# ultrasonic_responder

===== config.mk =====
export PLATFORM = sky130hd
export DESIGN_NAME = ultrasonic_responder
export DESIGN_NICKNAME = d
export VERILOG_FILES = /design/src/rtl/ultrasonic_responder.sv
export SDC_FILE = /design/constraint.sdc
export NUM_CORES = 1
export LEC_CHECK = 0
export CORE_MARGIN = 3
export CORE_UTILIZATION = 50
export DETAILED_ROUTE_END_ITERATION = 6
export PLACE_DENSITY = 0.65
export SLEW_MARGIN = 20
export SYNTH_ARGS = -nofsm -noshare
export SYNTH_HDL_FRONTEND = slang
export SYNTH_SLANG_ARGS = --single-unit
export TNS_END_PERCENT = 30

===== constraint.sdc =====
create_clock -name clk_i -period 8.49 [get_ports clk_i]
set_clock_uncertainty 0.2 [all_clocks]
set_input_delay 1.2735 -clock clk_i [delete_from_list [all_inputs] [get_ports clk_i]]
set_output_delay 1.2735 -clock clk_i [all_outputs]
set_load 0.005 [all_outputs]

===== src/rtl/ultrasonic_responder.sv =====
// Ultrasonic range-sensor responder.
// Emulates the target side of a Trig/Echo distance sensor. A Trig pulse of
// sufficient width starts a measurement. After a fixed burst delay the module
// returns an Echo pulse whose width encodes the captured distance, then holds
// off for a dead time before it will accept another Trig.
module ultrasonic_responder #(
    parameter int unsigned CLK_PER_US  = 50,
    parameter int unsigned MIN_TRIG_US = 10,
    parameter int unsigned BURST_US    = 200,
    parameter int unsigned US_PER_CM   = 58,
    parameter int unsigned MAX_CM      = 400,
    parameter int unsigned TIMEOUT_US  = 38000,
    parameter int unsigned HOLDOFF_US  = 10000
) (
    input  logic        clk_i,
    input  logic        rst_i,
    input  logic [15:0] dist_i,
    input  logic        trig_i,
    output logic        echo_o,
    output logic        busy_o,
    output logic        trig_short_o
);

    localparam logic [31:0] MIN_CYC     = 32'(MIN_TRIG_US * CLK_PER_US);
    localparam logic [31:0] BURST_LAST  = 32'(BURST_US * CLK_PER_US - 1);
    localparam logic [31:0] HOLD_LAST   = 32'(HOLDOFF_US * CLK_PER_US - 1);
    localparam logic [31:0] CYC_PER_CM  = 32'(US_PER_CM * CLK_PER_US);
    localparam logic [31:0] TIMEOUT_CYC = 32'(TIMEOUT_US * CLK_PER_US);
    localparam logic [15:0] MAX_DIST    = 16'(MAX_CM);

    localparam logic [2:0] S_IDLE    = 3'd0;
    localparam logic [2:0] S_TRIG_HI = 3'd1;
    localparam logic [2:0] S_BURST   = 3'd2;
    localparam logic [2:0] S_ECHO    = 3'd3;
    localparam logic [2:0] S_HOLDOFF = 3'd4;

    logic [2:0]  state_q, state_d;
    logic [31:0] cnt_q, cnt_d;
    logic [15:0] dist_q, dist_d;
    logic        echo_q, echo_d;
    logic        busy_q, busy_d;
    logic        short_q, short_d;
    logic        sync1_q, trig_s_q, trig_prev_q;

    logic        dist_in_range;
    logic [31:0] echo_width;
    logic [31:0] echo_last;

    // Two-flop synchronizer for the asynchronous Trig, plus a delayed copy for edge detection
    always_ff @(posedge clk_i or posedge rst_i) begin
        if (rst_i) begin
            sync1_q     <= 1'b0;
            trig_s_q    <= 1'b0;
            trig_prev_q <= 1'b0;
        end else begin
            sync1_q     <= trig_i;
            trig_s_q    <= sync1_q;
            trig_prev_q <= trig_s_q;
        end
    end

    // Echo width in cycles from the captured distance; zero and too-far both map to the timeout width
    always_comb begin
        dist_in_range = (dist_q != 16'd0) && (dist_q <= MAX_DIST);
        echo_width    = dist_in_range ? (32'(dist_q) * CYC_PER_CM) : TIMEOUT_CYC;
        echo_last     = echo_width - 32'd1;
    end

    // Measurement FSM; one shared counter times Trig width, burst, echo and holdoff
    always_comb begin
        state_d = state_q;
        cnt_d   = cnt_q;
        dist_d  = dist_q;
        echo_d  = echo_q;
        busy_d  = busy_q;
        short_d = 1'b0;
        case (state_q)
            S_IDLE: begin
                if (trig_s_q && !trig_prev_q) begin
                    state_d = S_TRIG_HI;
                    cnt_d   = 32'd0;
                end
            end
            S_TRIG_HI: begin
                if (trig_s_q) begin
                    if (cnt_q != '1) begin
                        cnt_d = cnt_q + 32'd1;
                    end
                end else if (cnt_q >= MIN_CYC) begin
                    state_d = S_BURST;
                    dist_d  = dist_i;
                    busy_d  = 1'b1;
                    cnt_d   = 32'd0;
                end else begin
                    state_d = S_IDLE;
                    short_d = 1'b1;
                    cnt_d   = 32'd0;
                end
            end
            S_BURST: begin
                if (cnt_q == BURST_LAST) begin
                    state_d = S_ECHO;
                    echo_d  = 1'b1;
                    cnt_d   = 32'd0;
                end else begin
                    cnt_d = cnt_q + 32'd1;
                end
            end
            S_ECHO: begin
                if (cnt_q == echo_last) begin
                    state_d = S_HOLDOFF;
                    echo_d  = 1'b0;
                    cnt_d   = 32'd0;
                end else begin
                    cnt_d = cnt_q + 32'd1;
                end
            end
            S_HOLDOFF: begin
                if (cnt_q == HOLD_LAST) begin
                    state_d = S_IDLE;
                    busy_d  = 1'b0;
                    cnt_d   = 32'd0;
                end else begin
                    cnt_d = cnt_q + 32'd1;
                end
            end
            default: begin
                state_d = S_IDLE;
                echo_d  = 1'b0;
                busy_d  = 1'b0;
                cnt_d   = 32'd0;
            end
        endcase
    end

    // State and output registers; reset drops Echo and busy immediately
    always_ff @(posedge clk_i or posedge rst_i) begin
        if (rst_i) begin
            state_q <= S_IDLE;
            cnt_q   <= 32'd0;
            dist_q  <= 16'd0;
            echo_q  <= 1'b0;
            busy_q  <= 1'b0;
            short_q <= 1'b0;
        end else begin
            state_q <= state_d;
            cnt_q   <= cnt_d;
            dist_q  <= dist_d;
            echo_q  <= echo_d;
            busy_q  <= busy_d;
            short_q <= short_d;
        end
    end

    assign echo_o       = echo_q;
    assign busy_o       = busy_q;
    assign trig_short_o = short_q;

endmodule


==> results.sh <==
# implementation run metrics
export IMPL_clock_power_uw=394
export IMPL_synth_compound_area_share_pct=17.45
export IMPL_dieWidth_um=131.6
export IMPL_crit_cells=23
export IMPL_status="finished clean"
export IMPL_drc=0
export IMPL_clockBufferDepth=2
export IMPL_final_layout_top_logic_cell="inv_1"
export IMPL_grt_pass1_vias=6464
export IMPL_async_reset_ff_share_pct=100.0
export IMPL_flop_cell="dfrtp_1"
export IMPL_grt_util_met3_pct=3.522
export IMPL_maxCapViolCount=0
export IMPL_grtUsageMet2_pct=35.19
export IMPL_use_met1_pct=33.85
export IMPL_timing_slew_headroom_pct=24.28
export IMPL_cts_resized=0
export IMPL_largest_register_ffs=32
export IMPL_met2_length_um=8551
export IMPL_sh_comb_area_pct=69.33
export IMPL_logic_gate_count=735
export IMPL_power_share_switching_pct=53.58
export IMPL_drive_gt1_share_pct=9.903
export IMPL_flop_count=57
export IMPL_cts_hold_buf=0
export IMPL_post_synth_top_area_cell="dfrtp_1"
export IMPL_edf_count=0
export IMPL_final_cell_mix="inv_1 (94), nand2_1 (77), ha_1 (75), dfrtp_1 (57), nor2_1 (55)"
export IMPL_period_minus_slack_ns=7.847
export IMPL_cpMostUsedCell="inv_1"
Fig. 1: ultrasonic_responder, a small window of the routed layout
Region (46, 46) to (86, 86) um. Cells in grey, sequential cells in the stronger grey; small squares are vias.
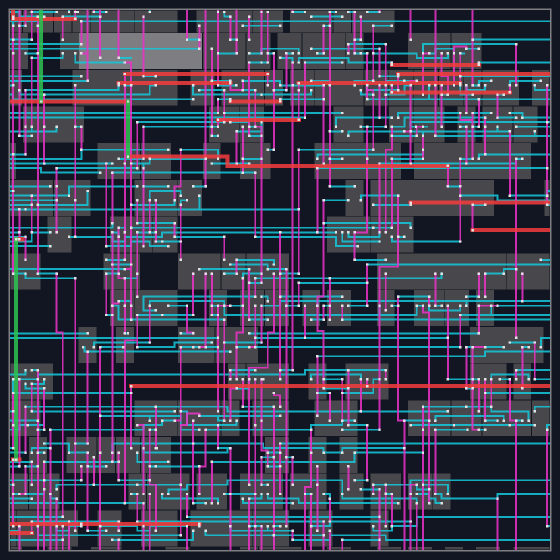
| layer | colour |
|---|---|
| M4 | green |
| M1 | cyan |
| M3 | red |
| M2 | magenta |
netlist names of flops here include: cnt_q (1)
sequential cells in the window: 1
cells with their middle in the window: 124
most frequent: nand2_1 (19), nor2_1 (9), o21ai_0 (7)

Fig. 2: ultrasonic_responder, wiring by layer
Drawn at 3 px/um. Only two layers are drawn.
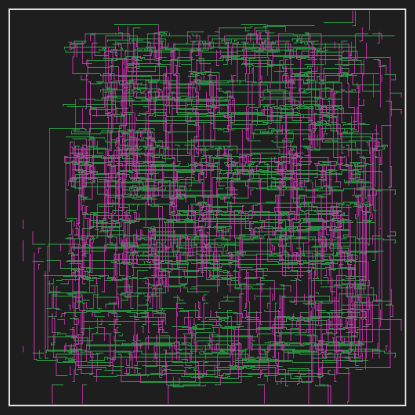
| layer | colour | wire length |
|---|---|---|
| M1 | green | 9,670 um |
| M2 | magenta | 8,550 um |
total routed wirelength: 19,250 um
via count: 6,711
Avg WL per Cell: 16.88 um
gr usage total: 23.03%


# game_state_ctrl

Fig. 3: game_state_ctrl, wiring by layer
Drawn at 4 px/um. Only two layers are drawn.
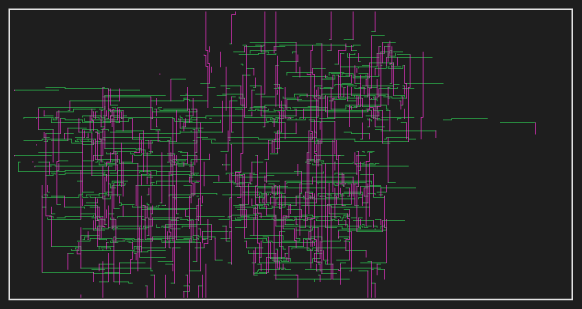
<file path="src/rtl/game_state_ctrl_pkg.sv">
`default_nettype none
// ============================================================================
//  Module      : game_state_ctrl_pkg
//  Description : Shared types and default parameter values for the game
//                state controller (state encoding, hit threshold, length of
//                the lose display and overlap counter width).
//  Revision    : 1.0 - initial release
// ============================================================================
package game_state_ctrl_pkg;

    // Game state encoding, explicit 2-bit width.
    typedef enum logic [1:0] {
        ST_IDLE  = 2'd0,
        ST_RUN   = 2'd1,
        ST_PAUSE = 2'd2,
        ST_LOSE  = 2'd3
    } state_t;

    // Default parameter values used by game_state_ctrl.
    localparam int c_hit_thresh_default  = 4;
    localparam int c_lose_frames_default = 120;
    localparam int c_cnt_w_default       = 12;

endpackage : game_state_ctrl_pkg
`default_nettype wire

</file>
<file path="src/rtl/rise_edge.sv">
`default_nettype none
// ============================================================================
//  Module      : rise_edge
//  Description : 1-bit rising-edge detector with a registered history bit.
//                o_rise = i_d & ~prev, combinational in the cycle i_d rises.
//                The first cycle after reset release is never reported as an
//                edge, so a button already held while reset is released does
//                not count as a press until it is released and pressed again.
//  Ports       : i_clk   - clock
//                i_rst_n - asynchronous active-low reset
//                i_d     - synchronous, debounced level input
//                o_rise  - high for one cycle on a 0->1 transition of i_d
//  Revision    : 1.0 - initial release
// ============================================================================
module rise_edge (
    input  logic i_clk,
    input  logic i_rst_n,
    input  logic i_d,
    output logic o_rise
);

    logic r_prev;
    // Low only in the first cycle after reset: r_prev=0 then reflects the
    // reset value, not an observed low level of the button.
    logic r_armed;

    always_ff @(posedge i_clk or negedge i_rst_n) begin
        if (!i_rst_n) begin
            r_prev  <= 1'b0;
            r_armed <= 1'b0;
        end else begin
            r_prev  <= i_d;
            r_armed <= 1'b1;
        end
    end

    assign o_rise = i_d & ~r_prev & r_armed;

endmodule : rise_edge
`default_nettype wire

</file>
<file path="src/rtl/game_state_ctrl.sv">
`default_nettype none
// ============================================================================
//  Module      : game_state_ctrl
//  Description : Game state machine (IDLE / RUN / PAUSE / LOSE). Counts
//                character/obstacle overlap pixels per frame, declares a hit
//                frame at end of frame, counts survived frames and times the
//                lose display before requesting a restart. All outputs are
//                registered.
//  Ports       : i_clk      - 100 MHz system clock
//                i_rst_n    - asynchronous active-low reset
//                i_pix_stb  - pixel strobe, one cycle per pixel
//                i_animate  - end-of-frame pulse
//                i_obj_px   - current pixel inside an obstacle
//                i_char_px  - current pixel inside the character
//                i_pause    - pause button (rising edge toggles pause)
//                i_start    - start button (rising edge starts play)
//                o_run      - high in RUN
//                o_paused   - high in PAUSE
//                o_lose     - high in LOSE
//                o_restart  - one-cycle pulse on leaving LOSE
//                o_frames   - frames survived in the current run
//  Revision    : 1.0 - initial release
// ============================================================================
module game_state_ctrl
    import game_state_ctrl_pkg::*;
#(
    parameter int HIT_THRESH  = c_hit_thresh_default,
    parameter int LOSE_FRAMES = c_lose_frames_default,
    parameter int CNT_W       = c_cnt_w_default
) (
    input  logic        i_clk,
    input  logic        i_rst_n,
    input  logic        i_pix_stb,
    input  logic        i_animate,
    input  logic        i_obj_px,
    input  logic        i_char_px,
    input  logic        i_pause,
    input  logic        i_start,
    output logic        o_run,
    output logic        o_paused,
    output logic        o_lose,
    output logic        o_restart,
    output logic [15:0] o_frames
);

    // Lose counter only needs to reach LOSE_FRAMES-1.
    localparam int                 c_lose_w    = (LOSE_FRAMES > 1) ? $clog2(LOSE_FRAMES) : 1;
    localparam logic [c_lose_w-1:0] c_lose_last = c_lose_w'(LOSE_FRAMES - 1);
    localparam logic [31:0]        c_hit_thresh = HIT_THRESH;

    state_t              r_state;
    state_t              w_state_nxt;
    logic [CNT_W-1:0]    r_ovl_cnt;
    logic [c_lose_w-1:0] r_lose_cnt;
    logic [15:0]         r_frames;
    logic                r_run;
    logic                r_paused;
    logic                r_lose;
    logic                r_restart;

    logic w_pause_rise;
    logic w_start_rise;
    logic w_overlap;
    logic w_hit;
    logic w_lose_done;

    rise_edge u_pause_edge (
        .i_clk   (i_clk),
        .i_rst_n (i_rst_n),
        .i_d     (i_pause),
        .o_rise  (w_pause_rise)
    );

    rise_edge u_start_edge (
        .i_clk   (i_clk),
        .i_rst_n (i_rst_n),
        .i_d     (i_start),
        .o_rise  (w_start_rise)
    );

    assign w_overlap = i_pix_stb & i_obj_px & i_char_px;

    // Evaluated against the count accumulated before this cycle; the pixel
    // coinciding with i_animate is never counted.
    assign w_hit = (r_state == ST_RUN) && i_animate &&
                   (32'(r_ovl_cnt) >= c_hit_thresh);

    assign w_lose_done = (r_state == ST_LOSE) && i_animate &&
                         (r_lose_cnt == c_lose_last);

    // ------------------------------------------------------------------------
    // Next-state logic
    // ------------------------------------------------------------------------
    always_comb begin
        w_state_nxt = r_state;
        case (r_state)
            ST_IDLE: begin
                // Pause edges are ignored here; start wins when both arrive.
                if (w_start_rise) w_state_nxt = ST_RUN;
            end
            ST_RUN: begin
                // A hit frame takes priority and drops a coincident pause edge.
                if (w_hit)             w_state_nxt = ST_LOSE;
                else if (w_pause_rise) w_state_nxt = ST_PAUSE;
            end
            ST_PAUSE: begin
                if (w_pause_rise) w_state_nxt = ST_RUN;
            end
            ST_LOSE: begin
                if (w_lose_done) w_state_nxt = ST_IDLE;
            end
            default: w_state_nxt = ST_IDLE;
        endcase
    end

    // ------------------------------------------------------------------------
    // State, counters and registered outputs
    // ------------------------------------------------------------------------
    always_ff @(posedge i_clk or negedge i_rst_n) begin
        if (!i_rst_n) begin
            r_state    <= ST_IDLE;
            r_ovl_cnt  <= '0;
            r_lose_cnt <= '0;
            r_frames   <= '0;
            r_run      <= 1'b0;
            r_paused   <= 1'b0;
            r_lose     <= 1'b0;
            r_restart  <= 1'b0;
        end else begin
            r_state <= w_state_nxt;

            // Overlap counter: cleared at every frame boundary, held at zero
            // outside RUN so a resumed frame starts from a clean count.
            if (r_state != ST_RUN || i_animate) begin
                r_ovl_cnt <= '0;
            end else if (w_overlap && (r_ovl_cnt != '1)) begin
                r_ovl_cnt <= r_ovl_cnt + 1'b1;
            end

            // Lose counter: zero outside LOSE, so entry always starts at 0.
            if (r_state != ST_LOSE) begin
                r_lose_cnt <= '0;
            end else if (i_animate && !w_lose_done) begin
                r_lose_cnt <= r_lose_cnt + 1'b1;
            end

            // Survived frames: cleared on start, kept through LOSE and IDLE
            // so the score stays visible until the next game.
            if (r_state == ST_IDLE && w_state_nxt == ST_RUN) begin
                r_frames <= '0;
            end else if (r_state == ST_RUN && i_animate && !w_hit &&
                         (r_frames != 16'hFFFF)) begin
                r_frames <= r_frames + 16'd1;
            end

            // Outputs are decoded from the next state so they line up with
            // the state register.
            r_run     <= (w_state_nxt == ST_RUN);
            r_paused  <= (w_state_nxt == ST_PAUSE);
            r_lose    <= (w_state_nxt == ST_LOSE);
            r_restart <= w_lose_done;
        end
    end

    assign o_run     = r_run;
    assign o_paused  = r_paused;
    assign o_lose    = r_lose;
    assign o_restart = r_restart;
    assign o_frames  = r_frames;

endmodule : game_state_ctrl
`default_nettype wire

</file>
<file path="config.mk">
export PLATFORM = sky130hd
export DESIGN_NAME = game_state_ctrl
export DESIGN_NICKNAME = d
export VERILOG_FILES = /design/src/rtl/game_state_ctrl_pkg.sv /design/src/rtl/rise_edge.sv /design/src/rtl/game_state_ctrl.sv
export SDC_FILE = /design/constraint.sdc
export NUM_CORES = 1
export LEC_CHECK = 0
export ABC_AREA = 1
export CORE_ASPECT_RATIO = 0.5
export CORE_MARGIN = 2
export CORE_UTILIZATION = 28
export DETAILED_ROUTE_END_ITERATION = 8
export GPL_TIMING_DRIVEN = 0
export MAX_ROUTING_LAYER = met4
export REMOVE_ABC_BUFFERS = 1
export SLEW_MARGIN = 25
export SYNTH_ARGS = -nofsm -noshare
export SYNTH_HDL_FRONTEND = slang
export SYNTH_HIERARCHICAL = 1
export SYNTH_SLANG_ARGS = --single-unit
</file>
<file path="constraint.sdc">
create_clock -name i_clk -period 2 [get_ports i_clk]
set_clock_uncertainty 0.1 [all_clocks]
set_input_delay 0.2 -clock i_clk [delete_from_list [all_inputs] [get_ports i_clk]]
set_output_delay 0.2 -clock i_clk [all_outputs]
set_load 0.02 [all_outputs]
</file>
==> results.sh <==
# implementation run metrics
export IMPL_nClkBuffers=5
export IMPL_viasPerCell=4.588
export IMPL_antenna_found_initial=0
export IMPL_synthesis_area_sq_um=2605
export IMPL_path_max_fanout=16
export IMPL_drt_first_pass_iters=4
export IMPL_r2r_slack_ns=0.20
export IMPL_dieHeight_um=72.21
export IMPL_status="finished clean"
export IMPL_worstPathArrival_ns=1.90
export IMPL_globalRouteOverflowTotal=0
export IMPL_synth_compound_area_share_pct=7.349
export IMPL_async_reset_ff_share_pct=100.0
export IMPL_hold_end="u_pause_edge/r_prev$_DFF_PN0_"
export IMPL_sh_comb_area_pct=41.34
export IMPL_leakage_nw=1.454
export IMPL_io_buffer_count=27
export IMPL_ys_seq_share_pct=43.23
export IMPL_gp_congestion=0.8484
export IMPL_clockBufferDepth=2
export IMPL_ys_flops=45
export IMPL_dpl_cell_count=496
export IMPL_m1WireLength_um=2899
export IMPL_flop_count=45
export IMPL_placed_area_sq_um=2990
export IMPL_seq_area_share_pct=34.97
## Picture notes: Fig. 3
| layer | colour | wire length |
|---|---|---|
| M2 | magenta | 2,560 um |
| M1 | green | 2,900 um |
gr usage total: 12.30%
via count: 2,326


# acorn128_sequencer

Fig. 4: acorn128_sequencer, metal 2
Drawn at 4 px/um. Cells faint in the background.
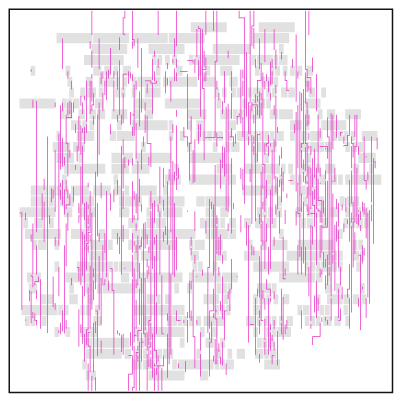
Fig. 5: acorn128_sequencer, a small window of the routed layout
Region (28, 28) to (68, 68) um. Cells in grey, sequential cells in the stronger grey; small squares are vias.
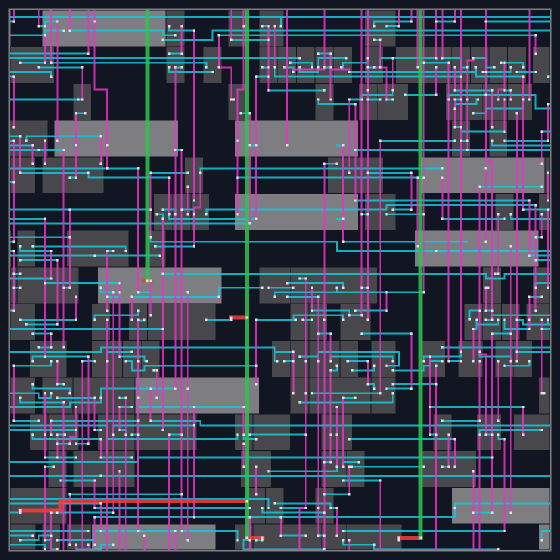
[src/rtl/acorn128_sequencer.sv]
// Control sequencer for an ACORN-128 bit-serial datapath: walks INIT, AD, MSG and
// FINAL phases, selecting the m-bit source and ca/cb control bits for every step.
module acorn128_sequencer #(
   parameter int INIT_STEPS  = 1792,
   parameter int PAD_STEPS   = 256,
   parameter int FINAL_STEPS = 768
) (
   input  logic        clk,
   input  logic        rst,
   input  logic        start_in,
   input  logic        decrypt_in,
   input  logic [7:0]  ad_len_in,
   input  logic [7:0]  msg_len_in,
   input  logic        dp_ready_in,
   input  logic        abort_in,
   output logic        step_en_out,
   output logic [2:0]  phase_out,
   output logic [10:0] bit_idx_out,
   output logic [2:0]  msrc_out,
   output logic        ca_out,
   output logic        cb_out,
   output logic        decrypt_out,
   output logic        tag_cap_out,
   output logic        busy_out,
   output logic        done_out
);

   typedef enum logic [2:0] {
      IDLE  = 3'd0,
      INIT  = 3'd1,
      AD    = 3'd2,
      MSG   = 3'd3,
      FINAL = 3'd4,
      DONE  = 3'd5
   } phase_t;

   localparam logic [2:0] SRC_ZERO    = 3'd0;
   localparam logic [2:0] SRC_KEY     = 3'd1;
   localparam logic [2:0] SRC_IV      = 3'd2;
   localparam logic [2:0] SRC_KEY_INV = 3'd3;
   localparam logic [2:0] SRC_AD      = 3'd4;
   localparam logic [2:0] SRC_TEXT    = 3'd5;
   localparam logic [2:0] SRC_ONE     = 3'd6;

   phase_t      phase_q, phase_n;
   logic [10:0] idx_q, idx_n, last_idx;
   logic [7:0]  ad_len_q, ad_len_n, msg_len_q, msg_len_n;
   logic        dec_q, dec_n;
   logic [2:0]  msrc_q;
   logic        ca_q, cb_q, tag_q, busy_q, done_q;
   logic [5:0]  dec_bits;
   logic        active;

   // Per-step controls as a pure function of (phase, index, lengths): {msrc, ca, cb, tag}
   function automatic logic [5:0] decode(input phase_t ph, input logic [10:0] idx,
                                         input logic [7:0] adl, input logic [7:0] ml);
      logic [10:0] adw;
      logic [10:0] mw;
      logic [5:0]  r;
      adw = {3'b000, adl};
      mw  = {3'b000, ml};
      r   = 6'd0;
      case (ph)
         INIT: begin
            if (idx < 11'd128)       r[5:3] = SRC_KEY;
            else if (idx < 11'd256)  r[5:3] = SRC_IV;
            else if (idx == 11'd256) r[5:3] = SRC_KEY_INV;
            else                     r[5:3] = SRC_KEY;
            r[2:1] = 2'b11;
         end
         AD: begin
            if (idx < adw)       r[5:3] = SRC_AD;
            else if (idx == adw) r[5:3] = SRC_ONE;
            else                 r[5:3] = SRC_ZERO;
            r[2] = (idx < adw + 11'd128);
            r[1] = 1'b1;
         end
         MSG: begin
            if (idx < mw)       r[5:3] = SRC_TEXT;
            else if (idx == mw) r[5:3] = SRC_ONE;
            else                r[5:3] = SRC_ZERO;
            r[2] = 1'b1;
            r[1] = !(idx < mw + 11'd128);
         end
         FINAL: begin
            r[5:3] = SRC_ZERO;
            r[2:1] = 2'b11;
            r[0]   = (idx >= 11'(FINAL_STEPS - 128));
         end
         default: r = 6'd0;
      endcase
      return r;
   endfunction

   assign active      = (phase_q == INIT) || (phase_q == AD) || (phase_q == MSG) || (phase_q == FINAL);
   assign step_en_out = active && dp_ready_in && !abort_in;

   always_comb begin
      last_idx = 11'd0;
      case (phase_q)
         INIT:    last_idx = 11'(INIT_STEPS - 1);
         AD:      last_idx = {3'b000, ad_len_q} + 11'(PAD_STEPS - 1);
         MSG:     last_idx = {3'b000, msg_len_q} + 11'(PAD_STEPS - 1);
         FINAL:   last_idx = 11'(FINAL_STEPS - 1);
         default: last_idx = 11'd0;
      endcase
   end

   always_comb begin
      phase_n   = phase_q;
      idx_n     = idx_q;
      ad_len_n  = ad_len_q;
      msg_len_n = msg_len_q;
      dec_n     = dec_q;
      case (phase_q)
         IDLE: begin
            if (start_in) begin
               phase_n   = INIT;
               idx_n     = 11'd0;
               dec_n     = decrypt_in;
               ad_len_n  = (ad_len_in > 8'd128) ? 8'd128 : ad_len_in;
               msg_len_n = (msg_len_in > 8'd128) ? 8'd128 : msg_len_in;
            end
         end
         DONE: begin
            phase_n = IDLE;
            idx_n   = 11'd0;
         end
         default: begin
            if (abort_in) begin
               phase_n = IDLE;
               idx_n   = 11'd0;
            end else if (step_en_out) begin
               if (idx_q == last_idx) begin
                  idx_n = 11'd0;
                  case (phase_q)
                     INIT:    phase_n = AD;
                     AD:      phase_n = MSG;
                     MSG:     phase_n = FINAL;
                     default: phase_n = DONE;
                  endcase
               end else begin
                  idx_n = idx_q + 11'd1;
               end
            end
         end
      endcase
      dec_bits = decode(phase_n, idx_n, ad_len_n, msg_len_n);
   end

   // Controls are registered from the next state so they line up with phase/index.
   always_ff @(posedge clk or posedge rst) begin
      if (rst) begin
         phase_q   <= IDLE;
         idx_q     <= 11'd0;
         ad_len_q  <= 8'd0;
         msg_len_q <= 8'd0;
         dec_q     <= 1'b0;
         msrc_q    <= SRC_ZERO;
         ca_q      <= 1'b0;
         cb_q      <= 1'b0;
         tag_q     <= 1'b0;
         busy_q    <= 1'b0;
         done_q    <= 1'b0;
      end else begin
         phase_q   <= phase_n;
         idx_q     <= idx_n;
         ad_len_q  <= ad_len_n;
         msg_len_q <= msg_len_n;
         dec_q     <= dec_n;
         msrc_q    <= dec_bits[5:3];
         ca_q      <= dec_bits[2];
         cb_q      <= dec_bits[1];
         tag_q     <= dec_bits[0];
         busy_q    <= (phase_n != IDLE);
         done_q    <= (phase_n == DONE);
      end
   end

   assign phase_out   = phase_q;
   assign bit_idx_out = idx_q;
   assign msrc_out    = msrc_q;
   assign ca_out      = ca_q;
   assign cb_out      = cb_q;
   assign decrypt_out = dec_q;
   assign tag_cap_out = tag_q;
   assign busy_out    = busy_q;
   assign done_out    = done_q;

endmodule

[config.mk]
export PLATFORM = sky130hd
export DESIGN_NAME = acorn128_sequencer
export DESIGN_NICKNAME = d
export VERILOG_FILES = /design/src/rtl/acorn128_sequencer.sv
export SDC_FILE = /design/constraint.sdc
export NUM_CORES = 1
export LEC_CHECK = 0
export ABC_AREA = 1
export CORE_MARGIN = 2
export CORE_UTILIZATION = 40
export DETAILED_ROUTE_END_ITERATION = 6
export DONT_BUFFER_PORTS = 1
export GPL_ROUTABILITY_DRIVEN = 0
export GPL_TIMING_DRIVEN = 0
export PLACE_DENSITY = 0.53
export SLEW_MARGIN = 10
export SYNTH_ARGS = -nofsm -noshare
export SYNTH_HDL_FRONTEND = slang
export SYNTH_SLANG_ARGS = --single-unit
export TNS_END_PERCENT = 30
[constraint.sdc]
create_clock -name clk -period 4.87 [get_ports clk]
set_input_delay 0.974 -clock clk [delete_from_list [all_inputs] [get_ports clk]]
set_output_delay 0.974 -clock clk [all_outputs]
set_load 0.02 [all_outputs]
==> results.sh <==
# implementation run metrics
export IMPL_status="finished clean"
export IMPL_nets=533
export IMPL_post_drt_wl_per_cell_um=15.30
export IMPL_grt_pass1_vias=2999
export IMPL_tns_ns=0
export IMPL_antenna_found_initial=0
export IMPL_grt_max_degree=22
export IMPL_min_path_cells=2
export IMPL_dpl_cell_count=587
export IMPL_nClkBuffers=6
export IMPL_final_util_pct=43.92
export IMPL_clk_latency_ns=0.30
export IMPL_setup_ws_ns=0.5077
export IMPL_synth_compound_area_share_pct=8.118
export IMPL_cts_tree="built"
export IMPL_grt_usage_pct=21.58
export IMPL_path_max_fanout=7
export IMPL_nWellTaps=105
export IMPL_ys_area_sq_um=3344
export IMPL_power_top_group="sequential cells"
export IMPL_ys_cells=481
export IMPL_r2r_cells=28
export IMPL_required_ns=5.11
## Picture notes: Fig. 4
nets with wire on the layer: 409
wire length on this layer: 4,290 um
total routed wirelength: 9105 um
met2 Resource Use GR: 36.33%
via count: 3,034

## Picture notes: Fig. 5
| layer | colour |
|---|---|
| M2 | magenta |
| M1 | cyan |
| M3 | red |
| M4 | green |
most frequent: nand2_1 (28), inv_1 (16), nor2_1 (12)
cells with their middle in the window: 115
netlist names of flops here include: bit_idx_out (6), msg_len_q (3)
sequential cells in the window: 10


# gtfraw_vnc_rx_sof_det_flat

## config.mk

```make
export PLATFORM = sky130hd
export DESIGN_NAME = gtfraw_vnc_rx_sof_det_flat
export DESIGN_NICKNAME = d
export VERILOG_FILES = /design/src/rtl/gtfraw_vnc_rx_sof_det_if.sv /design/src/rtl/gtfraw_vnc_rx_sof_det.sv /design/src/flat_wrapper.sv
export SDC_FILE = /design/constraint.sdc
export NUM_CORES = 1
export LEC_CHECK = 0
export ABC_CLOCK_PERIOD_IN_PS = 8500
export CAP_MARGIN = 20
export CORE_MARGIN = 2
export CORE_UTILIZATION = 55
export CTS_CLUSTER_SIZE = 40
export DETAILED_ROUTE_END_ITERATION = 8
export PLACE_DENSITY = 0.82
export SLEW_MARGIN = 20
export SYNTH_ARGS = -nofsm -noshare
export SYNTH_HDL_FRONTEND = slang
export SYNTH_SLANG_ARGS = --single-unit
```

## constraint.sdc

```tcl
create_clock -name rx_clk -period 8.5 [get_ports rx_clk]
set_clock_uncertainty 0.1 [all_clocks]
set_input_delay 1.7 -clock rx_clk [delete_from_list [all_inputs] [get_ports rx_clk]]
set_output_delay 1.7 -clock rx_clk [all_outputs]
set_load 0.01 [all_outputs]
```

## src/rtl/gtfraw_vnc_rx_sof_det_if.sv

```systemverilog
// Bus bundle for the GTF raw-mode RX start-of-frame detector.
// The master side drives raw data and controls; the slave side (the detector)
// returns the SOF pulse, capture fields, statistics and FSM state.
interface gtfraw_vnc_rx_sof_det_if #(
  parameter int DATA_W = 16,
  parameter int TS_W   = 32,
  parameter int CNT_W  = 16
);
  localparam int BP_W = (DATA_W > 1) ? $clog2(DATA_W) : 1;

  logic [DATA_W-1:0] gtf_ch_rxrawdata;
  logic              sync_error;
  logic              ctl_en;
  logic              ctl_trig_src;
  logic              ctl_continuous;
  logic [15:0]       ctl_holdoff;
  logic              ctl_cnt_clr;

  logic              rx_sof;
  logic [BP_W-1:0]   rx_sof_bitpos;
  logic [TS_W-1:0]   rx_sof_ts;
  logic              rx_start_measured_run;
  logic [CNT_W-1:0]  stat_sof_cnt;
  logic [1:0]        stat_state;

  modport master (
    output gtf_ch_rxrawdata, sync_error, ctl_en, ctl_trig_src,
           ctl_continuous, ctl_holdoff, ctl_cnt_clr,
    input  rx_sof, rx_sof_bitpos, rx_sof_ts, rx_start_measured_run,
           stat_sof_cnt, stat_state
  );

  modport slave (
    input  gtf_ch_rxrawdata, sync_error, ctl_en, ctl_trig_src,
           ctl_continuous, ctl_holdoff, ctl_cnt_clr,
    output rx_sof, rx_sof_bitpos, rx_sof_ts, rx_start_measured_run,
           stat_sof_cnt, stat_state
  );
endinterface

```

## src/rtl/gtfraw_vnc_rx_sof_det.sv

```systemverilog
// RX start-of-frame detector for the GTF raw-mode latency path.
// Looks for a one-hot word preceded by PRE_ZERO all-zero words (or takes the
// external sync_error strobe), and emits a registered SOF pulse together with
// the hot-bit position, a timestamp and a saturating event count.
// One-shot and continuous (holdoff-spaced) re-arming are supported.
module gtfraw_vnc_rx_sof_det #(
  parameter int DATA_W   = 16,
  parameter int PRE_ZERO = 1,
  parameter int TS_W     = 32,
  parameter int CNT_W    = 16
) (
  input  logic                          rx_clk,
  input  logic                          rx_rst_n,
  gtfraw_vnc_rx_sof_det_if.slave        bus
);
  localparam int         BP_W = (DATA_W > 1) ? $clog2(DATA_W) : 1;
  localparam logic [7:0] PZ   = 8'(PRE_ZERO);

  typedef enum logic [1:0] {
    S_IDLE    = 2'd0,
    S_ARMED   = 2'd1,
    S_HOLDOFF = 2'd2,
    S_DONE    = 2'd3
  } state_t;

  state_t            r_state;
  state_t            w_state_nxt;
  logic [15:0]       r_hcnt;
  logic [15:0]       w_hcnt_nxt;
  logic              r_first;
  logic [7:0]        r_zero_run;
  logic [TS_W-1:0]   r_ts;
  logic [CNT_W-1:0]  r_cnt;

  logic              r_vld_p1;
  logic [BP_W-1:0]   r_bitpos_p1;
  logic [TS_W-1:0]   r_ts_p1;
  logic              r_run_p1;

  logic [DATA_W-1:0] w_data;
  logic              w_onehot;
  logic              w_pat_trig;
  logic              w_trig;
  logic              w_fire;
  logic [BP_W-1:0]   w_bitpos;

  // True when exactly one bit of the word is set.
  function automatic logic f_is_onehot(input logic [DATA_W-1:0] d);
    return (d != '0) && ((d & (d - DATA_W'(1))) == '0);
  endfunction

  // Index of the highest set bit; for a one-hot word this is the hot bit.
  function automatic logic [BP_W-1:0] f_hot_index(input logic [DATA_W-1:0] d);
    logic [BP_W-1:0] idx;
    idx = '0;
    for (int i = 0; i < DATA_W; i++) begin
      if (d[i]) idx = BP_W'(i);
    end
    return idx;
  endfunction

  // Counter increment that sticks at all-ones instead of wrapping.
  function automatic logic [CNT_W-1:0] f_sat_inc(input logic [CNT_W-1:0] c);
    return (&c) ? c : c + CNT_W'(1);
  endfunction

  assign w_data     = bus.gtf_ch_rxrawdata;
  assign w_onehot   = f_is_onehot(w_data);
  // zero_run is the pre-update value: the zeros must precede the marker word.
  assign w_pat_trig = w_onehot && (r_zero_run == PZ);
  assign w_trig     = bus.ctl_trig_src ? bus.sync_error : w_pat_trig;
  assign w_bitpos   = bus.ctl_trig_src ? '0 : f_hot_index(w_data);

  // Next-state logic; dropping ctl_en overrides everything, including a trig.
  always_comb begin
    w_state_nxt = r_state;
    w_hcnt_nxt  = r_hcnt;
    w_fire      = 1'b0;
    if (!bus.ctl_en) begin
      w_state_nxt = S_IDLE;
    end else begin
      case (r_state)
        S_IDLE: w_state_nxt = S_ARMED;
        S_ARMED: begin
          if (w_trig) begin
            w_fire = 1'b1;
            if (!bus.ctl_continuous) begin
              w_state_nxt = S_DONE;
            end else if (bus.ctl_holdoff == 16'd0) begin
              w_state_nxt = S_ARMED;
            end else begin
              w_state_nxt = S_HOLDOFF;
              w_hcnt_nxt  = bus.ctl_holdoff;
            end
          end
        end
        S_HOLDOFF: begin
          w_hcnt_nxt = r_hcnt - 16'd1;
          if (r_hcnt == 16'd1) w_state_nxt = S_ARMED;
        end
        default: w_state_nxt = r_state;
      endcase
    end
  end

  // FSM state, holdoff counter and the first-SOF-after-arming flag.
  always_ff @(posedge rx_clk or negedge rx_rst_n) begin
    if (!rx_rst_n) begin
      r_state <= S_IDLE;
      r_hcnt  <= 16'd0;
      r_first <= 1'b1;
    end else begin
      r_state <= w_state_nxt;
      r_hcnt  <= w_hcnt_nxt;
      if ((r_state == S_IDLE) && (w_state_nxt == S_ARMED)) begin
        r_first <= 1'b1;
      end else if (w_fire) begin
        r_first <= 1'b0;
      end
    end
  end

  // Free-running timestamp, wraps naturally.
  always_ff @(posedge rx_clk or negedge rx_rst_n) begin
    if (!rx_rst_n) begin
      r_ts <= '0;
    end else begin
      r_ts <= r_ts + TS_W'(1);
    end
  end

  // Run length of consecutive zero words, saturating at PRE_ZERO.
  always_ff @(posedge rx_clk or negedge rx_rst_n) begin
    if (!rx_rst_n) begin
      r_zero_run <= 8'd0;
    end else if (!bus.ctl_en || (w_data != '0)) begin
      r_zero_run <= 8'd0;
    end else if (r_zero_run != PZ) begin
      r_zero_run <= r_zero_run + 8'd1;
    end
  end

  // ---- stage p1: fire outputs, one cycle after the triggering word ----
  // Capture registers; bitpos and ts hold their value between fires.
  always_ff @(posedge rx_clk or negedge rx_rst_n) begin
    if (!rx_rst_n) begin
      r_vld_p1    <= 1'b0;
      r_run_p1    <= 1'b0;
      r_bitpos_p1 <= '0;
      r_ts_p1     <= '0;
    end else begin
      r_vld_p1 <= w_fire;
      r_run_p1 <= w_fire && r_first;
      if (w_fire) begin
        r_bitpos_p1 <= w_bitpos;
        r_ts_p1     <= r_ts;
      end
    end
  end

  // SOF event counter; a clear beats a coincident fire.
  always_ff @(posedge rx_clk or negedge rx_rst_n) begin
    if (!rx_rst_n) begin
      r_cnt <= '0;
    end else if (bus.ctl_cnt_clr) begin
      r_cnt <= '0;
    end else if (w_fire) begin
      r_cnt <= f_sat_inc(r_cnt);
    end
  end

  assign bus.rx_sof                = r_vld_p1;
  assign bus.rx_sof_bitpos         = r_bitpos_p1;
  assign bus.rx_sof_ts             = r_ts_p1;
  assign bus.rx_start_measured_run = r_run_p1;
  assign bus.stat_sof_cnt          = r_cnt;
  assign bus.stat_state            = r_state;
endmodule
```

## src/flat_wrapper.sv

```systemverilog
// flat-port wrapper written by rule: the top's interface ports become plain ports
module gtfraw_vnc_rx_sof_det_flat 
#(
  parameter int DATA_W   = 16,
  parameter int PRE_ZERO = 1,
  parameter int TS_W     = 32,
  parameter int CNT_W    = 16
)
  (rx_clk, rx_rst_n, bus_gtf_ch_rxrawdata, bus_sync_error, bus_ctl_en, bus_ctl_trig_src, bus_ctl_continuous, bus_ctl_holdoff, bus_ctl_cnt_clr, bus_rx_sof, bus_rx_sof_bitpos, bus_rx_sof_ts, bus_rx_start_measured_run, bus_stat_sof_cnt, bus_stat_state);
  gtfraw_vnc_rx_sof_det_if #(.DATA_W(DATA_W), .TS_W(TS_W), .CNT_W(CNT_W)) bus_i ();
  input  logic rx_clk;
  input  logic rx_rst_n;
  input wire logic [$bits(bus_i.gtf_ch_rxrawdata)-1:0] bus_gtf_ch_rxrawdata;
  input wire logic [$bits(bus_i.sync_error)-1:0] bus_sync_error;
  input wire logic [$bits(bus_i.ctl_en)-1:0] bus_ctl_en;
  input wire logic [$bits(bus_i.ctl_trig_src)-1:0] bus_ctl_trig_src;
  input wire logic [$bits(bus_i.ctl_continuous)-1:0] bus_ctl_continuous;
  input wire logic [$bits(bus_i.ctl_holdoff)-1:0] bus_ctl_holdoff;
  input wire logic [$bits(bus_i.ctl_cnt_clr)-1:0] bus_ctl_cnt_clr;
  output wire logic [$bits(bus_i.rx_sof)-1:0] bus_rx_sof;
  output wire logic [$bits(bus_i.rx_sof_bitpos)-1:0] bus_rx_sof_bitpos;
  output wire logic [$bits(bus_i.rx_sof_ts)-1:0] bus_rx_sof_ts;
  output wire logic [$bits(bus_i.rx_start_measured_run)-1:0] bus_rx_start_measured_run;
  output wire logic [$bits(bus_i.stat_sof_cnt)-1:0] bus_stat_sof_cnt;
  output wire logic [$bits(bus_i.stat_state)-1:0] bus_stat_state;
  assign bus_i.gtf_ch_rxrawdata = bus_gtf_ch_rxrawdata;
  assign bus_i.sync_error = bus_sync_error;
  assign bus_i.ctl_en = bus_ctl_en;
  assign bus_i.ctl_trig_src = bus_ctl_trig_src;
  assign bus_i.ctl_continuous = bus_ctl_continuous;
  assign bus_i.ctl_holdoff = bus_ctl_holdoff;
  assign bus_i.ctl_cnt_clr = bus_ctl_cnt_clr;
  assign bus_rx_sof = bus_i.rx_sof;
  assign bus_rx_sof_bitpos = bus_i.rx_sof_bitpos;
  assign bus_rx_sof_ts = bus_i.rx_sof_ts;
  assign bus_rx_start_measured_run = bus_i.rx_start_measured_run;
  assign bus_stat_sof_cnt = bus_i.stat_sof_cnt;
  assign bus_stat_state = bus_i.stat_state;
  gtfraw_vnc_rx_sof_det #(.DATA_W(DATA_W), .PRE_ZERO(PRE_ZERO), .TS_W(TS_W), .CNT_W(CNT_W)) u_core (.rx_clk(rx_clk), .rx_rst_n(rx_rst_n), .bus(bus_i));
endmodule
```

Fig. 6: gtfraw_vnc_rx_sof_det_flat, a small window of the routed layout
Region (32, 32) to (72, 72) um. Cells in grey, sequential cells in the stronger grey; small squares are vias.
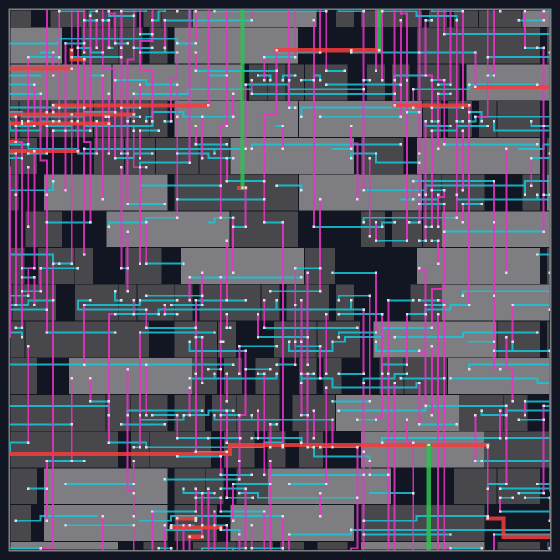
| layer | colour |
|---|---|
| M2 | magenta |
| M3 | red |
| M4 | green |
| M1 | cyan |
cells with their middle in the window: 115
most frequent: dfrtp_1 (23), nand2_1 (16), nor2_1 (8)
netlist names of flops here include: u_core.r_ts (9), u_core.r_zero_run (7), u_core.bus.rx_sof_ts (2)
sequential cells in the window: 24

==> results.sh <==
# implementation run metrics
export IMPL_m1WireLength_um=5853
export IMPL_ys_sh_xor_pct=5.635
export IMPL_clk_latency_ns=0.51
export IMPL_p_int_mw=1.128
export IMPL_slowest_stage="or4_1"
export IMPL_ys_seq_share_pct=50.56
export IMPL_whs_ns=0.3704
export IMPL_endpoint="u_core.bus.stat_sof_cnt[13]$_DFFE_PN0P_"
export IMPL_tns_ns=0
export IMPL_status="finished clean"
export IMPL_viasPerCell=5.916
export IMPL_synth_net_count=666
export IMPL_synth_top_cell_by_count="nand2_1"
export IMPL_dieWidth_um=104.9
export IMPL_post_drt_wl_per_cell_um=16.15
export IMPL_clockBufferDepth=2
export IMPL_crit_buf_inv=2
export IMPL_timing_slew_headroom_pct=45.16
export IMPL_yosys_warnings=0
export IMPL_async_reset_ff_share_pct=100.0
export IMPL_crit_type="input port to flip-flop"
export IMPL_cts_buffers=17
export IMPL_setup_viol_count_final=0
export IMPL_setup_ws_ns=3.472
export IMPL_maxUsedRoutingLayer="met4"

# tick_sched

Fig. 7: tick_sched, placement view
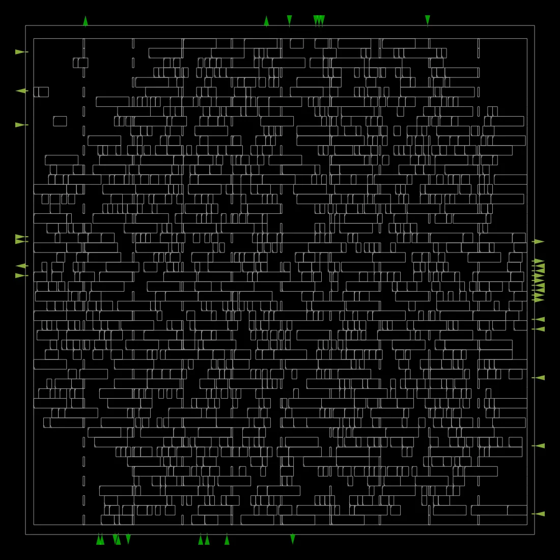
Fig. 8: tick_sched, metal 2
Drawn at 3 px/um. Cells faint in the background.
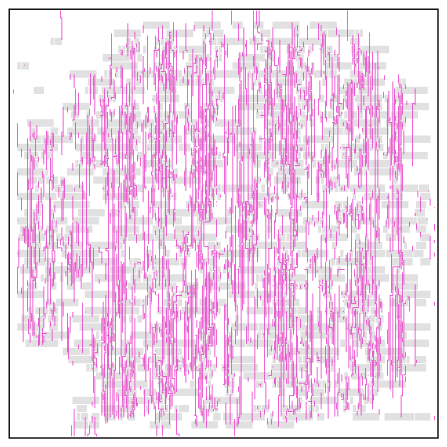
<file path="src/rtl/tick_sched_pkg.sv">
// Shared types and constants for the tick_sched timer scheduler.
package tick_sched_pkg;

  localparam int TICK_CLK_DIV_10MS = 1_000_000;
  // Widest period the channel record can hold; the top-level PW must not exceed it.
  localparam int PW_MAX = 16;

  typedef enum logic [0:0] {
    ST_IDLE    = 1'b0,
    ST_PRESENT = 1'b1
  } state_t;

  typedef struct packed {
    logic [PW_MAX-1:0] rem;
    logic [PW_MAX-1:0] per;
    logic              periodic;
    logic              active;
    logic              pending;
    logic              overrun;
  } chan_t;

endpackage

</file>
<file path="src/rtl/tick_sched_prescaler.sv">
// Divides clk into a registered one-cycle base tick; enable low freezes the count.
module tick_prescaler
  import tick_sched_pkg::*;
#(
  parameter int CLK_DIV = TICK_CLK_DIV_10MS
) (
  input  logic clk,
  input  logic resetSW_n,
  input  logic enable,
  output logic tick
);

  localparam int PCW = $clog2(CLK_DIV);

  logic [PCW-1:0] pcnt;
  logic           wrap;

  assign wrap = (pcnt == PCW'(CLK_DIV - 1));

  always_ff @(posedge clk or negedge resetSW_n) begin
    if (!resetSW_n) begin
      pcnt <= '0;
      tick <= 1'b0;
    end else begin
      tick <= enable && wrap;
      if (enable) begin
        pcnt <= wrap ? '0 : pcnt + 1'b1;
      end
    end
  end

endmodule

</file>
<file path="src/rtl/tick_sched.sv">
// Multi-channel countdown timers on a shared base tick, expiries serialized round-robin.
// Optional overrun detection is compiled in with TICK_SCHED_OVERRUN_EN.
module tick_sched
  import tick_sched_pkg::*;
#(
  parameter int CLK_DIV = TICK_CLK_DIV_10MS,
  parameter int NCH     = 4,
  parameter int PW      = 16
) (
  input  logic                    clk,
  input  logic                    resetSW_n,
  input  logic                    enable,
  input  logic                    cfg_valid,
  input  logic [$clog2(NCH)-1:0]  cfg_ch,
  input  logic [PW-1:0]           cfg_period,
  input  logic                    cfg_periodic,
  input  logic                    cfg_stop,
  output logic                    tick,
  output logic                    evt_valid,
  output logic [$clog2(NCH)-1:0]  evt_ch,
  input  logic                    evt_ready,
  output logic [NCH-1:0]          active,
  output logic [NCH-1:0]          overrun,
  output state_t                  dbg_state
);

  localparam int CW = $clog2(NCH);

  chan_t          ch [NCH];
  state_t         state;
  logic [CW-1:0]  rr_ptr;
  logic           found;
  logic [CW-1:0]  pick;
  logic [CW-1:0]  idx;
  logic [NCH-1:0] cap;

  tick_prescaler #(.CLK_DIV(CLK_DIV)) u_prescaler (
    .clk       (clk),
    .resetSW_n (resetSW_n),
    .enable    (enable),
    .tick      (tick)
  );

  // First pending channel at or after rr_ptr, searched cyclically.
  always_comb begin
    found = 1'b0;
    pick  = '0;
    idx   = '0;
    for (int i = 0; i < NCH; i++) begin
      idx = CW'((int'(rr_ptr) + i) % NCH);
      if (!found && ch[idx].pending) begin
        found = 1'b1;
        pick  = idx;
      end
    end
    cap = '0;
    if (state == ST_IDLE && found) cap[pick] = 1'b1;
  end

  // A config write beats a same-cycle tick; a capture clears pending before
  // a same-cycle expiry re-sets it, so that case is not an overrun.
  always_ff @(posedge clk or negedge resetSW_n) begin
    if (!resetSW_n) begin
      for (int i = 0; i < NCH; i++) ch[i] <= '0;
    end else begin
      for (int i = 0; i < NCH; i++) begin
        if (cfg_valid && cfg_ch == CW'(i)) begin
          ch[i].pending <= 1'b0;
          ch[i].overrun <= 1'b0;
          if (cfg_stop || cfg_period == '0) begin
            ch[i].active <= 1'b0;
          end else begin
            ch[i].rem      <= PW_MAX'(cfg_period);
            ch[i].per      <= PW_MAX'(cfg_period);
            ch[i].periodic <= cfg_periodic;
            ch[i].active   <= 1'b1;
          end
        end else if (tick && ch[i].active) begin
          if (ch[i].rem == PW_MAX'(1)) begin
            ch[i].pending <= 1'b1;
`ifdef TICK_SCHED_OVERRUN_EN
            if (ch[i].pending && !cap[i]) ch[i].overrun <= 1'b1;
`endif
            if (ch[i].periodic) ch[i].rem <= ch[i].per;
            else                ch[i].active <= 1'b0;
          end else begin
            ch[i].rem <= ch[i].rem - 1'b1;
            if (cap[i]) ch[i].pending <= 1'b0;
          end
        end else if (cap[i]) begin
          ch[i].pending <= 1'b0;
        end
      end
    end
  end

  always_comb begin
    active  = '0;
    overrun = '0;
    for (int i = 0; i < NCH; i++) begin
      active[i]  = ch[i].active;
      overrun[i] = ch[i].overrun;
    end
  end

  // Event port: an event transfers on a rising edge where evt_valid and
  // evt_ready are both high; evt_ch is stable while evt_valid is high, and
  // evt_valid never drops without that transfer (except on reset).
  always_ff @(posedge clk or negedge resetSW_n) begin
    if (!resetSW_n) begin
      state     <= ST_IDLE;
      evt_valid <= 1'b0;
      evt_ch    <= '0;
      rr_ptr    <= '0;
    end else begin
      case (state)
        ST_IDLE: begin
          if (found) begin
            evt_ch    <= pick;
            evt_valid <= 1'b1;
            state     <= ST_PRESENT;
          end
        end
        ST_PRESENT: begin
          if (evt_ready) begin
            evt_valid <= 1'b0;
            rr_ptr    <= (evt_ch == CW'(NCH - 1)) ? '0 : evt_ch + 1'b1;
            state     <= ST_IDLE;
          end
        end
        default: state <= ST_IDLE;
      endcase
    end
  end

  assign dbg_state = state;

endmodule

</file>
<file path="config.mk">
export PLATFORM = sky130hd
export DESIGN_NAME = tick_sched
export DESIGN_NICKNAME = d
export VERILOG_FILES = /design/src/rtl/tick_sched_pkg.sv /design/src/rtl/tick_sched_prescaler.sv /design/src/rtl/tick_sched.sv
export SDC_FILE = /design/constraint.sdc
export NUM_CORES = 1
export LEC_CHECK = 0
export CORE_MARGIN = 2
export CORE_UTILIZATION = 47
export DETAILED_ROUTE_END_ITERATION = 7
export GPL_TIMING_DRIVEN = 0
export PLACE_DENSITY_LB_ADDON = 0.12
export SYNTH_ARGS = -nofsm -noshare
export SYNTH_HDL_FRONTEND = slang
export SYNTH_HIERARCHICAL = 1
export SYNTH_SLANG_ARGS = --single-unit
</file>
<file path="constraint.sdc">
create_clock -name clk -period 5.3 [get_ports clk]
set_input_delay 1.06 -clock clk [delete_from_list [all_inputs] [get_ports clk]]
set_output_delay 1.06 -clock clk [all_outputs]
set_load 0.005 [all_outputs]
</file>
==> results.sh <==
# implementation run metrics
export IMPL_status="finished clean"
export IMPL_ys_area_sq_um=9000
export IMPL_synth_avg_cell_area_sq_um=8.563
export IMPL_tns_ns=0
export IMPL_fillCellCount=1744
export IMPL_clk_latency_ns=0.44
export IMPL_hp_class="flip-flop to flip-flop"
export IMPL_startpoint="cfg_period[10]"
export IMPL_antenna_found_initial=0
export IMPL_top_regs="ch: 136 flops, u_prescaler/pcnt: 20 flops, active: 4 flops"
export IMPL_ys_cells=1051
export IMPL_viasPerCell=5.820
export IMPL_nClkBuffers=18
export IMPL_tightest_slew_ns=1.021
export IMPL_cts_buffers=17
export IMPL_drive_gt1_share_pct=6.786
export IMPL_chip_area_sq_um=20270
export IMPL_drc=0
export IMPL_ys_sh_adder_pct=1.390
export IMPL_setup_viol_count_final=0
export IMPL_syn_to_final_growth_pct=14.03
export IMPL_vdd_ir_drop_max_mv=0.2334
export IMPL_top_cells_by_count="nand2_1 (288), dfrtp_1 (167), nor2_1 (80)"
export IMPL_grt_pass1_wl_um=40870
export IMPL_final_util_pct=54.68
export IMPL_edf_count=0
About Fig. 7:
sequential cell area share: 40.72%
Core Footprint: 18,770 sq um

About Fig. 8:
wire length on this layer: 11,700 um
main direction: vertical
met2 Resource Use GR: 41.37%
total routed wirelength: 25,150 um


# vme_cycle_initiator

### src/rtl/vme_cycle_initiator_pkg.sv
// FSM encoding and completion codes shared by the VME cycle initiator files.
package vme_cycle_initiator_pkg;

  typedef enum logic [6:0] {
    ST_IDLE     = 7'b0000001,
    ST_SETUP    = 7'b0000010,
    ST_ASDLY    = 7'b0000100,
    ST_WAIT_ACK = 7'b0001000,
    ST_RELEASE  = 7'b0010000,
    ST_WAIT_REL = 7'b0100000,
    ST_DONE     = 7'b1000000
  } state_t;

  localparam logic [1:0] STAT_OK   = 2'b00;
  localparam logic [1:0] STAT_BERR = 2'b01;
  localparam logic [1:0] STAT_TMO  = 2'b10;

endpackage

### src/rtl/vme_init_sync.sv
// Two-flop synchronizer for asynchronous active-low bus replies; resets to all ones (idle).
module vme_init_sync #(
  parameter int W = 1
) (
  input  logic         clock_i,
  input  logic         reset_i,
  input  logic [W-1:0] d_i,
  output logic [W-1:0] q_o
);

  logic [W-1:0] meta_q;
  logic [W-1:0] sync_q;

  always_ff @(posedge clock_i) begin
    if (reset_i) begin
      meta_q <= '1;
      sync_q <= '1;
    end else begin
      meta_q <= d_i;
      sync_q <= meta_q;
    end
  end

  assign q_o = sync_q;

endmodule

### src/rtl/vme_cycle_initiator.sv
// VME A24/D16 master: runs one AS/DS strobe cycle per accepted request and reports DTACK/BERR/timeout.
// Every bus output is registered; replies are acted on one clock after the 2-flop synchronizer.
module vme_cycle_initiator
  import vme_cycle_initiator_pkg::*;
#(
  parameter int SETUP_CYC   = 2,
  parameter int DS_DLY_CYC  = 1,
  parameter int TIMEOUT_CYC = 255
) (
  input  logic        clock_i,
  input  logic        reset_i,
  input  logic        req_i,
  input  logic        req_wr_i,
  input  logic [22:0] req_adr_i,
  input  logic [5:0]  req_am_i,
  input  logic [15:0] req_wdata_i,
  output logic        busy_o,
  output logic        done_o,
  output logic [1:0]  status_o,
  output logic [15:0] rdata_o,
  output logic [22:0] vme_a_o,
  output logic [5:0]  vme_am_o,
  output logic        _as_o,
  output logic        _ds0_o,
  output logic        _ds1_o,
  output logic        _write_o,
  output logic [15:0] vme_d_out_o,
  output logic        vme_d_oe_o,
  input  logic [15:0] vme_d_in_i,
  input  logic        _dtack_i,
  input  logic        _berr_i
);

  localparam int CMAX = (SETUP_CYC > DS_DLY_CYC) ? SETUP_CYC : DS_DLY_CYC;
  localparam int CW   = $clog2(CMAX + 1);
  localparam int TW   = $clog2(TIMEOUT_CYC + 1);

  state_t      state_q, state_d;
  logic [CW-1:0] cnt_q, cnt_d;
  logic [TW-1:0] timer_q, timer_d;
  logic        busy_q, busy_d;
  logic        done_q, done_d;
  logic [1:0]  status_q, status_d;
  logic [15:0] rdata_q, rdata_d;
  logic [22:0] a_q, a_d;
  logic [5:0]  am_q, am_d;
  logic        as_n_q, as_n_d;
  logic        ds_n_q, ds_n_d;
  logic        write_n_q, write_n_d;
  logic [15:0] dout_q, dout_d;
  logic        doe_q, doe_d;

  logic [1:0]  reply_s;
  logic        dtack_s, berr_s;

  vme_init_sync #(.W(2)) u_sync (
    .clock_i (clock_i),
    .reset_i (reset_i),
    .d_i     ({_berr_i, _dtack_i}),
    .q_o     (reply_s)
  );

  assign dtack_s = reply_s[0];
  assign berr_s  = reply_s[1];

  always_comb begin
    state_d   = state_q;
    cnt_d     = cnt_q;
    timer_d   = timer_q;
    busy_d    = busy_q;
    done_d    = 1'b0;
    status_d  = status_q;
    rdata_d   = rdata_q;
    a_d       = a_q;
    am_d      = am_q;
    as_n_d    = as_n_q;
    ds_n_d    = ds_n_q;
    write_n_d = write_n_q;
    dout_d    = dout_q;
    doe_d     = doe_q;

    unique case (state_q)
      ST_IDLE: begin
        if (req_i) begin
          busy_d    = 1'b1;
          status_d  = STAT_OK;
          a_d       = req_adr_i;
          am_d      = req_am_i;
          write_n_d = ~req_wr_i;
          doe_d     = req_wr_i;
          if (req_wr_i) dout_d = req_wdata_i;
          cnt_d     = CW'(SETUP_CYC - 1);
          state_d   = ST_SETUP;
        end
      end
      ST_SETUP: begin
        if (cnt_q == '0) begin
          as_n_d  = 1'b0;
          cnt_d   = CW'(DS_DLY_CYC - 1);
          state_d = ST_ASDLY;
        end else begin
          cnt_d = cnt_q - 1'b1;
        end
      end
      ST_ASDLY: begin
        if (cnt_q == '0) begin
          ds_n_d  = 1'b0;
          timer_d = '0;
          state_d = ST_WAIT_ACK;
        end else begin
          cnt_d = cnt_q - 1'b1;
        end
      end
      ST_WAIT_ACK: begin
        // A reply seen on the same clock as the timeout still counts as a reply.
        if (!berr_s || !dtack_s || timer_q == TW'(TIMEOUT_CYC - 1)) begin
          as_n_d  = 1'b1;
          ds_n_d  = 1'b1;
          doe_d   = 1'b0;
          state_d = ST_RELEASE;
          if (!berr_s) begin
            status_d = STAT_BERR;
          end else if (!dtack_s) begin
            status_d = STAT_OK;
            if (write_n_q) rdata_d = vme_d_in_i;
          end else begin
            status_d = STAT_TMO;
          end
        end else if (timer_q != TW'(TIMEOUT_CYC)) begin
          timer_d = timer_q + 1'b1;
        end
      end
      ST_RELEASE: begin
        state_d = ST_WAIT_REL;
      end
      ST_WAIT_REL: begin
        if (status_q == STAT_TMO || (dtack_s && berr_s)) begin
          done_d    = 1'b1;
          busy_d    = 1'b0;
          write_n_d = 1'b1;
          state_d   = ST_DONE;
        end
      end
      ST_DONE: begin
        state_d = ST_IDLE;
      end
      default: begin
        state_d = ST_IDLE;
      end
    endcase
  end

  always_ff @(posedge clock_i) begin
    if (reset_i) begin
      state_q   <= ST_IDLE;
      cnt_q     <= '0;
      timer_q   <= '0;
      busy_q    <= 1'b0;
      done_q    <= 1'b0;
      status_q  <= STAT_OK;
      rdata_q   <= '0;
      a_q       <= '0;
      am_q      <= '0;
      as_n_q    <= 1'b1;
      ds_n_q    <= 1'b1;
      write_n_q <= 1'b1;
      dout_q    <= '0;
      doe_q     <= 1'b0;
    end else begin
      state_q   <= state_d;
      cnt_q     <= cnt_d;
      timer_q   <= timer_d;
      busy_q    <= busy_d;
      done_q    <= done_d;
      status_q  <= status_d;
      rdata_q   <= rdata_d;
      a_q       <= a_d;
      am_q      <= am_d;
      as_n_q    <= as_n_d;
      ds_n_q    <= ds_n_d;
      write_n_q <= write_n_d;
      dout_q    <= dout_d;
      doe_q     <= doe_d;
    end
  end

  assign busy_o      = busy_q;
  assign done_o      = done_q;
  assign status_o    = status_q;
  assign rdata_o     = rdata_q;
  assign vme_a_o     = a_q;
  assign vme_am_o    = am_q;
  assign _as_o       = as_n_q;
  assign _ds0_o      = ds_n_q;
  assign _ds1_o      = ds_n_q;
  assign _write_o    = write_n_q;
  assign vme_d_out_o = dout_q;
  assign vme_d_oe_o  = doe_q;

endmodule

### config.mk
export PLATFORM = sky130hd
export DESIGN_NAME = vme_cycle_initiator
export DESIGN_NICKNAME = d
export VERILOG_FILES = /design/src/rtl/vme_cycle_initiator_pkg.sv /design/src/rtl/vme_init_sync.sv /design/src/rtl/vme_cycle_initiator.sv
export SDC_FILE = /design/constraint.sdc
export NUM_CORES = 1
export LEC_CHECK = 0
export ABC_CLOCK_PERIOD_IN_PS = 2100
export CAP_MARGIN = 20
export CORE_MARGIN = 3
export CORE_UTILIZATION = 40
export DETAILED_ROUTE_END_ITERATION = 8
export PLACE_DENSITY = 0.76
export SYNTH_ARGS = -nofsm -noshare
export SYNTH_HDL_FRONTEND = slang
export SYNTH_SLANG_ARGS = --single-unit
### constraint.sdc
create_clock -name clock_i -period 2.1 [get_ports clock_i]
set_input_delay 0.21 -clock clock_i [delete_from_list [all_inputs] [get_ports clock_i]]
set_output_delay 0.21 -clock clock_i [all_outputs]
set_load 0.02 [all_outputs]
Fig. 9: vme_cycle_initiator, placement view
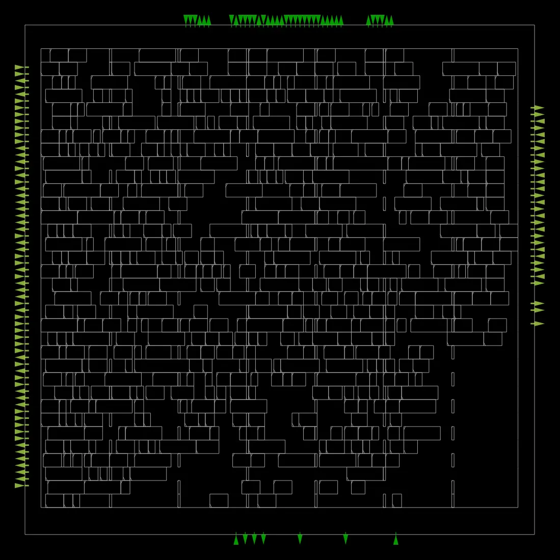
cell row count: 34
sequential cell area share: 32.70%
Seq cells: 90

==> results.sh <==
# implementation run metrics
export IMPL_status="finished clean"
export IMPL_end_kind="flip-flop"
export IMPL_simple_gate_area_share_pct=24.62
export IMPL_min_path_cells=2
export IMPL_pin_count=137
export IMPL_synth_top_cell_by_count="dfxtp_1"
export IMPL_drt_first_pass_iters=4
export IMPL_clkTransAtPathRegs_ns=0.10
export IMPL_rsz0062_at_grt="false"
export IMPL_dp_hpwl_um=7446
export IMPL_cp_cell_sequence="or4_4 > or3_4 > buf_4 > nor4_1 > mux2i_1"
export IMPL_logic_gate_count=309
export IMPL_dieHeight_um=102.7
export IMPL_maxUsedRoutingLayer="met4"
export IMPL_required_ns=2.39
export IMPL_path_max_fanout=5
export IMPL_ys_types=52
export IMPL_viasPerCell=5.219

# seven_seg_scanner

Fig. 10: seven_seg_scanner, wiring by layer
Drawn at 2 px/um. Only two layers are drawn.
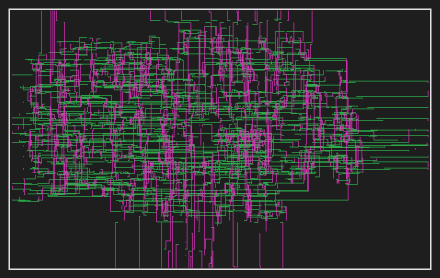
Fig. 11: seven_seg_scanner, metal 2
Drawn at 2 px/um. Cells faint in the background.
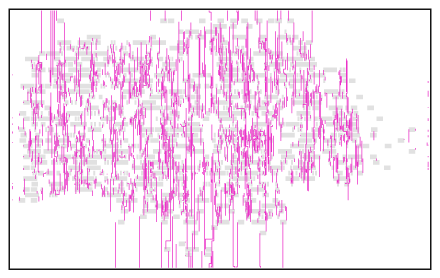
===== config.mk =====
export PLATFORM = sky130hd
export DESIGN_NAME = seven_seg_scanner
export DESIGN_NICKNAME = d
export VERILOG_FILES = /design/src/rtl/seven_seg_scanner.sv
export SDC_FILE = /design/constraint.sdc
export NUM_CORES = 1
export LEC_CHECK = 0
export ABC_AREA = 1
export CORE_ASPECT_RATIO = 0.6
export CORE_MARGIN = 4
export CORE_UTILIZATION = 29
export DETAILED_ROUTE_END_ITERATION = 8
export HOLD_SLACK_MARGIN = 0.15
export REMOVE_ABC_BUFFERS = 1
export SLEW_MARGIN = 5
export SYNTH_ARGS = -nofsm -noshare
export SYNTH_HDL_FRONTEND = slang
export SYNTH_SLANG_ARGS = --single-unit

===== constraint.sdc =====
create_clock -name clk -period 3 [get_ports clk]
set_clock_uncertainty 0.15 [all_clocks]
set_input_delay 0.6 -clock clk [delete_from_list [all_inputs] [get_ports clk]]
set_output_delay 0.6 -clock clk [all_outputs]
set_load 0.05 [all_outputs]

===== src/rtl/seven_seg_scanner.sv =====
// Time-multiplexed driver for an 8-digit common-anode seven-segment display.
// Shows a 32-bit hex value with per-digit blanking and decimal points. New
// values are staged in a pending buffer and promoted to the displayed shadow
// copy only at a frame boundary, so a frame never mixes old and new data.
//
// Ports:
//   clk, rst     system clock, synchronous active-high reset
//   load         one-cycle strobe capturing value/digit_en/dp_en
//   value        nibble i is shown on digit i
//   digit_en     bit i = 1 lights digit i
//   dp_en        bit i = 1 lights the decimal point of digit i
//   anode        digit select, active-low (one low or all high)
//   cathode      segments {g,f,e,d,c,b,a}, active-low
//   dp           decimal point, active-low
//   frame_done   one-cycle pulse after each frame boundary
module seven_seg_scanner #(
  parameter int unsigned DIGIT_TICKS = 100000
) (
  input  logic        clk,
  input  logic        rst,
  input  logic        load,
  input  logic [31:0] value,
  input  logic [7:0]  digit_en,
  input  logic [7:0]  dp_en,
  output logic [7:0]  anode,
  output logic [6:0]  cathode,
  output logic        dp,
  output logic        frame_done
);

  localparam int unsigned CntW = $clog2(DIGIT_TICKS);
  localparam logic [CntW-1:0] TickMax = CntW'(DIGIT_TICKS - 1);

  logic [CntW-1:0] tick_cnt_q, tick_cnt_d;
  logic [2:0]      idx_q, idx_d;
  logic            tick, boundary;

  logic [31:0] shadow_value_q, shadow_value_d;
  logic [7:0]  shadow_en_q, shadow_en_d;
  logic [7:0]  shadow_dp_q, shadow_dp_d;
  logic [31:0] pend_value_q, pend_value_d;
  logic [7:0]  pend_en_q, pend_en_d;
  logic [7:0]  pend_dp_q, pend_dp_d;
  logic        pend_valid_q, pend_valid_d;

  logic [7:0] anode_d;
  logic [6:0] cathode_d;
  logic       dp_d;
  logic       digit_on;
  logic [3:0] nibble;

  function automatic logic [6:0] hex_lut(input logic [3:0] n);
    logic [6:0] seg;
    unique case (n)
      4'h0: seg = 7'b1000000;
      4'h1: seg = 7'b1111001;
      4'h2: seg = 7'b0100100;
      4'h3: seg = 7'b0110000;
      4'h4: seg = 7'b0011001;
      4'h5: seg = 7'b0010010;
      4'h6: seg = 7'b0000010;
      4'h7: seg = 7'b1111000;
      4'h8: seg = 7'b0000000;
      4'h9: seg = 7'b0010000;
      4'hA: seg = 7'b0001000;
      4'hB: seg = 7'b0000011;
      4'hC: seg = 7'b1000110;
      4'hD: seg = 7'b0100001;
      4'hE: seg = 7'b0000110;
      4'hF: seg = 7'b0001110;
      default: seg = 7'b1111111;
    endcase
    return seg;
  endfunction

  always_comb begin
    tick     = (tick_cnt_q == TickMax);
    boundary = tick && (idx_q == 3'd7);

    tick_cnt_d = tick ? '0 : tick_cnt_q + 1'b1;
    idx_d      = tick ? idx_q + 3'd1 : idx_q;

    shadow_value_d = shadow_value_q;
    shadow_en_d    = shadow_en_q;
    shadow_dp_d    = shadow_dp_q;
    pend_value_d   = pend_value_q;
    pend_en_d      = pend_en_q;
    pend_dp_d      = pend_dp_q;
    pend_valid_d   = pend_valid_q;

    if (boundary) begin
      // A load landing on the boundary bypasses pending and beats older data.
      if (load) begin
        shadow_value_d = value;
        shadow_en_d    = digit_en;
        shadow_dp_d    = dp_en;
      end else if (pend_valid_q) begin
        shadow_value_d = pend_value_q;
        shadow_en_d    = pend_en_q;
        shadow_dp_d    = pend_dp_q;
      end
      pend_valid_d = 1'b0;
    end else if (load) begin
      pend_value_d = value;
      pend_en_d    = digit_en;
      pend_dp_d    = dp_en;
      pend_valid_d = 1'b1;
    end

    digit_on  = shadow_en_q[idx_q];
    nibble    = shadow_value_q[{idx_q, 2'b00} +: 4];
    anode_d   = digit_on ? ~(8'b1 << idx_q) : 8'hFF;
    cathode_d = digit_on ? hex_lut(nibble) : 7'h7F;
    dp_d      = digit_on ? ~shadow_dp_q[idx_q] : 1'b1;
  end

  always_ff @(posedge clk) begin
    if (rst) begin
      tick_cnt_q     <= '0;
      idx_q          <= '0;
      shadow_value_q <= '0;
      shadow_en_q    <= '0;
      shadow_dp_q    <= '0;
      pend_value_q   <= '0;
      pend_en_q      <= '0;
      pend_dp_q      <= '0;
      pend_valid_q   <= 1'b0;
      anode          <= 8'hFF;
      cathode        <= 7'h7F;
      dp             <= 1'b1;
      frame_done     <= 1'b0;
    end else begin
      tick_cnt_q     <= tick_cnt_d;
      idx_q          <= idx_d;
      shadow_value_q <= shadow_value_d;
      shadow_en_q    <= shadow_en_d;
      shadow_dp_q    <= shadow_dp_d;
      pend_value_q   <= pend_value_d;
      pend_en_q      <= pend_en_d;
      pend_dp_q      <= pend_dp_d;
      pend_valid_q   <= pend_valid_d;
      anode          <= anode_d;
      cathode        <= cathode_d;
      dp             <= dp_d;
      frame_done     <= boundary;
    end
  end

endmodule


==> results.sh <==
# implementation run metrics
export IMPL_logic_gate_count=681
export IMPL_min_path_cells=1
export IMPL_final_cell_mix="nand2_1 (231), nor2_1 (135), dfxtp_1 (134), inv_1 (120), clkdlybuf4s50_1 (66)"
export IMPL_cts_root_buf="clkbuf_16"
export IMPL_drive_gt1_share_pct=8.696
export IMPL_ys_sh_adder_pct=2.115
export IMPL_cp_cell_sequence="buf_4 > inv_1 > nand2_1 > nand3_1 > nand2_1 > o21ai_0 > inv_1 > ha_1 > nand3_1 > nand2_1 > nand2_1 > nand3_1"
export IMPL_crit_family="simple AND/OR/NAND/NOR gates"
export IMPL_dieHeight_um=129.2
export IMPL_grt_pass1_vias=5937
export IMPL_r2r_cells=12
export IMPL_pin_count=68
export IMPL_grt_pass1_wl_um=30040
export IMPL_status="finished clean"
export IMPL_ys_cells=1007
export IMPL_worstPathArrival_ns=2.59
export IMPL_reg2reg_to="cathode[3]$_SDFF_PP1_"
export IMPL_drc=0
export IMPL_ys_sh_xor_pct=0.6168
export IMPL_clk_latency_ns=0.43
export IMPL_hold_start="tick_cnt_q[0]$_SDFF_PP0_"
export IMPL_first_iter_violations=341
export IMPL_synthCells=1007
export IMPL_regArea_sq_um=2683
export IMPL_viasPerCell=4.563
export IMPL_final_util_pct=35.79
export IMPL_p_int_mw=3.306
export IMPL_hold_viol_final=0
## Picture notes: Fig. 10
| layer | colour | wire length |
|---|---|---|
| M2 | magenta | 7,310 um |
| M1 | green | 9,970 um |
gr usage total: 13.65%
via count: 6,297
total routed wirelength: 18,270 um
Avg WL per Cell: 13.24 um

## Picture notes: Fig. 11
main direction: vertical
longest straight run: 51.2 um
wire length on this layer: 7,310 um
nets with wire on the layer: 788
met2 Resource Use GR: 19.70%


# gate_pipe_unit

Fig. 12: gate_pipe_unit, metal 2
Drawn at 3 px/um. Cells faint in the background.
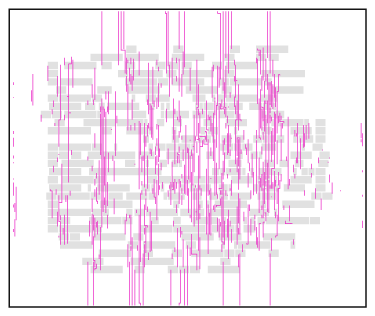
`config.mk`:
```
export PLATFORM = sky130hd
export DESIGN_NAME = gate_pipe_unit
export DESIGN_NICKNAME = d
export VERILOG_FILES = /design/src/rtl/gate_pkg.sv /design/src/rtl/gate_op_core.sv /design/src/rtl/gate_pipe_unit.sv
export SDC_FILE = /design/constraint.sdc
export NUM_CORES = 1
export LEC_CHECK = 0
export CORE_ASPECT_RATIO = 0.8
export CORE_MARGIN = 10
export CORE_UTILIZATION = 40
export DETAILED_ROUTE_END_ITERATION = 10
export GPL_TIMING_DRIVEN = 0
export PLACE_DENSITY_LB_ADDON = 0.2
export RECOVER_POWER = 50
export SETUP_SLACK_MARGIN = 0.2
export SLEW_MARGIN = 20
export SYNTH_ARGS = -nofsm -noshare
export SYNTH_HDL_FRONTEND = slang
export SYNTH_SLANG_ARGS = --single-unit
```
`constraint.sdc`:
```
create_clock -name clk -period 5.12 [get_ports clk]
set_input_delay 1.28 -clock clk [delete_from_list [all_inputs] [get_ports clk]]
set_output_delay 1.28 -clock clk [all_outputs]
set_load 0.02 [all_outputs]
```
`src/rtl/gate_pkg.sv`:
```
// Shared op-code constants and the per-bit logic primitive used by the
// gate pipeline datapath.
package gate_pkg;

  localparam logic [2:0] OP_AND  = 3'd0;
  localparam logic [2:0] OP_OR   = 3'd1;
  localparam logic [2:0] OP_XOR  = 3'd2;
  localparam logic [2:0] OP_NOT  = 3'd3;
  localparam logic [2:0] OP_NAND = 3'd4;
  localparam logic [2:0] OP_MUX2 = 3'd5;
  localparam logic [2:0] OP_MUXN = 3'd6;
  localparam logic [2:0] OP_RSVD = 3'd7;

  // Single-bit evaluation of the two-operand ops; callers replicate it per bit.
  function automatic logic gate_eval(input logic [2:0] op, input logic a, input logic b);
    logic r;
    case (op)
      OP_AND:  r = a & b;
      OP_OR:   r = a | b;
      OP_XOR:  r = a ^ b;
      OP_NOT:  r = ~a;
      OP_NAND: r = ~(a & b);
      default: r = 1'b0;
    endcase
    return r;
  endfunction

endpackage

```
`src/rtl/gate_op_core.sv`:
```
// Combinational op evaluator sitting between the two pipeline registers:
// bitwise ops, 2:1 select and NUM_IN:1 channel select with range check.
module gate_op_core
  import gate_pkg::*;
#(
  parameter int WIDTH  = 8,
  parameter int NUM_IN = 4,
  parameter int SEL_W  = (NUM_IN > 1) ? $clog2(NUM_IN) : 1
) (
  input  logic [2:0]              op,
  input  logic [WIDTH-1:0]        a,
  input  logic [WIDTH-1:0]        b,
  input  logic [SEL_W-1:0]        sel,
  input  logic [NUM_IN*WIDTH-1:0] ch_data,
  output logic [WIDTH-1:0]        y,
  output logic                    err
);

  always_comb begin
    y   = '0;
    err = 1'b0;
    case (op)
      OP_AND, OP_OR, OP_XOR, OP_NOT, OP_NAND: begin
        for (int i = 0; i < WIDTH; i++) begin
          y[i] = gate_eval(op, a[i], b[i]);
        end
      end
      OP_MUX2: y = sel[0] ? b : a;
      OP_MUXN: begin
        // Out-of-range selects fall through with y=0 and err raised.
        err = 1'b1;
        for (int i = 0; i < NUM_IN; i++) begin
          if (32'(sel) == i) begin
            y   = ch_data[i*WIDTH +: WIDTH];
            err = 1'b0;
          end
        end
      end
      default: err = 1'b1;
    endcase
  end

endmodule

```
`src/rtl/gate_pipe_unit.sv`:
```
// Two-stage registered logic-op unit with valid/ready handshake on both sides.
// Stage 1 holds the captured request, stage 2 holds the evaluated result.
module gate_pipe_unit
  import gate_pkg::*;
#(
  parameter int WIDTH  = 8,
  parameter int NUM_IN = 4,
  parameter int SEL_W  = (NUM_IN > 1) ? $clog2(NUM_IN) : 1
) (
  input  logic                    clk,
  input  logic                    rst,
  input  logic                    in_valid,
  output logic                    in_ready,
  input  logic [2:0]              op,
  input  logic [WIDTH-1:0]        a,
  input  logic [WIDTH-1:0]        b,
  input  logic [SEL_W-1:0]        sel,
  input  logic [NUM_IN*WIDTH-1:0] ch_data,
  output logic                    out_valid,
  input  logic                    out_ready,
  output logic [WIDTH-1:0]        y,
  output logic                    err
);

  logic                    vld_p1;
  logic [2:0]              op_p1;
  logic [WIDTH-1:0]        a_p1;
  logic [WIDTH-1:0]        b_p1;
  logic [SEL_W-1:0]        sel_p1;
  logic [NUM_IN*WIDTH-1:0] ch_p1;

  logic                    vld_p2;
  logic [WIDTH-1:0]        y_p2;
  logic                    err_p2;

  logic [WIDTH-1:0]        core_y;
  logic                    core_err;
  logic                    s2_load;
  logic                    accept;

  // out_ready -> in_ready is the single combinational path through the unit.
  assign s2_load  = !vld_p2 || out_ready;
  assign in_ready = !rst && (!vld_p1 || s2_load);
  assign accept   = in_valid && in_ready;

  // Stage 1: request capture
  always_ff @(posedge clk) begin
    if (accept) begin
      op_p1  <= op;
      a_p1   <= a;
      b_p1   <= b;
      sel_p1 <= sel;
      ch_p1  <= ch_data;
    end
  end

  gate_op_core #(
    .WIDTH  (WIDTH),
    .NUM_IN (NUM_IN),
    .SEL_W  (SEL_W)
  ) u_core (
    .op      (op_p1),
    .a       (a_p1),
    .b       (b_p1),
    .sel     (sel_p1),
    .ch_data (ch_p1),
    .y       (core_y),
    .err     (core_err)
  );

  // Stage 2: result register and occupancy control
  always_ff @(posedge clk) begin
    if (rst) begin
      vld_p1 <= 1'b0;
      vld_p2 <= 1'b0;
      y_p2   <= '0;
      err_p2 <= 1'b0;
    end else begin
      if (accept) begin
        vld_p1 <= 1'b1;
      end else if (s2_load) begin
        vld_p1 <= 1'b0;
      end
      if (s2_load) begin
        vld_p2 <= vld_p1;
        if (vld_p1) begin
          y_p2   <= core_y;
          err_p2 <= core_err;
        end
      end
    end
  end

  assign out_valid = vld_p2;
  assign y         = y_p2;
  assign err       = err_p2;

endmodule

```
==> results.sh <==
# implementation run metrics
export IMPL_ys_types=40
export IMPL_clkSinkCount=64
export IMPL_p_seq_uw=600
export IMPL_fillCellCount=664
export IMPL_reg2reg_to="y[4]$_SDFFE_PP0P_"
export IMPL_use_met1_pct=14.57
export IMPL_yosys_warnings=0
export IMPL_worstPathArrival_ns=2.68
export IMPL_pwr_density_cell_nw_per_um2=278.1
export IMPL_grt_pass1_vias=2222
export IMPL_top_cells_by_count="edfxtp_1 (53), mux2i_1 (28), inv_1 (17)"
export IMPL_status="finished clean"
export IMPL_crit_cells=3
export IMPL_final_util_pct=54.76
export IMPL_chip_area_sq_um=11690
export IMPL_gp_congestion=0.8009
export IMPL_power_share_switching_pct=23.00
export IMPL_maxCapViolCount=0
export IMPL_fin_area_sq_um=4086
export IMPL_cts_resized=0
export IMPL_hp_class="flip-flop to flip-flop"
export IMPL_r2r_start="op_p1[1]$_DFFE_PP_"
export IMPL_startpoint_type="input port"
export IMPL_antenna_found_initial=0
About Fig. 12:
wire length on this layer: 3,250 um
share of all routed wire: 45%
main direction: vertical
longest straight run: 42.8 um
met2 Resource Use GR: 19.11%
via count: 2,164


# axi_sts_register_flat

Fig. 13: axi_sts_register_flat, ports around the boundary
Drawn at 4 px/um. Pins as bars across the die edge, other pins in grey.
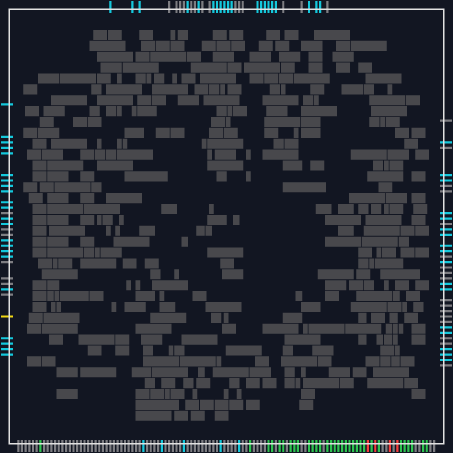
Fig. 14: axi_sts_register_flat, a small window of the routed layout
Region (34, 34) to (74, 74) um. Cells in grey, sequential cells in the stronger grey; small squares are vias.
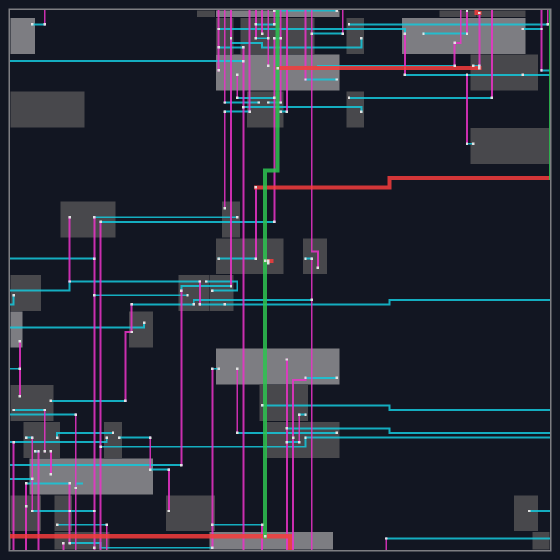
===== config.mk =====
export PLATFORM = sky130hd
export DESIGN_NAME = axi_sts_register_flat
export DESIGN_NICKNAME = d
export VERILOG_FILES = /design/src/rtl/axi_sts_pkg.sv /design/src/rtl/axi_sts_register_if.sv /design/src/rtl/axi_sts_wr_sink.sv /design/src/rtl/axi_sts_register.sv /design/src/flat_wrapper.sv
export SDC_FILE = /design/constraint.sdc
export NUM_CORES = 1
export LEC_CHECK = 0
export CORE_MARGIN = 3
export CORE_UTILIZATION = 31
export DETAILED_ROUTE_END_ITERATION = 7
export GPL_TIMING_DRIVEN = 0
export PLACE_DENSITY = 0.74
export SLEW_MARGIN = 15
export SYNTH_ARGS = -nofsm -noshare
export SYNTH_HDL_FRONTEND = slang
export SYNTH_SLANG_ARGS = --single-unit

===== constraint.sdc =====
create_clock -name aclk -period 2.1 [get_ports aclk]
set_input_delay 0.42 -clock aclk [delete_from_list [all_inputs] [get_ports aclk]]
set_output_delay 0.42 -clock aclk [all_outputs]
set_load 0.01 [all_outputs]

===== src/rtl/axi_sts_pkg.sv =====
// rtl/axi_sts_pkg.sv - shared constants and types for the AXI-Lite status register bank
package axi_sts_pkg;

    localparam logic [1:0] RESP_OKAY   = 2'b00;
    localparam logic [1:0] RESP_SLVERR = 2'b10;

    localparam int ADDR_LSB = 2;

    typedef enum logic {
        R_IDLE,
        R_DATA
    } rd_state_t;

endpackage


===== src/rtl/axi_sts_register_if.sv =====
// rtl/axi_sts_register_if.sv - AXI4-Lite slave bus bundle with master/slave views
interface axi_sts_register_if #(
    parameter int AXI_DATA_WIDTH = 32,
    parameter int AXI_ADDR_WIDTH = 32
);
    logic [AXI_ADDR_WIDTH-1:0]   s_axi_awaddr;
    logic                        s_axi_awvalid;
    logic                        s_axi_awready;
    logic [AXI_DATA_WIDTH-1:0]   s_axi_wdata;
    logic [AXI_DATA_WIDTH/8-1:0] s_axi_wstrb;
    logic                        s_axi_wvalid;
    logic                        s_axi_wready;
    logic [1:0]                  s_axi_bresp;
    logic                        s_axi_bvalid;
    logic                        s_axi_bready;
    logic [AXI_ADDR_WIDTH-1:0]   s_axi_araddr;
    logic                        s_axi_arvalid;
    logic                        s_axi_arready;
    logic [AXI_DATA_WIDTH-1:0]   s_axi_rdata;
    logic [1:0]                  s_axi_rresp;
    logic                        s_axi_rvalid;
    logic                        s_axi_rready;

    modport slave (
        input  s_axi_awaddr, s_axi_awvalid, s_axi_wdata, s_axi_wstrb, s_axi_wvalid,
        input  s_axi_bready, s_axi_araddr, s_axi_arvalid, s_axi_rready,
        output s_axi_awready, s_axi_wready, s_axi_bresp, s_axi_bvalid,
        output s_axi_arready, s_axi_rdata, s_axi_rresp, s_axi_rvalid
    );

    modport master (
        output s_axi_awaddr, s_axi_awvalid, s_axi_wdata, s_axi_wstrb, s_axi_wvalid,
        output s_axi_bready, s_axi_araddr, s_axi_arvalid, s_axi_rready,
        input  s_axi_awready, s_axi_wready, s_axi_bresp, s_axi_bvalid,
        input  s_axi_arready, s_axi_rdata, s_axi_rresp, s_axi_rvalid
    );
endinterface


===== src/rtl/axi_sts_wr_sink.sv =====
// rtl/axi_sts_wr_sink.sv - AW/W/B responder that answers every write with SLVERR
module axi_sts_wr_sink
    import axi_sts_pkg::*;
(
    input  logic       i_clk,
    input  logic       i_rst,
    input  logic       i_awvalid,
    output logic       o_awready,
    input  logic       i_wvalid,
    output logic       o_wready,
    output logic       o_bvalid,
    output logic [1:0] o_bresp,
    input  logic       i_bready
);
    logic       r_active;
    logic       r_aw_seen;
    logic       r_w_seen;
    logic       r_bvalid;
    logic [1:0] r_bresp;
    logic       w_aw_hs;
    logic       w_w_hs;

    // r_active keeps the readys low until the first edge after reset releases
    assign o_awready = r_active && !r_aw_seen && !r_bvalid;
    assign o_wready  = r_active && !r_w_seen && !r_bvalid;
    assign o_bvalid  = r_bvalid;
    assign o_bresp   = r_bresp;

    assign w_aw_hs = i_awvalid && o_awready;
    assign w_w_hs  = i_wvalid && o_wready;

    always_ff @(posedge i_clk or posedge i_rst) begin
        if (i_rst) begin
            r_active  <= 1'b0;
            r_aw_seen <= 1'b0;
            r_w_seen  <= 1'b0;
            r_bvalid  <= 1'b0;
            r_bresp   <= RESP_OKAY;
        end else begin
            r_active <= 1'b1;
            if (r_bvalid && i_bready) begin
                r_bvalid <= 1'b0;
            end
            if ((r_aw_seen || w_aw_hs) && (r_w_seen || w_w_hs)) begin
                r_bvalid  <= 1'b1;
                r_bresp   <= RESP_SLVERR;
                r_aw_seen <= 1'b0;
                r_w_seen  <= 1'b0;
            end else begin
                if (w_aw_hs) r_aw_seen <= 1'b1;
                if (w_w_hs)  r_w_seen  <= 1'b1;
            end
        end
    end

endmodule


===== src/rtl/axi_sts_register.sv =====
// rtl/axi_sts_register.sv - read-only AXI4-Lite window onto a wide status bus with word-0 snapshot
module axi_sts_register
    import axi_sts_pkg::*;
#(
    parameter int STS_DATA_WIDTH = 64,
    parameter int AXI_DATA_WIDTH = 32,
    parameter int AXI_ADDR_WIDTH = 32,
    parameter int SNAPSHOT       = 1
) (
    input  logic                      aclk,
    input  logic                      areset,
    input  logic [STS_DATA_WIDTH-1:0] sts_data,
    axi_sts_register_if.slave         s_axi
);
    localparam int N = STS_DATA_WIDTH / AXI_DATA_WIDTH;
    // One index bit beyond the bank so the window just above it answers SLVERR instead of aliasing
    localparam int IDX_W = $clog2(N) + 1;
    localparam logic [IDX_W-1:0] N_IDX = IDX_W'(N);

    rd_state_t                 r_state;
    logic                      r_arready;
    logic                      r_rvalid;
    logic [AXI_DATA_WIDTH-1:0] r_rdata;
    logic [1:0]                r_rresp;
    logic [STS_DATA_WIDTH-1:0] r_snap;

    logic [IDX_W-1:0]          w_idx;
    logic                      w_in_range;
    logic [AXI_DATA_WIDTH-1:0] w_word;
    logic                      w_unused;

    assign w_idx      = s_axi.s_axi_araddr[ADDR_LSB +: IDX_W];
    assign w_in_range = (w_idx < N_IDX);

    always_comb begin
        w_word = '0;
        for (int i = 0; i < N; i++) begin
            if (w_idx == IDX_W'(i)) begin
                if (SNAPSHOT != 0 && i != 0) begin
                    w_word = r_snap[i*AXI_DATA_WIDTH +: AXI_DATA_WIDTH];
                end else begin
                    w_word = sts_data[i*AXI_DATA_WIDTH +: AXI_DATA_WIDTH];
                end
            end
        end
    end

    always_ff @(posedge aclk or posedge areset) begin
        if (areset) begin
            r_state   <= R_IDLE;
            r_arready <= 1'b0;
            r_rvalid  <= 1'b0;
            r_rdata   <= '0;
            r_rresp   <= RESP_OKAY;
            r_snap    <= '0;
        end else begin
            case (r_state)
                R_IDLE: begin
                    r_arready <= 1'b1;
                    if (s_axi.s_axi_arvalid && r_arready) begin
                        r_arready <= 1'b0;
                        r_rvalid  <= 1'b1;
                        r_state   <= R_DATA;
                        if (w_in_range) begin
                            r_rdata <= w_word;
                            r_rresp <= RESP_OKAY;
                            if (SNAPSHOT != 0 && w_idx == '0) begin
                                r_snap <= sts_data;
                            end
                        end else begin
                            r_rdata <= '0;
                            r_rresp <= RESP_SLVERR;
                        end
                    end
                end
                R_DATA: begin
                    if (s_axi.s_axi_rready) begin
                        r_rvalid  <= 1'b0;
                        r_arready <= 1'b1;
                        r_state   <= R_IDLE;
                    end
                end
                default: r_state <= R_IDLE;
            endcase
        end
    end

    assign s_axi.s_axi_arready = r_arready;
    assign s_axi.s_axi_rvalid  = r_rvalid;
    assign s_axi.s_axi_rdata   = r_rdata;
    assign s_axi.s_axi_rresp   = r_rresp;

    axi_sts_wr_sink u_wr_sink (
        .i_clk     (aclk),
        .i_rst     (areset),
        .i_awvalid (s_axi.s_axi_awvalid),
        .o_awready (s_axi.s_axi_awready),
        .i_wvalid  (s_axi.s_axi_wvalid),
        .o_wready  (s_axi.s_axi_wready),
        .o_bvalid  (s_axi.s_axi_bvalid),
        .o_bresp   (s_axi.s_axi_bresp),
        .i_bready  (s_axi.s_axi_bready)
    );

    // Write payload and upper read-address bits carry no meaning for a read-only bank
    assign w_unused = ^{s_axi.s_axi_awaddr, s_axi.s_axi_wdata, s_axi.s_axi_wstrb,
                        s_axi.s_axi_araddr};

endmodule


===== src/flat_wrapper.sv =====
// flat-port wrapper written by rule: the top's interface ports become plain ports
module axi_sts_register_flat import axi_sts_pkg::*;
#(
    parameter int STS_DATA_WIDTH = 64,
    parameter int AXI_DATA_WIDTH = 32,
    parameter int AXI_ADDR_WIDTH = 32,
    parameter int SNAPSHOT       = 1
)
  (aclk, areset, sts_data, s_axi_s_axi_awaddr, s_axi_s_axi_awvalid, s_axi_s_axi_wdata, s_axi_s_axi_wstrb, s_axi_s_axi_wvalid, s_axi_s_axi_bready, s_axi_s_axi_araddr, s_axi_s_axi_arvalid, s_axi_s_axi_rready, s_axi_s_axi_awready, s_axi_s_axi_wready, s_axi_s_axi_bresp, s_axi_s_axi_bvalid, s_axi_s_axi_arready, s_axi_s_axi_rdata, s_axi_s_axi_rresp, s_axi_s_axi_rvalid);
  axi_sts_register_if #(.AXI_DATA_WIDTH(AXI_DATA_WIDTH), .AXI_ADDR_WIDTH(AXI_ADDR_WIDTH)) s_axi_i ();
  input  logic aclk;
  input  logic areset;
  input  logic [STS_DATA_WIDTH-1:0] sts_data;
  input wire logic [$bits(s_axi_i.s_axi_awaddr)-1:0] s_axi_s_axi_awaddr;
  input wire logic [$bits(s_axi_i.s_axi_awvalid)-1:0] s_axi_s_axi_awvalid;
  input wire logic [$bits(s_axi_i.s_axi_wdata)-1:0] s_axi_s_axi_wdata;
  input wire logic [$bits(s_axi_i.s_axi_wstrb)-1:0] s_axi_s_axi_wstrb;
  input wire logic [$bits(s_axi_i.s_axi_wvalid)-1:0] s_axi_s_axi_wvalid;
  input wire logic [$bits(s_axi_i.s_axi_bready)-1:0] s_axi_s_axi_bready;
  input wire logic [$bits(s_axi_i.s_axi_araddr)-1:0] s_axi_s_axi_araddr;
  input wire logic [$bits(s_axi_i.s_axi_arvalid)-1:0] s_axi_s_axi_arvalid;
  input wire logic [$bits(s_axi_i.s_axi_rready)-1:0] s_axi_s_axi_rready;
  output wire logic [$bits(s_axi_i.s_axi_awready)-1:0] s_axi_s_axi_awready;
  output wire logic [$bits(s_axi_i.s_axi_wready)-1:0] s_axi_s_axi_wready;
  output wire logic [$bits(s_axi_i.s_axi_bresp)-1:0] s_axi_s_axi_bresp;
  output wire logic [$bits(s_axi_i.s_axi_bvalid)-1:0] s_axi_s_axi_bvalid;
  output wire logic [$bits(s_axi_i.s_axi_arready)-1:0] s_axi_s_axi_arready;
  output wire logic [$bits(s_axi_i.s_axi_rdata)-1:0] s_axi_s_axi_rdata;
  output wire logic [$bits(s_axi_i.s_axi_rresp)-1:0] s_axi_s_axi_rresp;
  output wire logic [$bits(s_axi_i.s_axi_rvalid)-1:0] s_axi_s_axi_rvalid;
  assign s_axi_i.s_axi_awaddr = s_axi_s_axi_awaddr;
  assign s_axi_i.s_axi_awvalid = s_axi_s_axi_awvalid;
  assign s_axi_i.s_axi_wdata = s_axi_s_axi_wdata;
  assign s_axi_i.s_axi_wstrb = s_axi_s_axi_wstrb;
  assign s_axi_i.s_axi_wvalid = s_axi_s_axi_wvalid;
  assign s_axi_i.s_axi_bready = s_axi_s_axi_bready;
  assign s_axi_i.s_axi_araddr = s_axi_s_axi_araddr;
  assign s_axi_i.s_axi_arvalid = s_axi_s_axi_arvalid;
  assign s_axi_i.s_axi_rready = s_axi_s_axi_rready;
  assign s_axi_s_axi_awready = s_axi_i.s_axi_awready;
  assign s_axi_s_axi_wready = s_axi_i.s_axi_wready;
  assign s_axi_s_axi_bresp = s_axi_i.s_axi_bresp;
  assign s_axi_s_axi_bvalid = s_axi_i.s_axi_bvalid;
  assign s_axi_s_axi_arready = s_axi_i.s_axi_arready;
  assign s_axi_s_axi_rdata = s_axi_i.s_axi_rdata;
  assign s_axi_s_axi_rresp = s_axi_i.s_axi_rresp;
  assign s_axi_s_axi_rvalid = s_axi_i.s_axi_rvalid;
  axi_sts_register #(.STS_DATA_WIDTH(STS_DATA_WIDTH), .AXI_DATA_WIDTH(AXI_DATA_WIDTH), .AXI_ADDR_WIDTH(AXI_ADDR_WIDTH), .SNAPSHOT(SNAPSHOT)) u_core (.aclk(aclk), .areset(areset), .sts_data(sts_data), .s_axi(s_axi_i));
endmodule

==> results.sh <==
# implementation run metrics
export IMPL_logic_area_sq_um=1292
export IMPL_nNonClkInverters=3
export IMPL_clkTransAtPathRegs_ns=0.07
export IMPL_leakage_nw=2.183
export IMPL_cts_root_buf="clkbuf_8"
export IMPL_p_comb_mw=2.26
export IMPL_status="finished clean"
export IMPL_htree_num_levels=3
export IMPL_gp_congestion=0.7330
export IMPL_logic_family="multiplexers"
export IMPL_grtUsageMet2_pct=23.18
export IMPL_sh_comb_area_pct=26.94
export IMPL_grt_usage_pct=14.69
export IMPL_clockBufferDepth=2
export IMPL_finalWirelength_um=8308
export IMPL_startpoint_type="flip-flop"
export IMPL_setup_ws_ns=0.1909
Notes on Fig. 13 above:
| port | colour | pins | direction | edge |
|---|---|---|---|---|
| sts_data | cyan | 64 | input | 22 left, 20 top, 17 right, 5 bottom |
| s_axi_s_axi_wdata | green | 32 | input | bottom |
| s_axi_s_axi_rvalid | yellow | 1 | output | left |
| s_axi_s_axi_wstrb | red | 4 | input | bottom |
all pins by edge: 114 bottom, 34 top, 34 right, 30 left
Port Buffers: 109
DIE WIDTH: 108.2 um
Die Span Y: 108.2 um

Notes on Fig. 14 above:
| layer | colour |
|---|---|
| M1 | cyan |
| M4 | green |
| M2 | magenta |
| M3 | red |
netlist names of flops here include: u_core.s_axi.s_axi_rdata (4), u_core.r_snap (1)
most frequent: clkbuf_1 (5), dfrtp_1 (5), buf_2 (3)
sequential cells in the window: 5
cells with their middle in the window: 30


# mem_arbiter_flat

## config.mk

```make
export PLATFORM = sky130hd
export DESIGN_NAME = mem_arbiter_flat
export DESIGN_NICKNAME = d
export VERILOG_FILES = /design/src/rtl/mem_arbiter_if.sv /design/src/rtl/mem_arbiter.sv /design/src/flat_wrapper.sv
export SDC_FILE = /design/constraint.sdc
export NUM_CORES = 1
export LEC_CHECK = 0
export ABC_AREA = 1
export CAP_MARGIN = 10
export CORE_ASPECT_RATIO = 1.75
export CORE_MARGIN = 1
export CORE_UTILIZATION = 38
export CTS_BUF_LIST = sky130_fd_sc_hd__clkbuf_8
export DETAILED_ROUTE_END_ITERATION = 10
export HOLD_SLACK_MARGIN = 0.06
export PLACE_DENSITY_LB_ADDON = 0.2
export SLEW_MARGIN = 30
export SYNTH_ARGS = -nofsm -noshare
export SYNTH_HDL_FRONTEND = slang
export SYNTH_SLANG_ARGS = --single-unit
```

## constraint.sdc

```tcl
create_clock -name clk -period 1.4 [get_ports clk]
set_input_delay 0.14 -clock clk [delete_from_list [all_inputs] [get_ports clk]]
set_output_delay 0.14 -clock clk [all_outputs]
set_load 0.02 [all_outputs]
```

## src/rtl/mem_arbiter_if.sv

```systemverilog
// Bundle of every handshake/bus signal around the memory arbiter: the fetch
// port, the data port and the single-port memory request/response channel.
// The master view belongs to the arbiter (it masters the memory bus); the
// slave view is everything around it (pipeline stages and memory).
interface mem_arbiter_if #(
    parameter int ADDR_WIDTH = 32,
    parameter int DATA_WIDTH = 32
);
    // Fetch port
    logic                    if_req;
    logic [ADDR_WIDTH-1:0]   if_addr;
    logic                    flush;
    logic [DATA_WIDTH-1:0]   if_rdata;
    logic                    if_rvalid;
    logic                    if_stall;

    // Data port
    logic                    dm_req;
    logic                    dm_we;
    logic [DATA_WIDTH/8-1:0] dm_be;
    logic [ADDR_WIDTH-1:0]   dm_addr;
    logic [DATA_WIDTH-1:0]   dm_wdata;
    logic [DATA_WIDTH-1:0]   dm_rdata;
    logic                    dm_rvalid;
    logic                    dm_stall;

    // Memory port
    logic                    mem_req;
    logic                    mem_we;
    logic [DATA_WIDTH/8-1:0] mem_be;
    logic [ADDR_WIDTH-1:0]   mem_addr;
    logic [DATA_WIDTH-1:0]   mem_wdata;
    logic                    mem_gnt;
    logic                    mem_rvalid;
    logic [DATA_WIDTH-1:0]   mem_rdata;

    modport master (
        input  if_req, if_addr, flush,
        input  dm_req, dm_we, dm_be, dm_addr, dm_wdata,
        input  mem_gnt, mem_rvalid, mem_rdata,
        output if_rdata, if_rvalid, if_stall,
        output dm_rdata, dm_rvalid, dm_stall,
        output mem_req, mem_we, mem_be, mem_addr, mem_wdata
    );

    modport slave (
        output if_req, if_addr, flush,
        output dm_req, dm_we, dm_be, dm_addr, dm_wdata,
        output mem_gnt, mem_rvalid, mem_rdata,
        input  if_rdata, if_rvalid, if_stall,
        input  dm_rdata, dm_rvalid, dm_stall,
        input  mem_req, mem_we, mem_be, mem_addr, mem_wdata
    );
endinterface

```

## src/rtl/mem_arbiter.sv

```systemverilog
// Arbiter sharing one single-port memory between instruction fetch and the
// memory stage. One transaction is outstanding at a time; the data port wins
// ties, but a run counter hands the memory to fetch after MAX_DATA_RUN data
// grants made while fetch was waiting. Fetches squashed by a taken branch
// still finish on the memory side, their result is simply discarded.
module mem_arbiter #(
    parameter int ADDR_WIDTH   = 32,
    parameter int DATA_WIDTH   = 32,
    parameter int MAX_DATA_RUN = 4
) (
    input  logic          clk,
    input  logic          rst,
    mem_arbiter_if.master bus
);
    localparam int RUN_WIDTH = $clog2(MAX_DATA_RUN + 1);

    typedef enum logic [1:0] {
        IDLE,
        REQ,
        WAIT,
        RESP
    } state_t;

    state_t               state;
    logic                 owner_dm;
    logic                 drop;
    logic [RUN_WIDTH-1:0] run;
    logic                 grant_dm;
    logic                 grant_if;

    // Arbitration decision used in IDLE: data first unless its run has starved fetch
    always_comb begin
        grant_dm = bus.dm_req && (!bus.if_req || (run < RUN_WIDTH'(MAX_DATA_RUN)));
        grant_if = !grant_dm && bus.if_req;
    end

    // A stage stalls while it is requesting and its completion pulse is not present
    assign bus.if_stall = bus.if_req & ~bus.if_rvalid;
    assign bus.dm_stall = bus.dm_req & ~bus.dm_rvalid;

    // Transaction FSM with registered memory request fields and response outputs
    always_ff @(posedge clk) begin
        if (rst) begin
            state         <= IDLE;
            owner_dm      <= 1'b0;
            drop          <= 1'b0;
            run           <= '0;
            bus.mem_req   <= 1'b0;
            bus.mem_we    <= 1'b0;
            bus.mem_be    <= '0;
            bus.mem_addr  <= '0;
            bus.mem_wdata <= '0;
            bus.if_rvalid <= 1'b0;
            bus.dm_rvalid <= 1'b0;
            bus.if_rdata  <= '0;
            bus.dm_rdata  <= '0;
        end else begin
            case (state)
                IDLE: begin
                    bus.if_rvalid <= 1'b0;
                    bus.dm_rvalid <= 1'b0;
                    if (grant_dm) begin
                        owner_dm      <= 1'b1;
                        drop          <= 1'b0;
                        run           <= bus.if_req ? run + 1'b1 : '0;
                        bus.mem_req   <= 1'b1;
                        bus.mem_we    <= bus.dm_we;
                        bus.mem_be    <= bus.dm_be;
                        bus.mem_addr  <= bus.dm_addr;
                        bus.mem_wdata <= bus.dm_wdata;
                        state         <= REQ;
                    end else if (grant_if) begin
                        owner_dm      <= 1'b0;
                        drop          <= bus.flush;
                        run           <= '0;
                        bus.mem_req   <= 1'b1;
                        bus.mem_we    <= 1'b0;
                        bus.mem_be    <= '1;
                        bus.mem_addr  <= bus.if_addr;
                        bus.mem_wdata <= '0;
                        state         <= REQ;
                    end
                end
                REQ: begin
                    if (!owner_dm && bus.flush) begin
                        drop <= 1'b1;
                    end
                    if (bus.mem_gnt) begin
                        bus.mem_req <= 1'b0;
                        state       <= WAIT;
                    end
                end
                WAIT: begin
                    if (!owner_dm && bus.flush) begin
                        drop <= 1'b1;
                    end
                    if (bus.mem_rvalid) begin
                        state <= RESP;
                        if (owner_dm) begin
                            bus.dm_rvalid <= 1'b1;
                            if (!bus.mem_we) begin
                                bus.dm_rdata <= bus.mem_rdata;
                            end
                        end else if (!(drop || bus.flush)) begin
                            bus.if_rvalid <= 1'b1;
                            bus.if_rdata  <= bus.mem_rdata;
                        end
                    end
                end
                RESP: begin
                    bus.if_rvalid <= 1'b0;
                    bus.dm_rvalid <= 1'b0;
                    state         <= IDLE;
                end
                default: begin
                    state <= IDLE;
                end
            endcase
        end
    end
endmodule

```

## src/flat_wrapper.sv

```systemverilog
// flat-port wrapper written by rule: the top's interface ports become plain ports
module mem_arbiter_flat 
#(
    parameter int ADDR_WIDTH   = 32,
    parameter int DATA_WIDTH   = 32,
    parameter int MAX_DATA_RUN = 4
)
  (clk, rst, bus_if_req, bus_if_addr, bus_flush, bus_dm_req, bus_dm_we, bus_dm_be, bus_dm_addr, bus_dm_wdata, bus_mem_gnt, bus_mem_rvalid, bus_mem_rdata, bus_if_rdata, bus_if_rvalid, bus_if_stall, bus_dm_rdata, bus_dm_rvalid, bus_dm_stall, bus_mem_req, bus_mem_we, bus_mem_be, bus_mem_addr, bus_mem_wdata);
  mem_arbiter_if #(.ADDR_WIDTH(ADDR_WIDTH), .DATA_WIDTH(DATA_WIDTH)) bus_i ();
  input  logic clk;
  input  logic rst;
  input wire logic [$bits(bus_i.if_req)-1:0] bus_if_req;
  input wire logic [$bits(bus_i.if_addr)-1:0] bus_if_addr;
  input wire logic [$bits(bus_i.flush)-1:0] bus_flush;
  input wire logic [$bits(bus_i.dm_req)-1:0] bus_dm_req;
  input wire logic [$bits(bus_i.dm_we)-1:0] bus_dm_we;
  input wire logic [$bits(bus_i.dm_be)-1:0] bus_dm_be;
  input wire logic [$bits(bus_i.dm_addr)-1:0] bus_dm_addr;
  input wire logic [$bits(bus_i.dm_wdata)-1:0] bus_dm_wdata;
  input wire logic [$bits(bus_i.mem_gnt)-1:0] bus_mem_gnt;
  input wire logic [$bits(bus_i.mem_rvalid)-1:0] bus_mem_rvalid;
  input wire logic [$bits(bus_i.mem_rdata)-1:0] bus_mem_rdata;
  output wire logic [$bits(bus_i.if_rdata)-1:0] bus_if_rdata;
  output wire logic [$bits(bus_i.if_rvalid)-1:0] bus_if_rvalid;
  output wire logic [$bits(bus_i.if_stall)-1:0] bus_if_stall;
  output wire logic [$bits(bus_i.dm_rdata)-1:0] bus_dm_rdata;
  output wire logic [$bits(bus_i.dm_rvalid)-1:0] bus_dm_rvalid;
  output wire logic [$bits(bus_i.dm_stall)-1:0] bus_dm_stall;
  output wire logic [$bits(bus_i.mem_req)-1:0] bus_mem_req;
  output wire logic [$bits(bus_i.mem_we)-1:0] bus_mem_we;
  output wire logic [$bits(bus_i.mem_be)-1:0] bus_mem_be;
  output wire logic [$bits(bus_i.mem_addr)-1:0] bus_mem_addr;
  output wire logic [$bits(bus_i.mem_wdata)-1:0] bus_mem_wdata;
  assign bus_i.if_req = bus_if_req;
  assign bus_i.if_addr = bus_if_addr;
  assign bus_i.flush = bus_flush;
  assign bus_i.dm_req = bus_dm_req;
  assign bus_i.dm_we = bus_dm_we;
  assign bus_i.dm_be = bus_dm_be;
  assign bus_i.dm_addr = bus_dm_addr;
  assign bus_i.dm_wdata = bus_dm_wdata;
  assign bus_i.mem_gnt = bus_mem_gnt;
  assign bus_i.mem_rvalid = bus_mem_rvalid;
  assign bus_i.mem_rdata = bus_mem_rdata;
  assign bus_if_rdata = bus_i.if_rdata;
  assign bus_if_rvalid = bus_i.if_rvalid;
  assign bus_if_stall = bus_i.if_stall;
  assign bus_dm_rdata = bus_i.dm_rdata;
  assign bus_dm_rvalid = bus_i.dm_rvalid;
  assign bus_dm_stall = bus_i.dm_stall;
  assign bus_mem_req = bus_i.mem_req;
  assign bus_mem_we = bus_i.mem_we;
  assign bus_mem_be = bus_i.mem_be;
  assign bus_mem_addr = bus_i.mem_addr;
  assign bus_mem_wdata = bus_i.mem_wdata;
  mem_arbiter #(.ADDR_WIDTH(ADDR_WIDTH), .DATA_WIDTH(DATA_WIDTH), .MAX_DATA_RUN(MAX_DATA_RUN)) u_core (.clk(clk), .rst(rst), .bus(bus_i));
endmodule
```

Fig. 15: mem_arbiter_flat, wiring by layer
Drawn at 3 px/um. Only two layers are drawn.
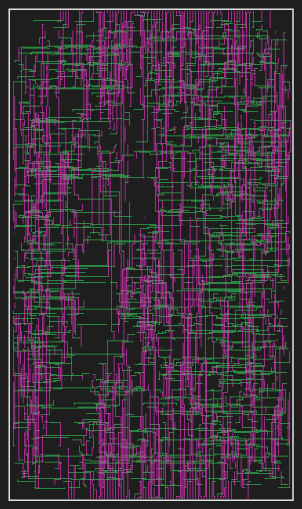
| layer | colour | wire length |
|---|---|---|
| M2 | magenta | 10,900 um |
| M1 | green | 7,150 um |
via count: 6,106
gr usage total: 22.77%
total routed wirelength: 19,980 um
Avg WL per Cell: 15.84 um

Fig. 16: mem_arbiter_flat, placement view
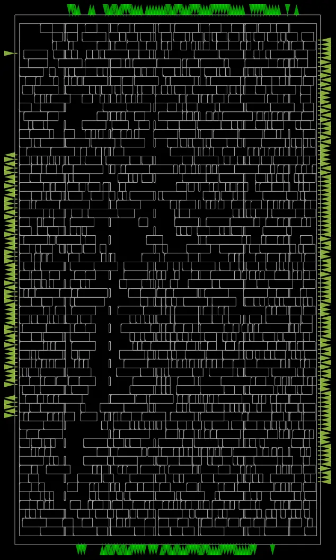
cell row count: 58
sequential cell area share: 29.53%
Finished Layout Cells: 1,262

==> results.sh <==
# implementation run metrics
export IMPL_setup_ws_ns=-0.03610
export IMPL_clockBufferDepth=2
export IMPL_startpoint_type="flip-flop"
export IMPL_violations="negative setup slack"
export IMPL_startpoint="u_core.state[0]$_SDFFE_PP0P_"
export IMPL_dieWidth_um=94.09
export IMPL_setup_viol_count_final=13
export IMPL_max_freq_mhz=696.3
export IMPL_placed_area_sq_um=8815
export IMPL_grt_util_met3_pct=7.216
export IMPL_end_kind="flip-flop"
export IMPL_pre_cts_slack_ns=-0.2496
export IMPL_nWellTaps=180
export IMPL_period_minus_slack_ns=1.436
export IMPL_status="finished with violations"
export IMPL_synth_avg_cell_area_sq_um=7.267
export IMPL_yosys_warnings=0
export IMPL_slowest_stage="dfxtp_2"
export IMPL_fp_util_pct=39.05
export IMPL_cts_hold_buf=0

# adc733_chan_avg

Fig. 17: adc733_chan_avg, a small window of the routed layout
Region (129, 129) to (169, 169) um. Cells in grey, sequential cells in the stronger grey; small squares are vias.
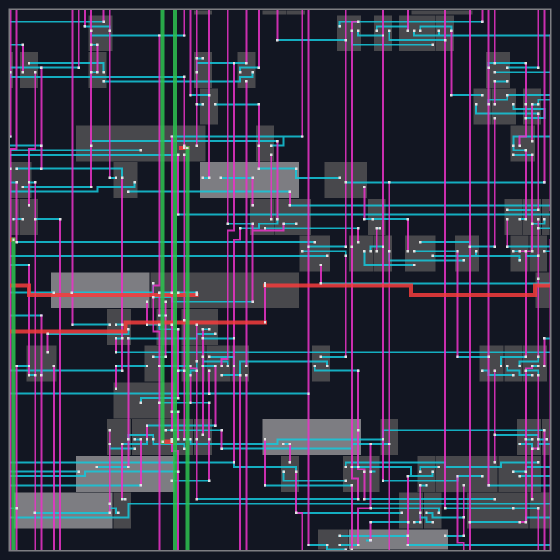
Fig. 18: adc733_chan_avg, placement view
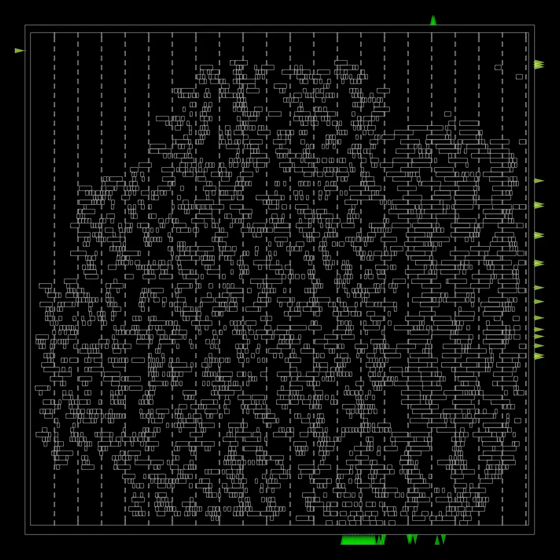
## config.mk

```make
export PLATFORM = sky130hd
export DESIGN_NAME = adc733_chan_avg
export DESIGN_NICKNAME = d
export VERILOG_FILES = /design/src/rtl/adc733_pkg.sv /design/src/rtl/adc733_sync_fifo.sv /design/src/rtl/adc733_chan_avg.sv
export SDC_FILE = /design/constraint.sdc
export NUM_CORES = 1
export LEC_CHECK = 0
export ABC_AREA = 1
export CELL_PAD_IN_SITES_DETAIL_PLACEMENT = 0
export CELL_PAD_IN_SITES_GLOBAL_PLACEMENT = 2
export CORE_MARGIN = 3
export CORE_UTILIZATION = 25
export CTS_CLUSTER_SIZE = 20
export DETAILED_ROUTE_END_ITERATION = 7
export PLACE_DENSITY = 0.62
export SLEW_MARGIN = 0
export SYNTH_ARGS = -nofsm -noshare
export SYNTH_HDL_FRONTEND = slang
export SYNTH_SLANG_ARGS = --single-unit
export TNS_END_PERCENT = 20
```

## constraint.sdc

```tcl
create_clock -name clk -period 5.35 [get_ports clk]
set_input_delay 0.535 -clock clk [delete_from_list [all_inputs] [get_ports clk]]
set_output_delay 0.535 -clock clk [all_outputs]
set_load 0.01 [all_outputs]
```

## src/rtl/adc733_pkg.sv

```systemverilog
// Shared types and helpers for the AD73360 per-channel block averager.
package adc733_pkg;

    localparam int CH_W      = 3;
    localparam int DATA_W    = 16;
    // Widest accumulator needed (AVG_LOG2 up to 4).
    localparam int SUM_W_MAX = DATA_W + 4;

    // One output word: the channel tag and its averaged sample.
    typedef struct packed {
        logic [CH_W-1:0]   ch;
        logic [DATA_W-1:0] data;
    } fifo_word_t;

    // Sample-handling FSM.
    typedef enum logic [1:0] {
        IDLE = 2'd0,
        ACC  = 2'd1,
        EMIT = 2'd2
    } state_t;

    // Sign-extend a two's complement sample to the widest accumulator width;
    // callers size-cast down to their own accumulator width.
    function automatic logic [SUM_W_MAX-1:0] sext_sample(input logic [DATA_W-1:0] v);
        return {{(SUM_W_MAX-DATA_W){v[DATA_W-1]}}, v};
    endfunction

endpackage

```

## src/rtl/adc733_sync_fifo.sv

```systemverilog
// Small show-ahead synchronous FIFO. A push into a full FIFO is accepted
// only when a pop happens in the same cycle.
module adc733_sync_fifo #(
    parameter int WIDTH = 19,
    parameter int DEPTH = 8
) (
    input  logic                     clk,
    input  logic                     rst,
    input  logic                     push_i,
    input  logic [WIDTH-1:0]         data_i,
    input  logic                     pop_i,
    output logic [WIDTH-1:0]         data_o,
    output logic                     full_o,
    output logic                     empty_o,
    output logic [$clog2(DEPTH):0]   fill_o
);

    localparam int AW = $clog2(DEPTH);

    logic [WIDTH-1:0] mem_q [DEPTH];
    logic [AW-1:0]    wr_ptr_q;
    logic [AW-1:0]    rd_ptr_q;
    logic [AW:0]      count_q;
    logic             pop_ok;
    logic             push_ok;

    assign empty_o = (count_q == '0);
    assign full_o  = (count_q == (AW+1)'(DEPTH));
    assign fill_o  = count_q;
    assign pop_ok  = pop_i & ~empty_o;
    assign push_ok = push_i & (~full_o | pop_ok);
    // Head word is presented directly; zero while empty so reset shows 0.
    assign data_o  = empty_o ? '0 : mem_q[rd_ptr_q];

    // Storage array: written on accepted push, no reset needed.
    always_ff @(posedge clk) begin
        if (push_ok) begin
            mem_q[wr_ptr_q] <= data_i;
        end
    end

    // Pointers wrap naturally (power-of-two depth); count tracks occupancy.
    always_ff @(posedge clk) begin
        if (rst) begin
            wr_ptr_q <= '0;
            rd_ptr_q <= '0;
            count_q  <= '0;
        end else begin
            if (push_ok) begin
                wr_ptr_q <= wr_ptr_q + AW'(1);
            end
            if (pop_ok) begin
                rd_ptr_q <= rd_ptr_q + AW'(1);
            end
            if (push_ok && !pop_ok) begin
                count_q <= count_q + (AW+1)'(1);
            end else if (pop_ok && !push_ok) begin
                count_q <= count_q - (AW+1)'(1);
            end
        end
    end

endmodule

```

## src/rtl/adc733_chan_avg.sv

```systemverilog
// Per-channel block averager behind the AD73360 serial-port wrapper.
// Detects sample strobes, accumulates 2^AVG_LOG2 samples per channel and
// queues {channel, average} words for a valid/ready consumer.
module adc733_chan_avg
    import adc733_pkg::*;
#(
    parameter int NUM_CH     = 8,
    parameter int AVG_LOG2   = 2,
    parameter int FIFO_DEPTH = 8
) (
    input  logic                          clk,
    input  logic                          rst,
    input  logic                          rd_en_i,
    input  logic                          op_mode_i,
    input  logic [CH_W-1:0]               channel_i,
    input  logic [DATA_W-1:0]             data_i,
    output logic                          m_valid,
    input  logic                          m_ready,
    output logic [DATA_W-1:0]             m_data,
    output logic [CH_W-1:0]               m_channel,
    output logic                          overflow,
    input  logic                          clr_ovf,
    output logic [$clog2(FIFO_DEPTH):0]   fill
);

    localparam int SUM_W = DATA_W + AVG_LOG2;
    localparam int CNT_W = AVG_LOG2 + 1;
    localparam logic [CNT_W-1:0] AVG_N    = CNT_W'(1 << AVG_LOG2);
    localparam logic [CH_W:0]    NUM_CH_L = (CH_W+1)'(NUM_CH);

    logic              rd_s1_q, rd_s2_q, rd_s3_q;
    logic              evt;
    logic              opm_q;
    logic              clr_all_q;
    state_t            state_q, state_d;
    logic              capture;
    logic [CH_W-1:0]   ch_q;
    logic [DATA_W-1:0] sample_q;
    logic [SUM_W-1:0]  sample_ext;
    logic [SUM_W-1:0]  sum_arr [NUM_CH];
    logic [CNT_W-1:0]  cnt_arr [NUM_CH];
    logic [SUM_W-1:0]  cur_sum;
    logic [CNT_W-1:0]  cur_cnt;
    logic              push;
    logic              pop;
    logic              fifo_full;
    logic              fifo_empty;
    fifo_word_t        push_word;
    fifo_word_t        head_word;
    logic              overflow_q;

    // Two-flop synchroniser plus edge register on the asynchronous strobe.
    always_ff @(posedge clk) begin
        if (rst) begin
            rd_s1_q <= 1'b0;
            rd_s2_q <= 1'b0;
            rd_s3_q <= 1'b0;
        end else begin
            rd_s1_q <= rd_en_i;
            rd_s2_q <= rd_s1_q;
            rd_s3_q <= rd_s2_q;
        end
    end

    assign evt = rd_s2_q & ~rd_s3_q;

    // Registered op_mode falling-edge detect; clears all partial blocks.
    always_ff @(posedge clk) begin
        if (rst) begin
            opm_q     <= 1'b0;
            clr_all_q <= 1'b0;
        end else begin
            opm_q     <= op_mode_i;
            clr_all_q <= opm_q & ~op_mode_i;
        end
    end

    // FSM state register plus the sample/channel captured on the event cycle.
    always_ff @(posedge clk) begin
        if (rst) begin
            state_q  <= IDLE;
            ch_q     <= '0;
            sample_q <= '0;
        end else begin
            state_q <= state_d;
            if (capture) begin
                ch_q     <= channel_i;
                sample_q <= data_i;
            end
        end
    end

    // Next-state logic; events outside IDLE are silently lost.
    always_comb begin
        state_d = state_q;
        capture = 1'b0;
        case (state_q)
            IDLE: begin
                if (evt && op_mode_i && ({1'b0, channel_i} < NUM_CH_L)) begin
                    state_d = ACC;
                    capture = 1'b1;
                end
            end
            ACC: begin
                state_d = ((cur_cnt + CNT_W'(1)) == AVG_N) ? EMIT : IDLE;
            end
            EMIT: begin
                state_d = IDLE;
            end
            default: begin
                state_d = IDLE;
            end
        endcase
    end

    assign sample_ext = SUM_W'(sext_sample(sample_q));

    // Per-channel accumulator and sample count.
    for (genvar gi = 0; gi < NUM_CH; gi++) begin : g_acc
        logic [SUM_W-1:0] sum_q;
        logic [CNT_W-1:0] cnt_q;

        // Accumulate in ACC, clear after EMIT or on an op_mode drop.
        always_ff @(posedge clk) begin
            if (rst || clr_all_q) begin
                sum_q <= '0;
                cnt_q <= '0;
            end else if (ch_q == CH_W'(gi)) begin
                if (state_q == ACC) begin
                    sum_q <= sum_q + sample_ext;
                    cnt_q <= cnt_q + CNT_W'(1);
                end else if (state_q == EMIT) begin
                    sum_q <= '0;
                    cnt_q <= '0;
                end
            end
        end

        assign sum_arr[gi] = sum_q;
        assign cnt_arr[gi] = cnt_q;
    end

    // Select the accumulator of the channel currently being processed.
    always_comb begin
        cur_sum = '0;
        cur_cnt = '0;
        for (int i = 0; i < NUM_CH; i++) begin
            if (ch_q == CH_W'(i)) begin
                cur_sum = sum_arr[i];
                cur_cnt = cnt_arr[i];
            end
        end
    end

    // Floor average via arithmetic shift of the completed sum.
    assign push           = (state_q == EMIT);
    assign push_word.ch   = ch_q;
    assign push_word.data = DATA_W'($signed(cur_sum) >>> AVG_LOG2);

    assign pop = m_valid & m_ready;

    adc733_sync_fifo #(
        .WIDTH ($bits(fifo_word_t)),
        .DEPTH (FIFO_DEPTH)
    ) u_fifo (
        .clk     (clk),
        .rst     (rst),
        .push_i  (push),
        .data_i  (push_word),
        .pop_i   (pop),
        .data_o  (head_word),
        .full_o  (fifo_full),
        .empty_o (fifo_empty),
        .fill_o  (fill)
    );

    // Sticky drop flag; a new drop wins over a simultaneous clear.
    always_ff @(posedge clk) begin
        if (rst) begin
            overflow_q <= 1'b0;
        end else if (push && fifo_full && !pop) begin
            overflow_q <= 1'b1;
        end else if (clr_ovf) begin
            overflow_q <= 1'b0;
        end
    end

    assign overflow  = overflow_q;
    assign m_valid   = ~fifo_empty;
    assign m_data    = head_word.data;
    assign m_channel = head_word.ch;

endmodule

```

==> results.sh <==
# implementation run metrics
export IMPL_period_used_pct=71.57
export IMPL_grt_usage_pct=17.72
export IMPL_ant_nets=0
export IMPL_grt_pass1_vias=19190
export IMPL_final_cell_mix="nand2_1 (685), a21oi_1 (417), nor2_1 (267), o21ai_0 (256), dfxtp_1 (206)"
export IMPL_grt_max_degree=84
export IMPL_dpl_cell_count=3957
export IMPL_tns_ns=0
export IMPL_drt_first_pass_iters=5
export IMPL_power_frac_seq_pct=39.0
export IMPL_cts_root_buf="clkbuf_16"
export IMPL_finalPower_mw=7.586
export IMPL_status="finished clean"
export IMPL_netSwitchingPower_mw=2.280
export IMPL_slew_violations=0
export IMPL_top_cells_by_area="edfxtp_1 (21%), dfxtp_1 (20%), nand2_1 (12%), a21oi_1 (9.8%), ha_1 (8.9%)"
export IMPL_ys_sh_adder_pct=9.752
About Fig. 17:
| layer | colour |
|---|---|
| M3 | red |
| M1 | cyan |
| M4 | green |
| M2 | magenta |
cells with their middle in the window: 72
sequential cells in the window: 6
netlist names of flops here include: g_acc.cnt_q (3), g_acc.sum_q (3)
most frequent: nand2_1 (17), nor2_1 (8)

About Fig. 18:
sequential cell area share: 35.31%
Core Footprint: 84,090 sq um



==> gallery <==
A small window of the routed layout.
image #1
Region (51, 51) to (91, 91) um. Cells in grey, sequential cells in the stronger grey; small squares are vias.
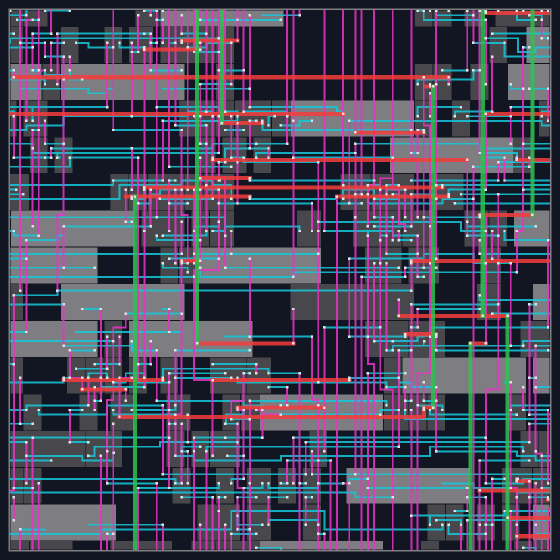
image #2
Region (31, 31) to (71, 71) um. Cells in grey, sequential cells in the stronger grey; small squares are vias.
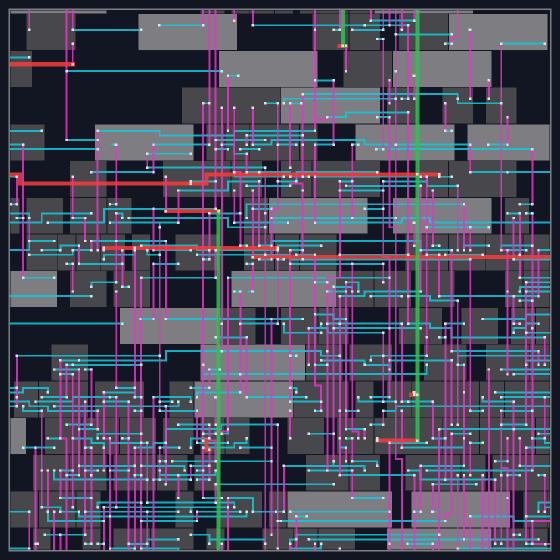
image #3
Region (27, 62) to (67, 102) um. Cells in grey, sequential cells in the stronger grey; small squares are vias.
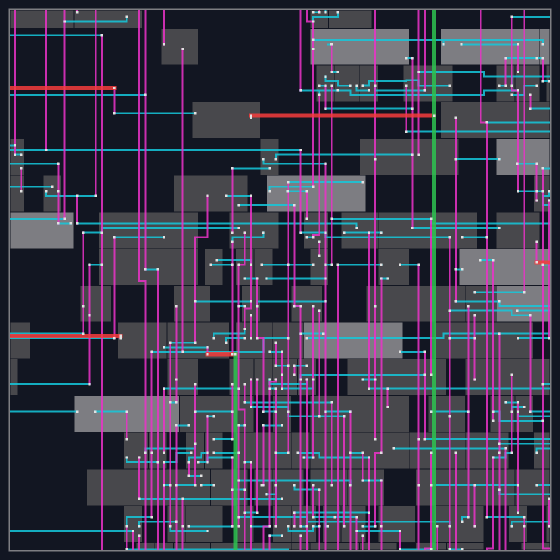
image #4
Region (85, 45) to (125, 85) um. Cells in grey, sequential cells in the stronger grey; small squares are vias.
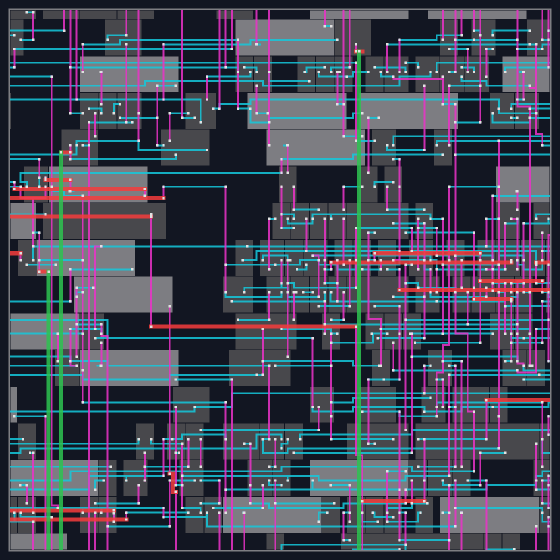
image #5
Region (39, 29) to (79, 69) um. Cells in grey, sequential cells in the stronger grey; small squares are vias.
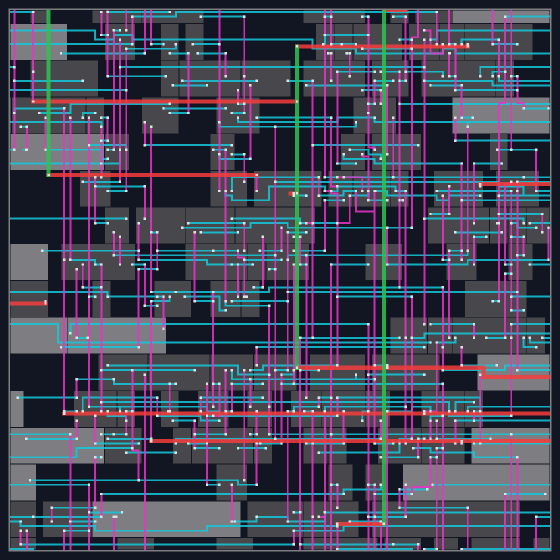
image #6
Region (50, 16) to (90, 56) um. Cells in grey, sequential cells in the stronger grey; small squares are vias.
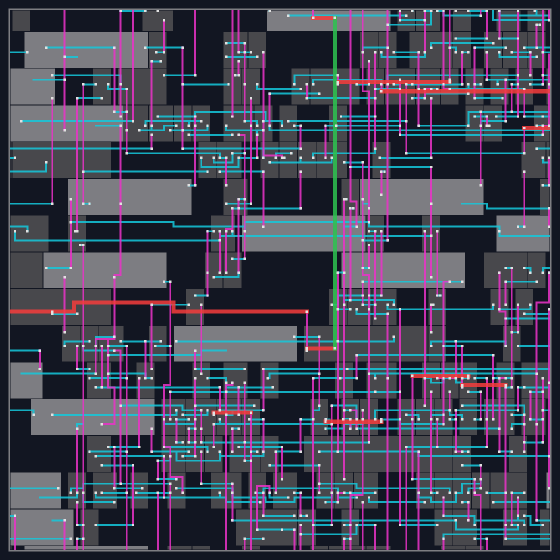
- gate_pipe_unit = image #5
- game_state_ctrl = image #6
- mem_arbiter_flat = image #3
- tick_sched = image #1
- vme_cycle_initiator = image #2
- seven_seg_scanner = image #4


==> screenshots <==
Ports around the boundary.
panel A
Drawn at 4 px/um. Pins as bars across the die edge, other pins in grey.
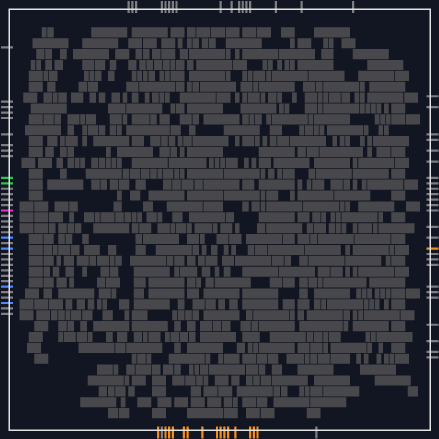
panel B
Drawn at 4 px/um. Pins as bars across the die edge, other pins in grey.
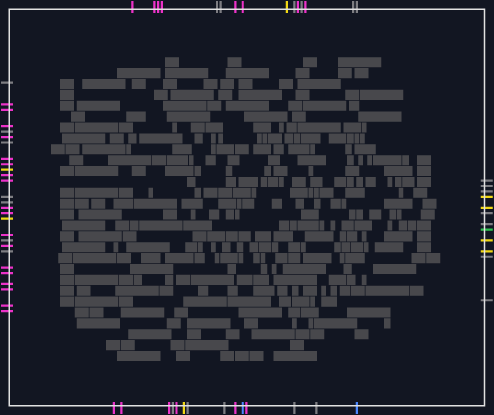
panel C
Drawn at 4 px/um. Pins as bars across the die edge, other pins in grey.
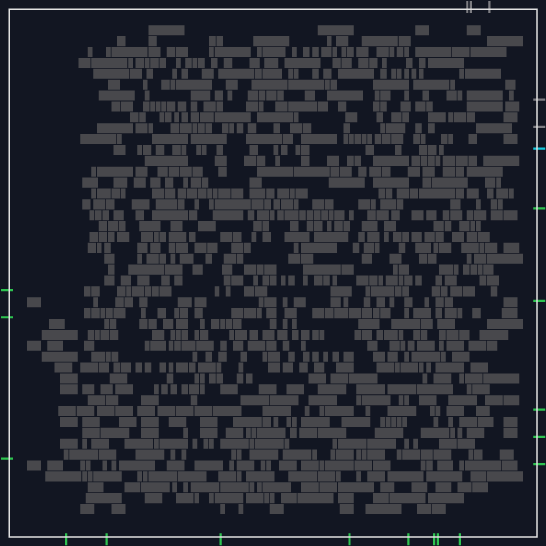
panel D
Drawn at 4 px/um. Pins as bars across the die edge, other pins in grey.
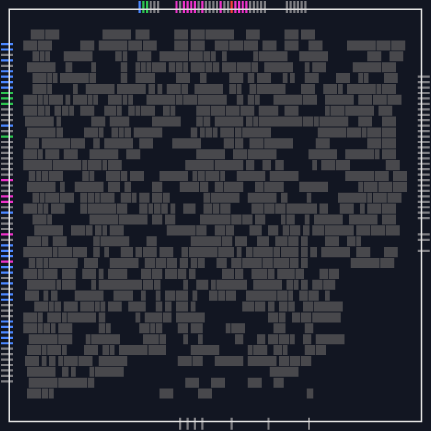
panel E
Drawn at 3 px/um. Pins as bars across the die edge, other pins in grey.
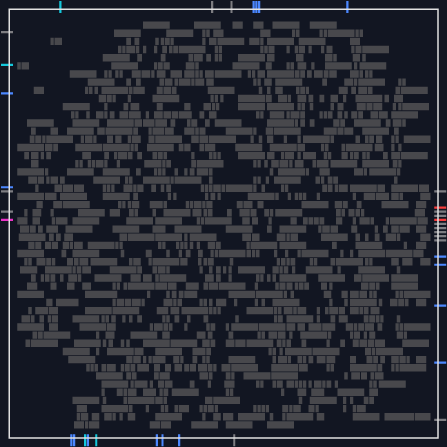
panel F
Drawn at 4 px/um. Pins as bars across the die edge, other pins in grey.
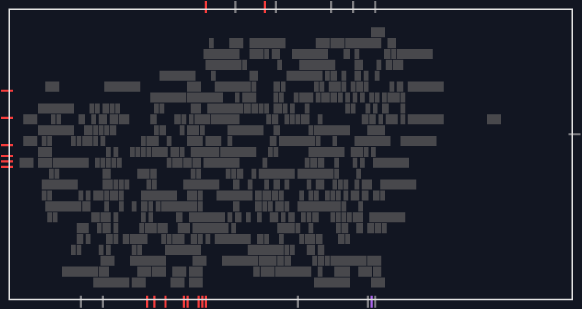
- panel A = gtfraw_vnc_rx_sof_det_flat
- panel D = vme_cycle_initiator
- panel C = ultrasonic_responder
- panel E = tick_sched
- panel F = game_state_ctrl
- panel B = gate_pipe_unit

Key to panel D:
| port | colour | pins | direction | edge |
|---|---|---|---|---|
| _dtack_i | red | 1 | input | top |
| req_am_i | green | 6 | input | 4 left, 2 top |
| req_adr_i | blue | 23 | input | 22 left, 1 top |
| req_wdata_i | magenta | 16 | input | 11 top, 5 left |

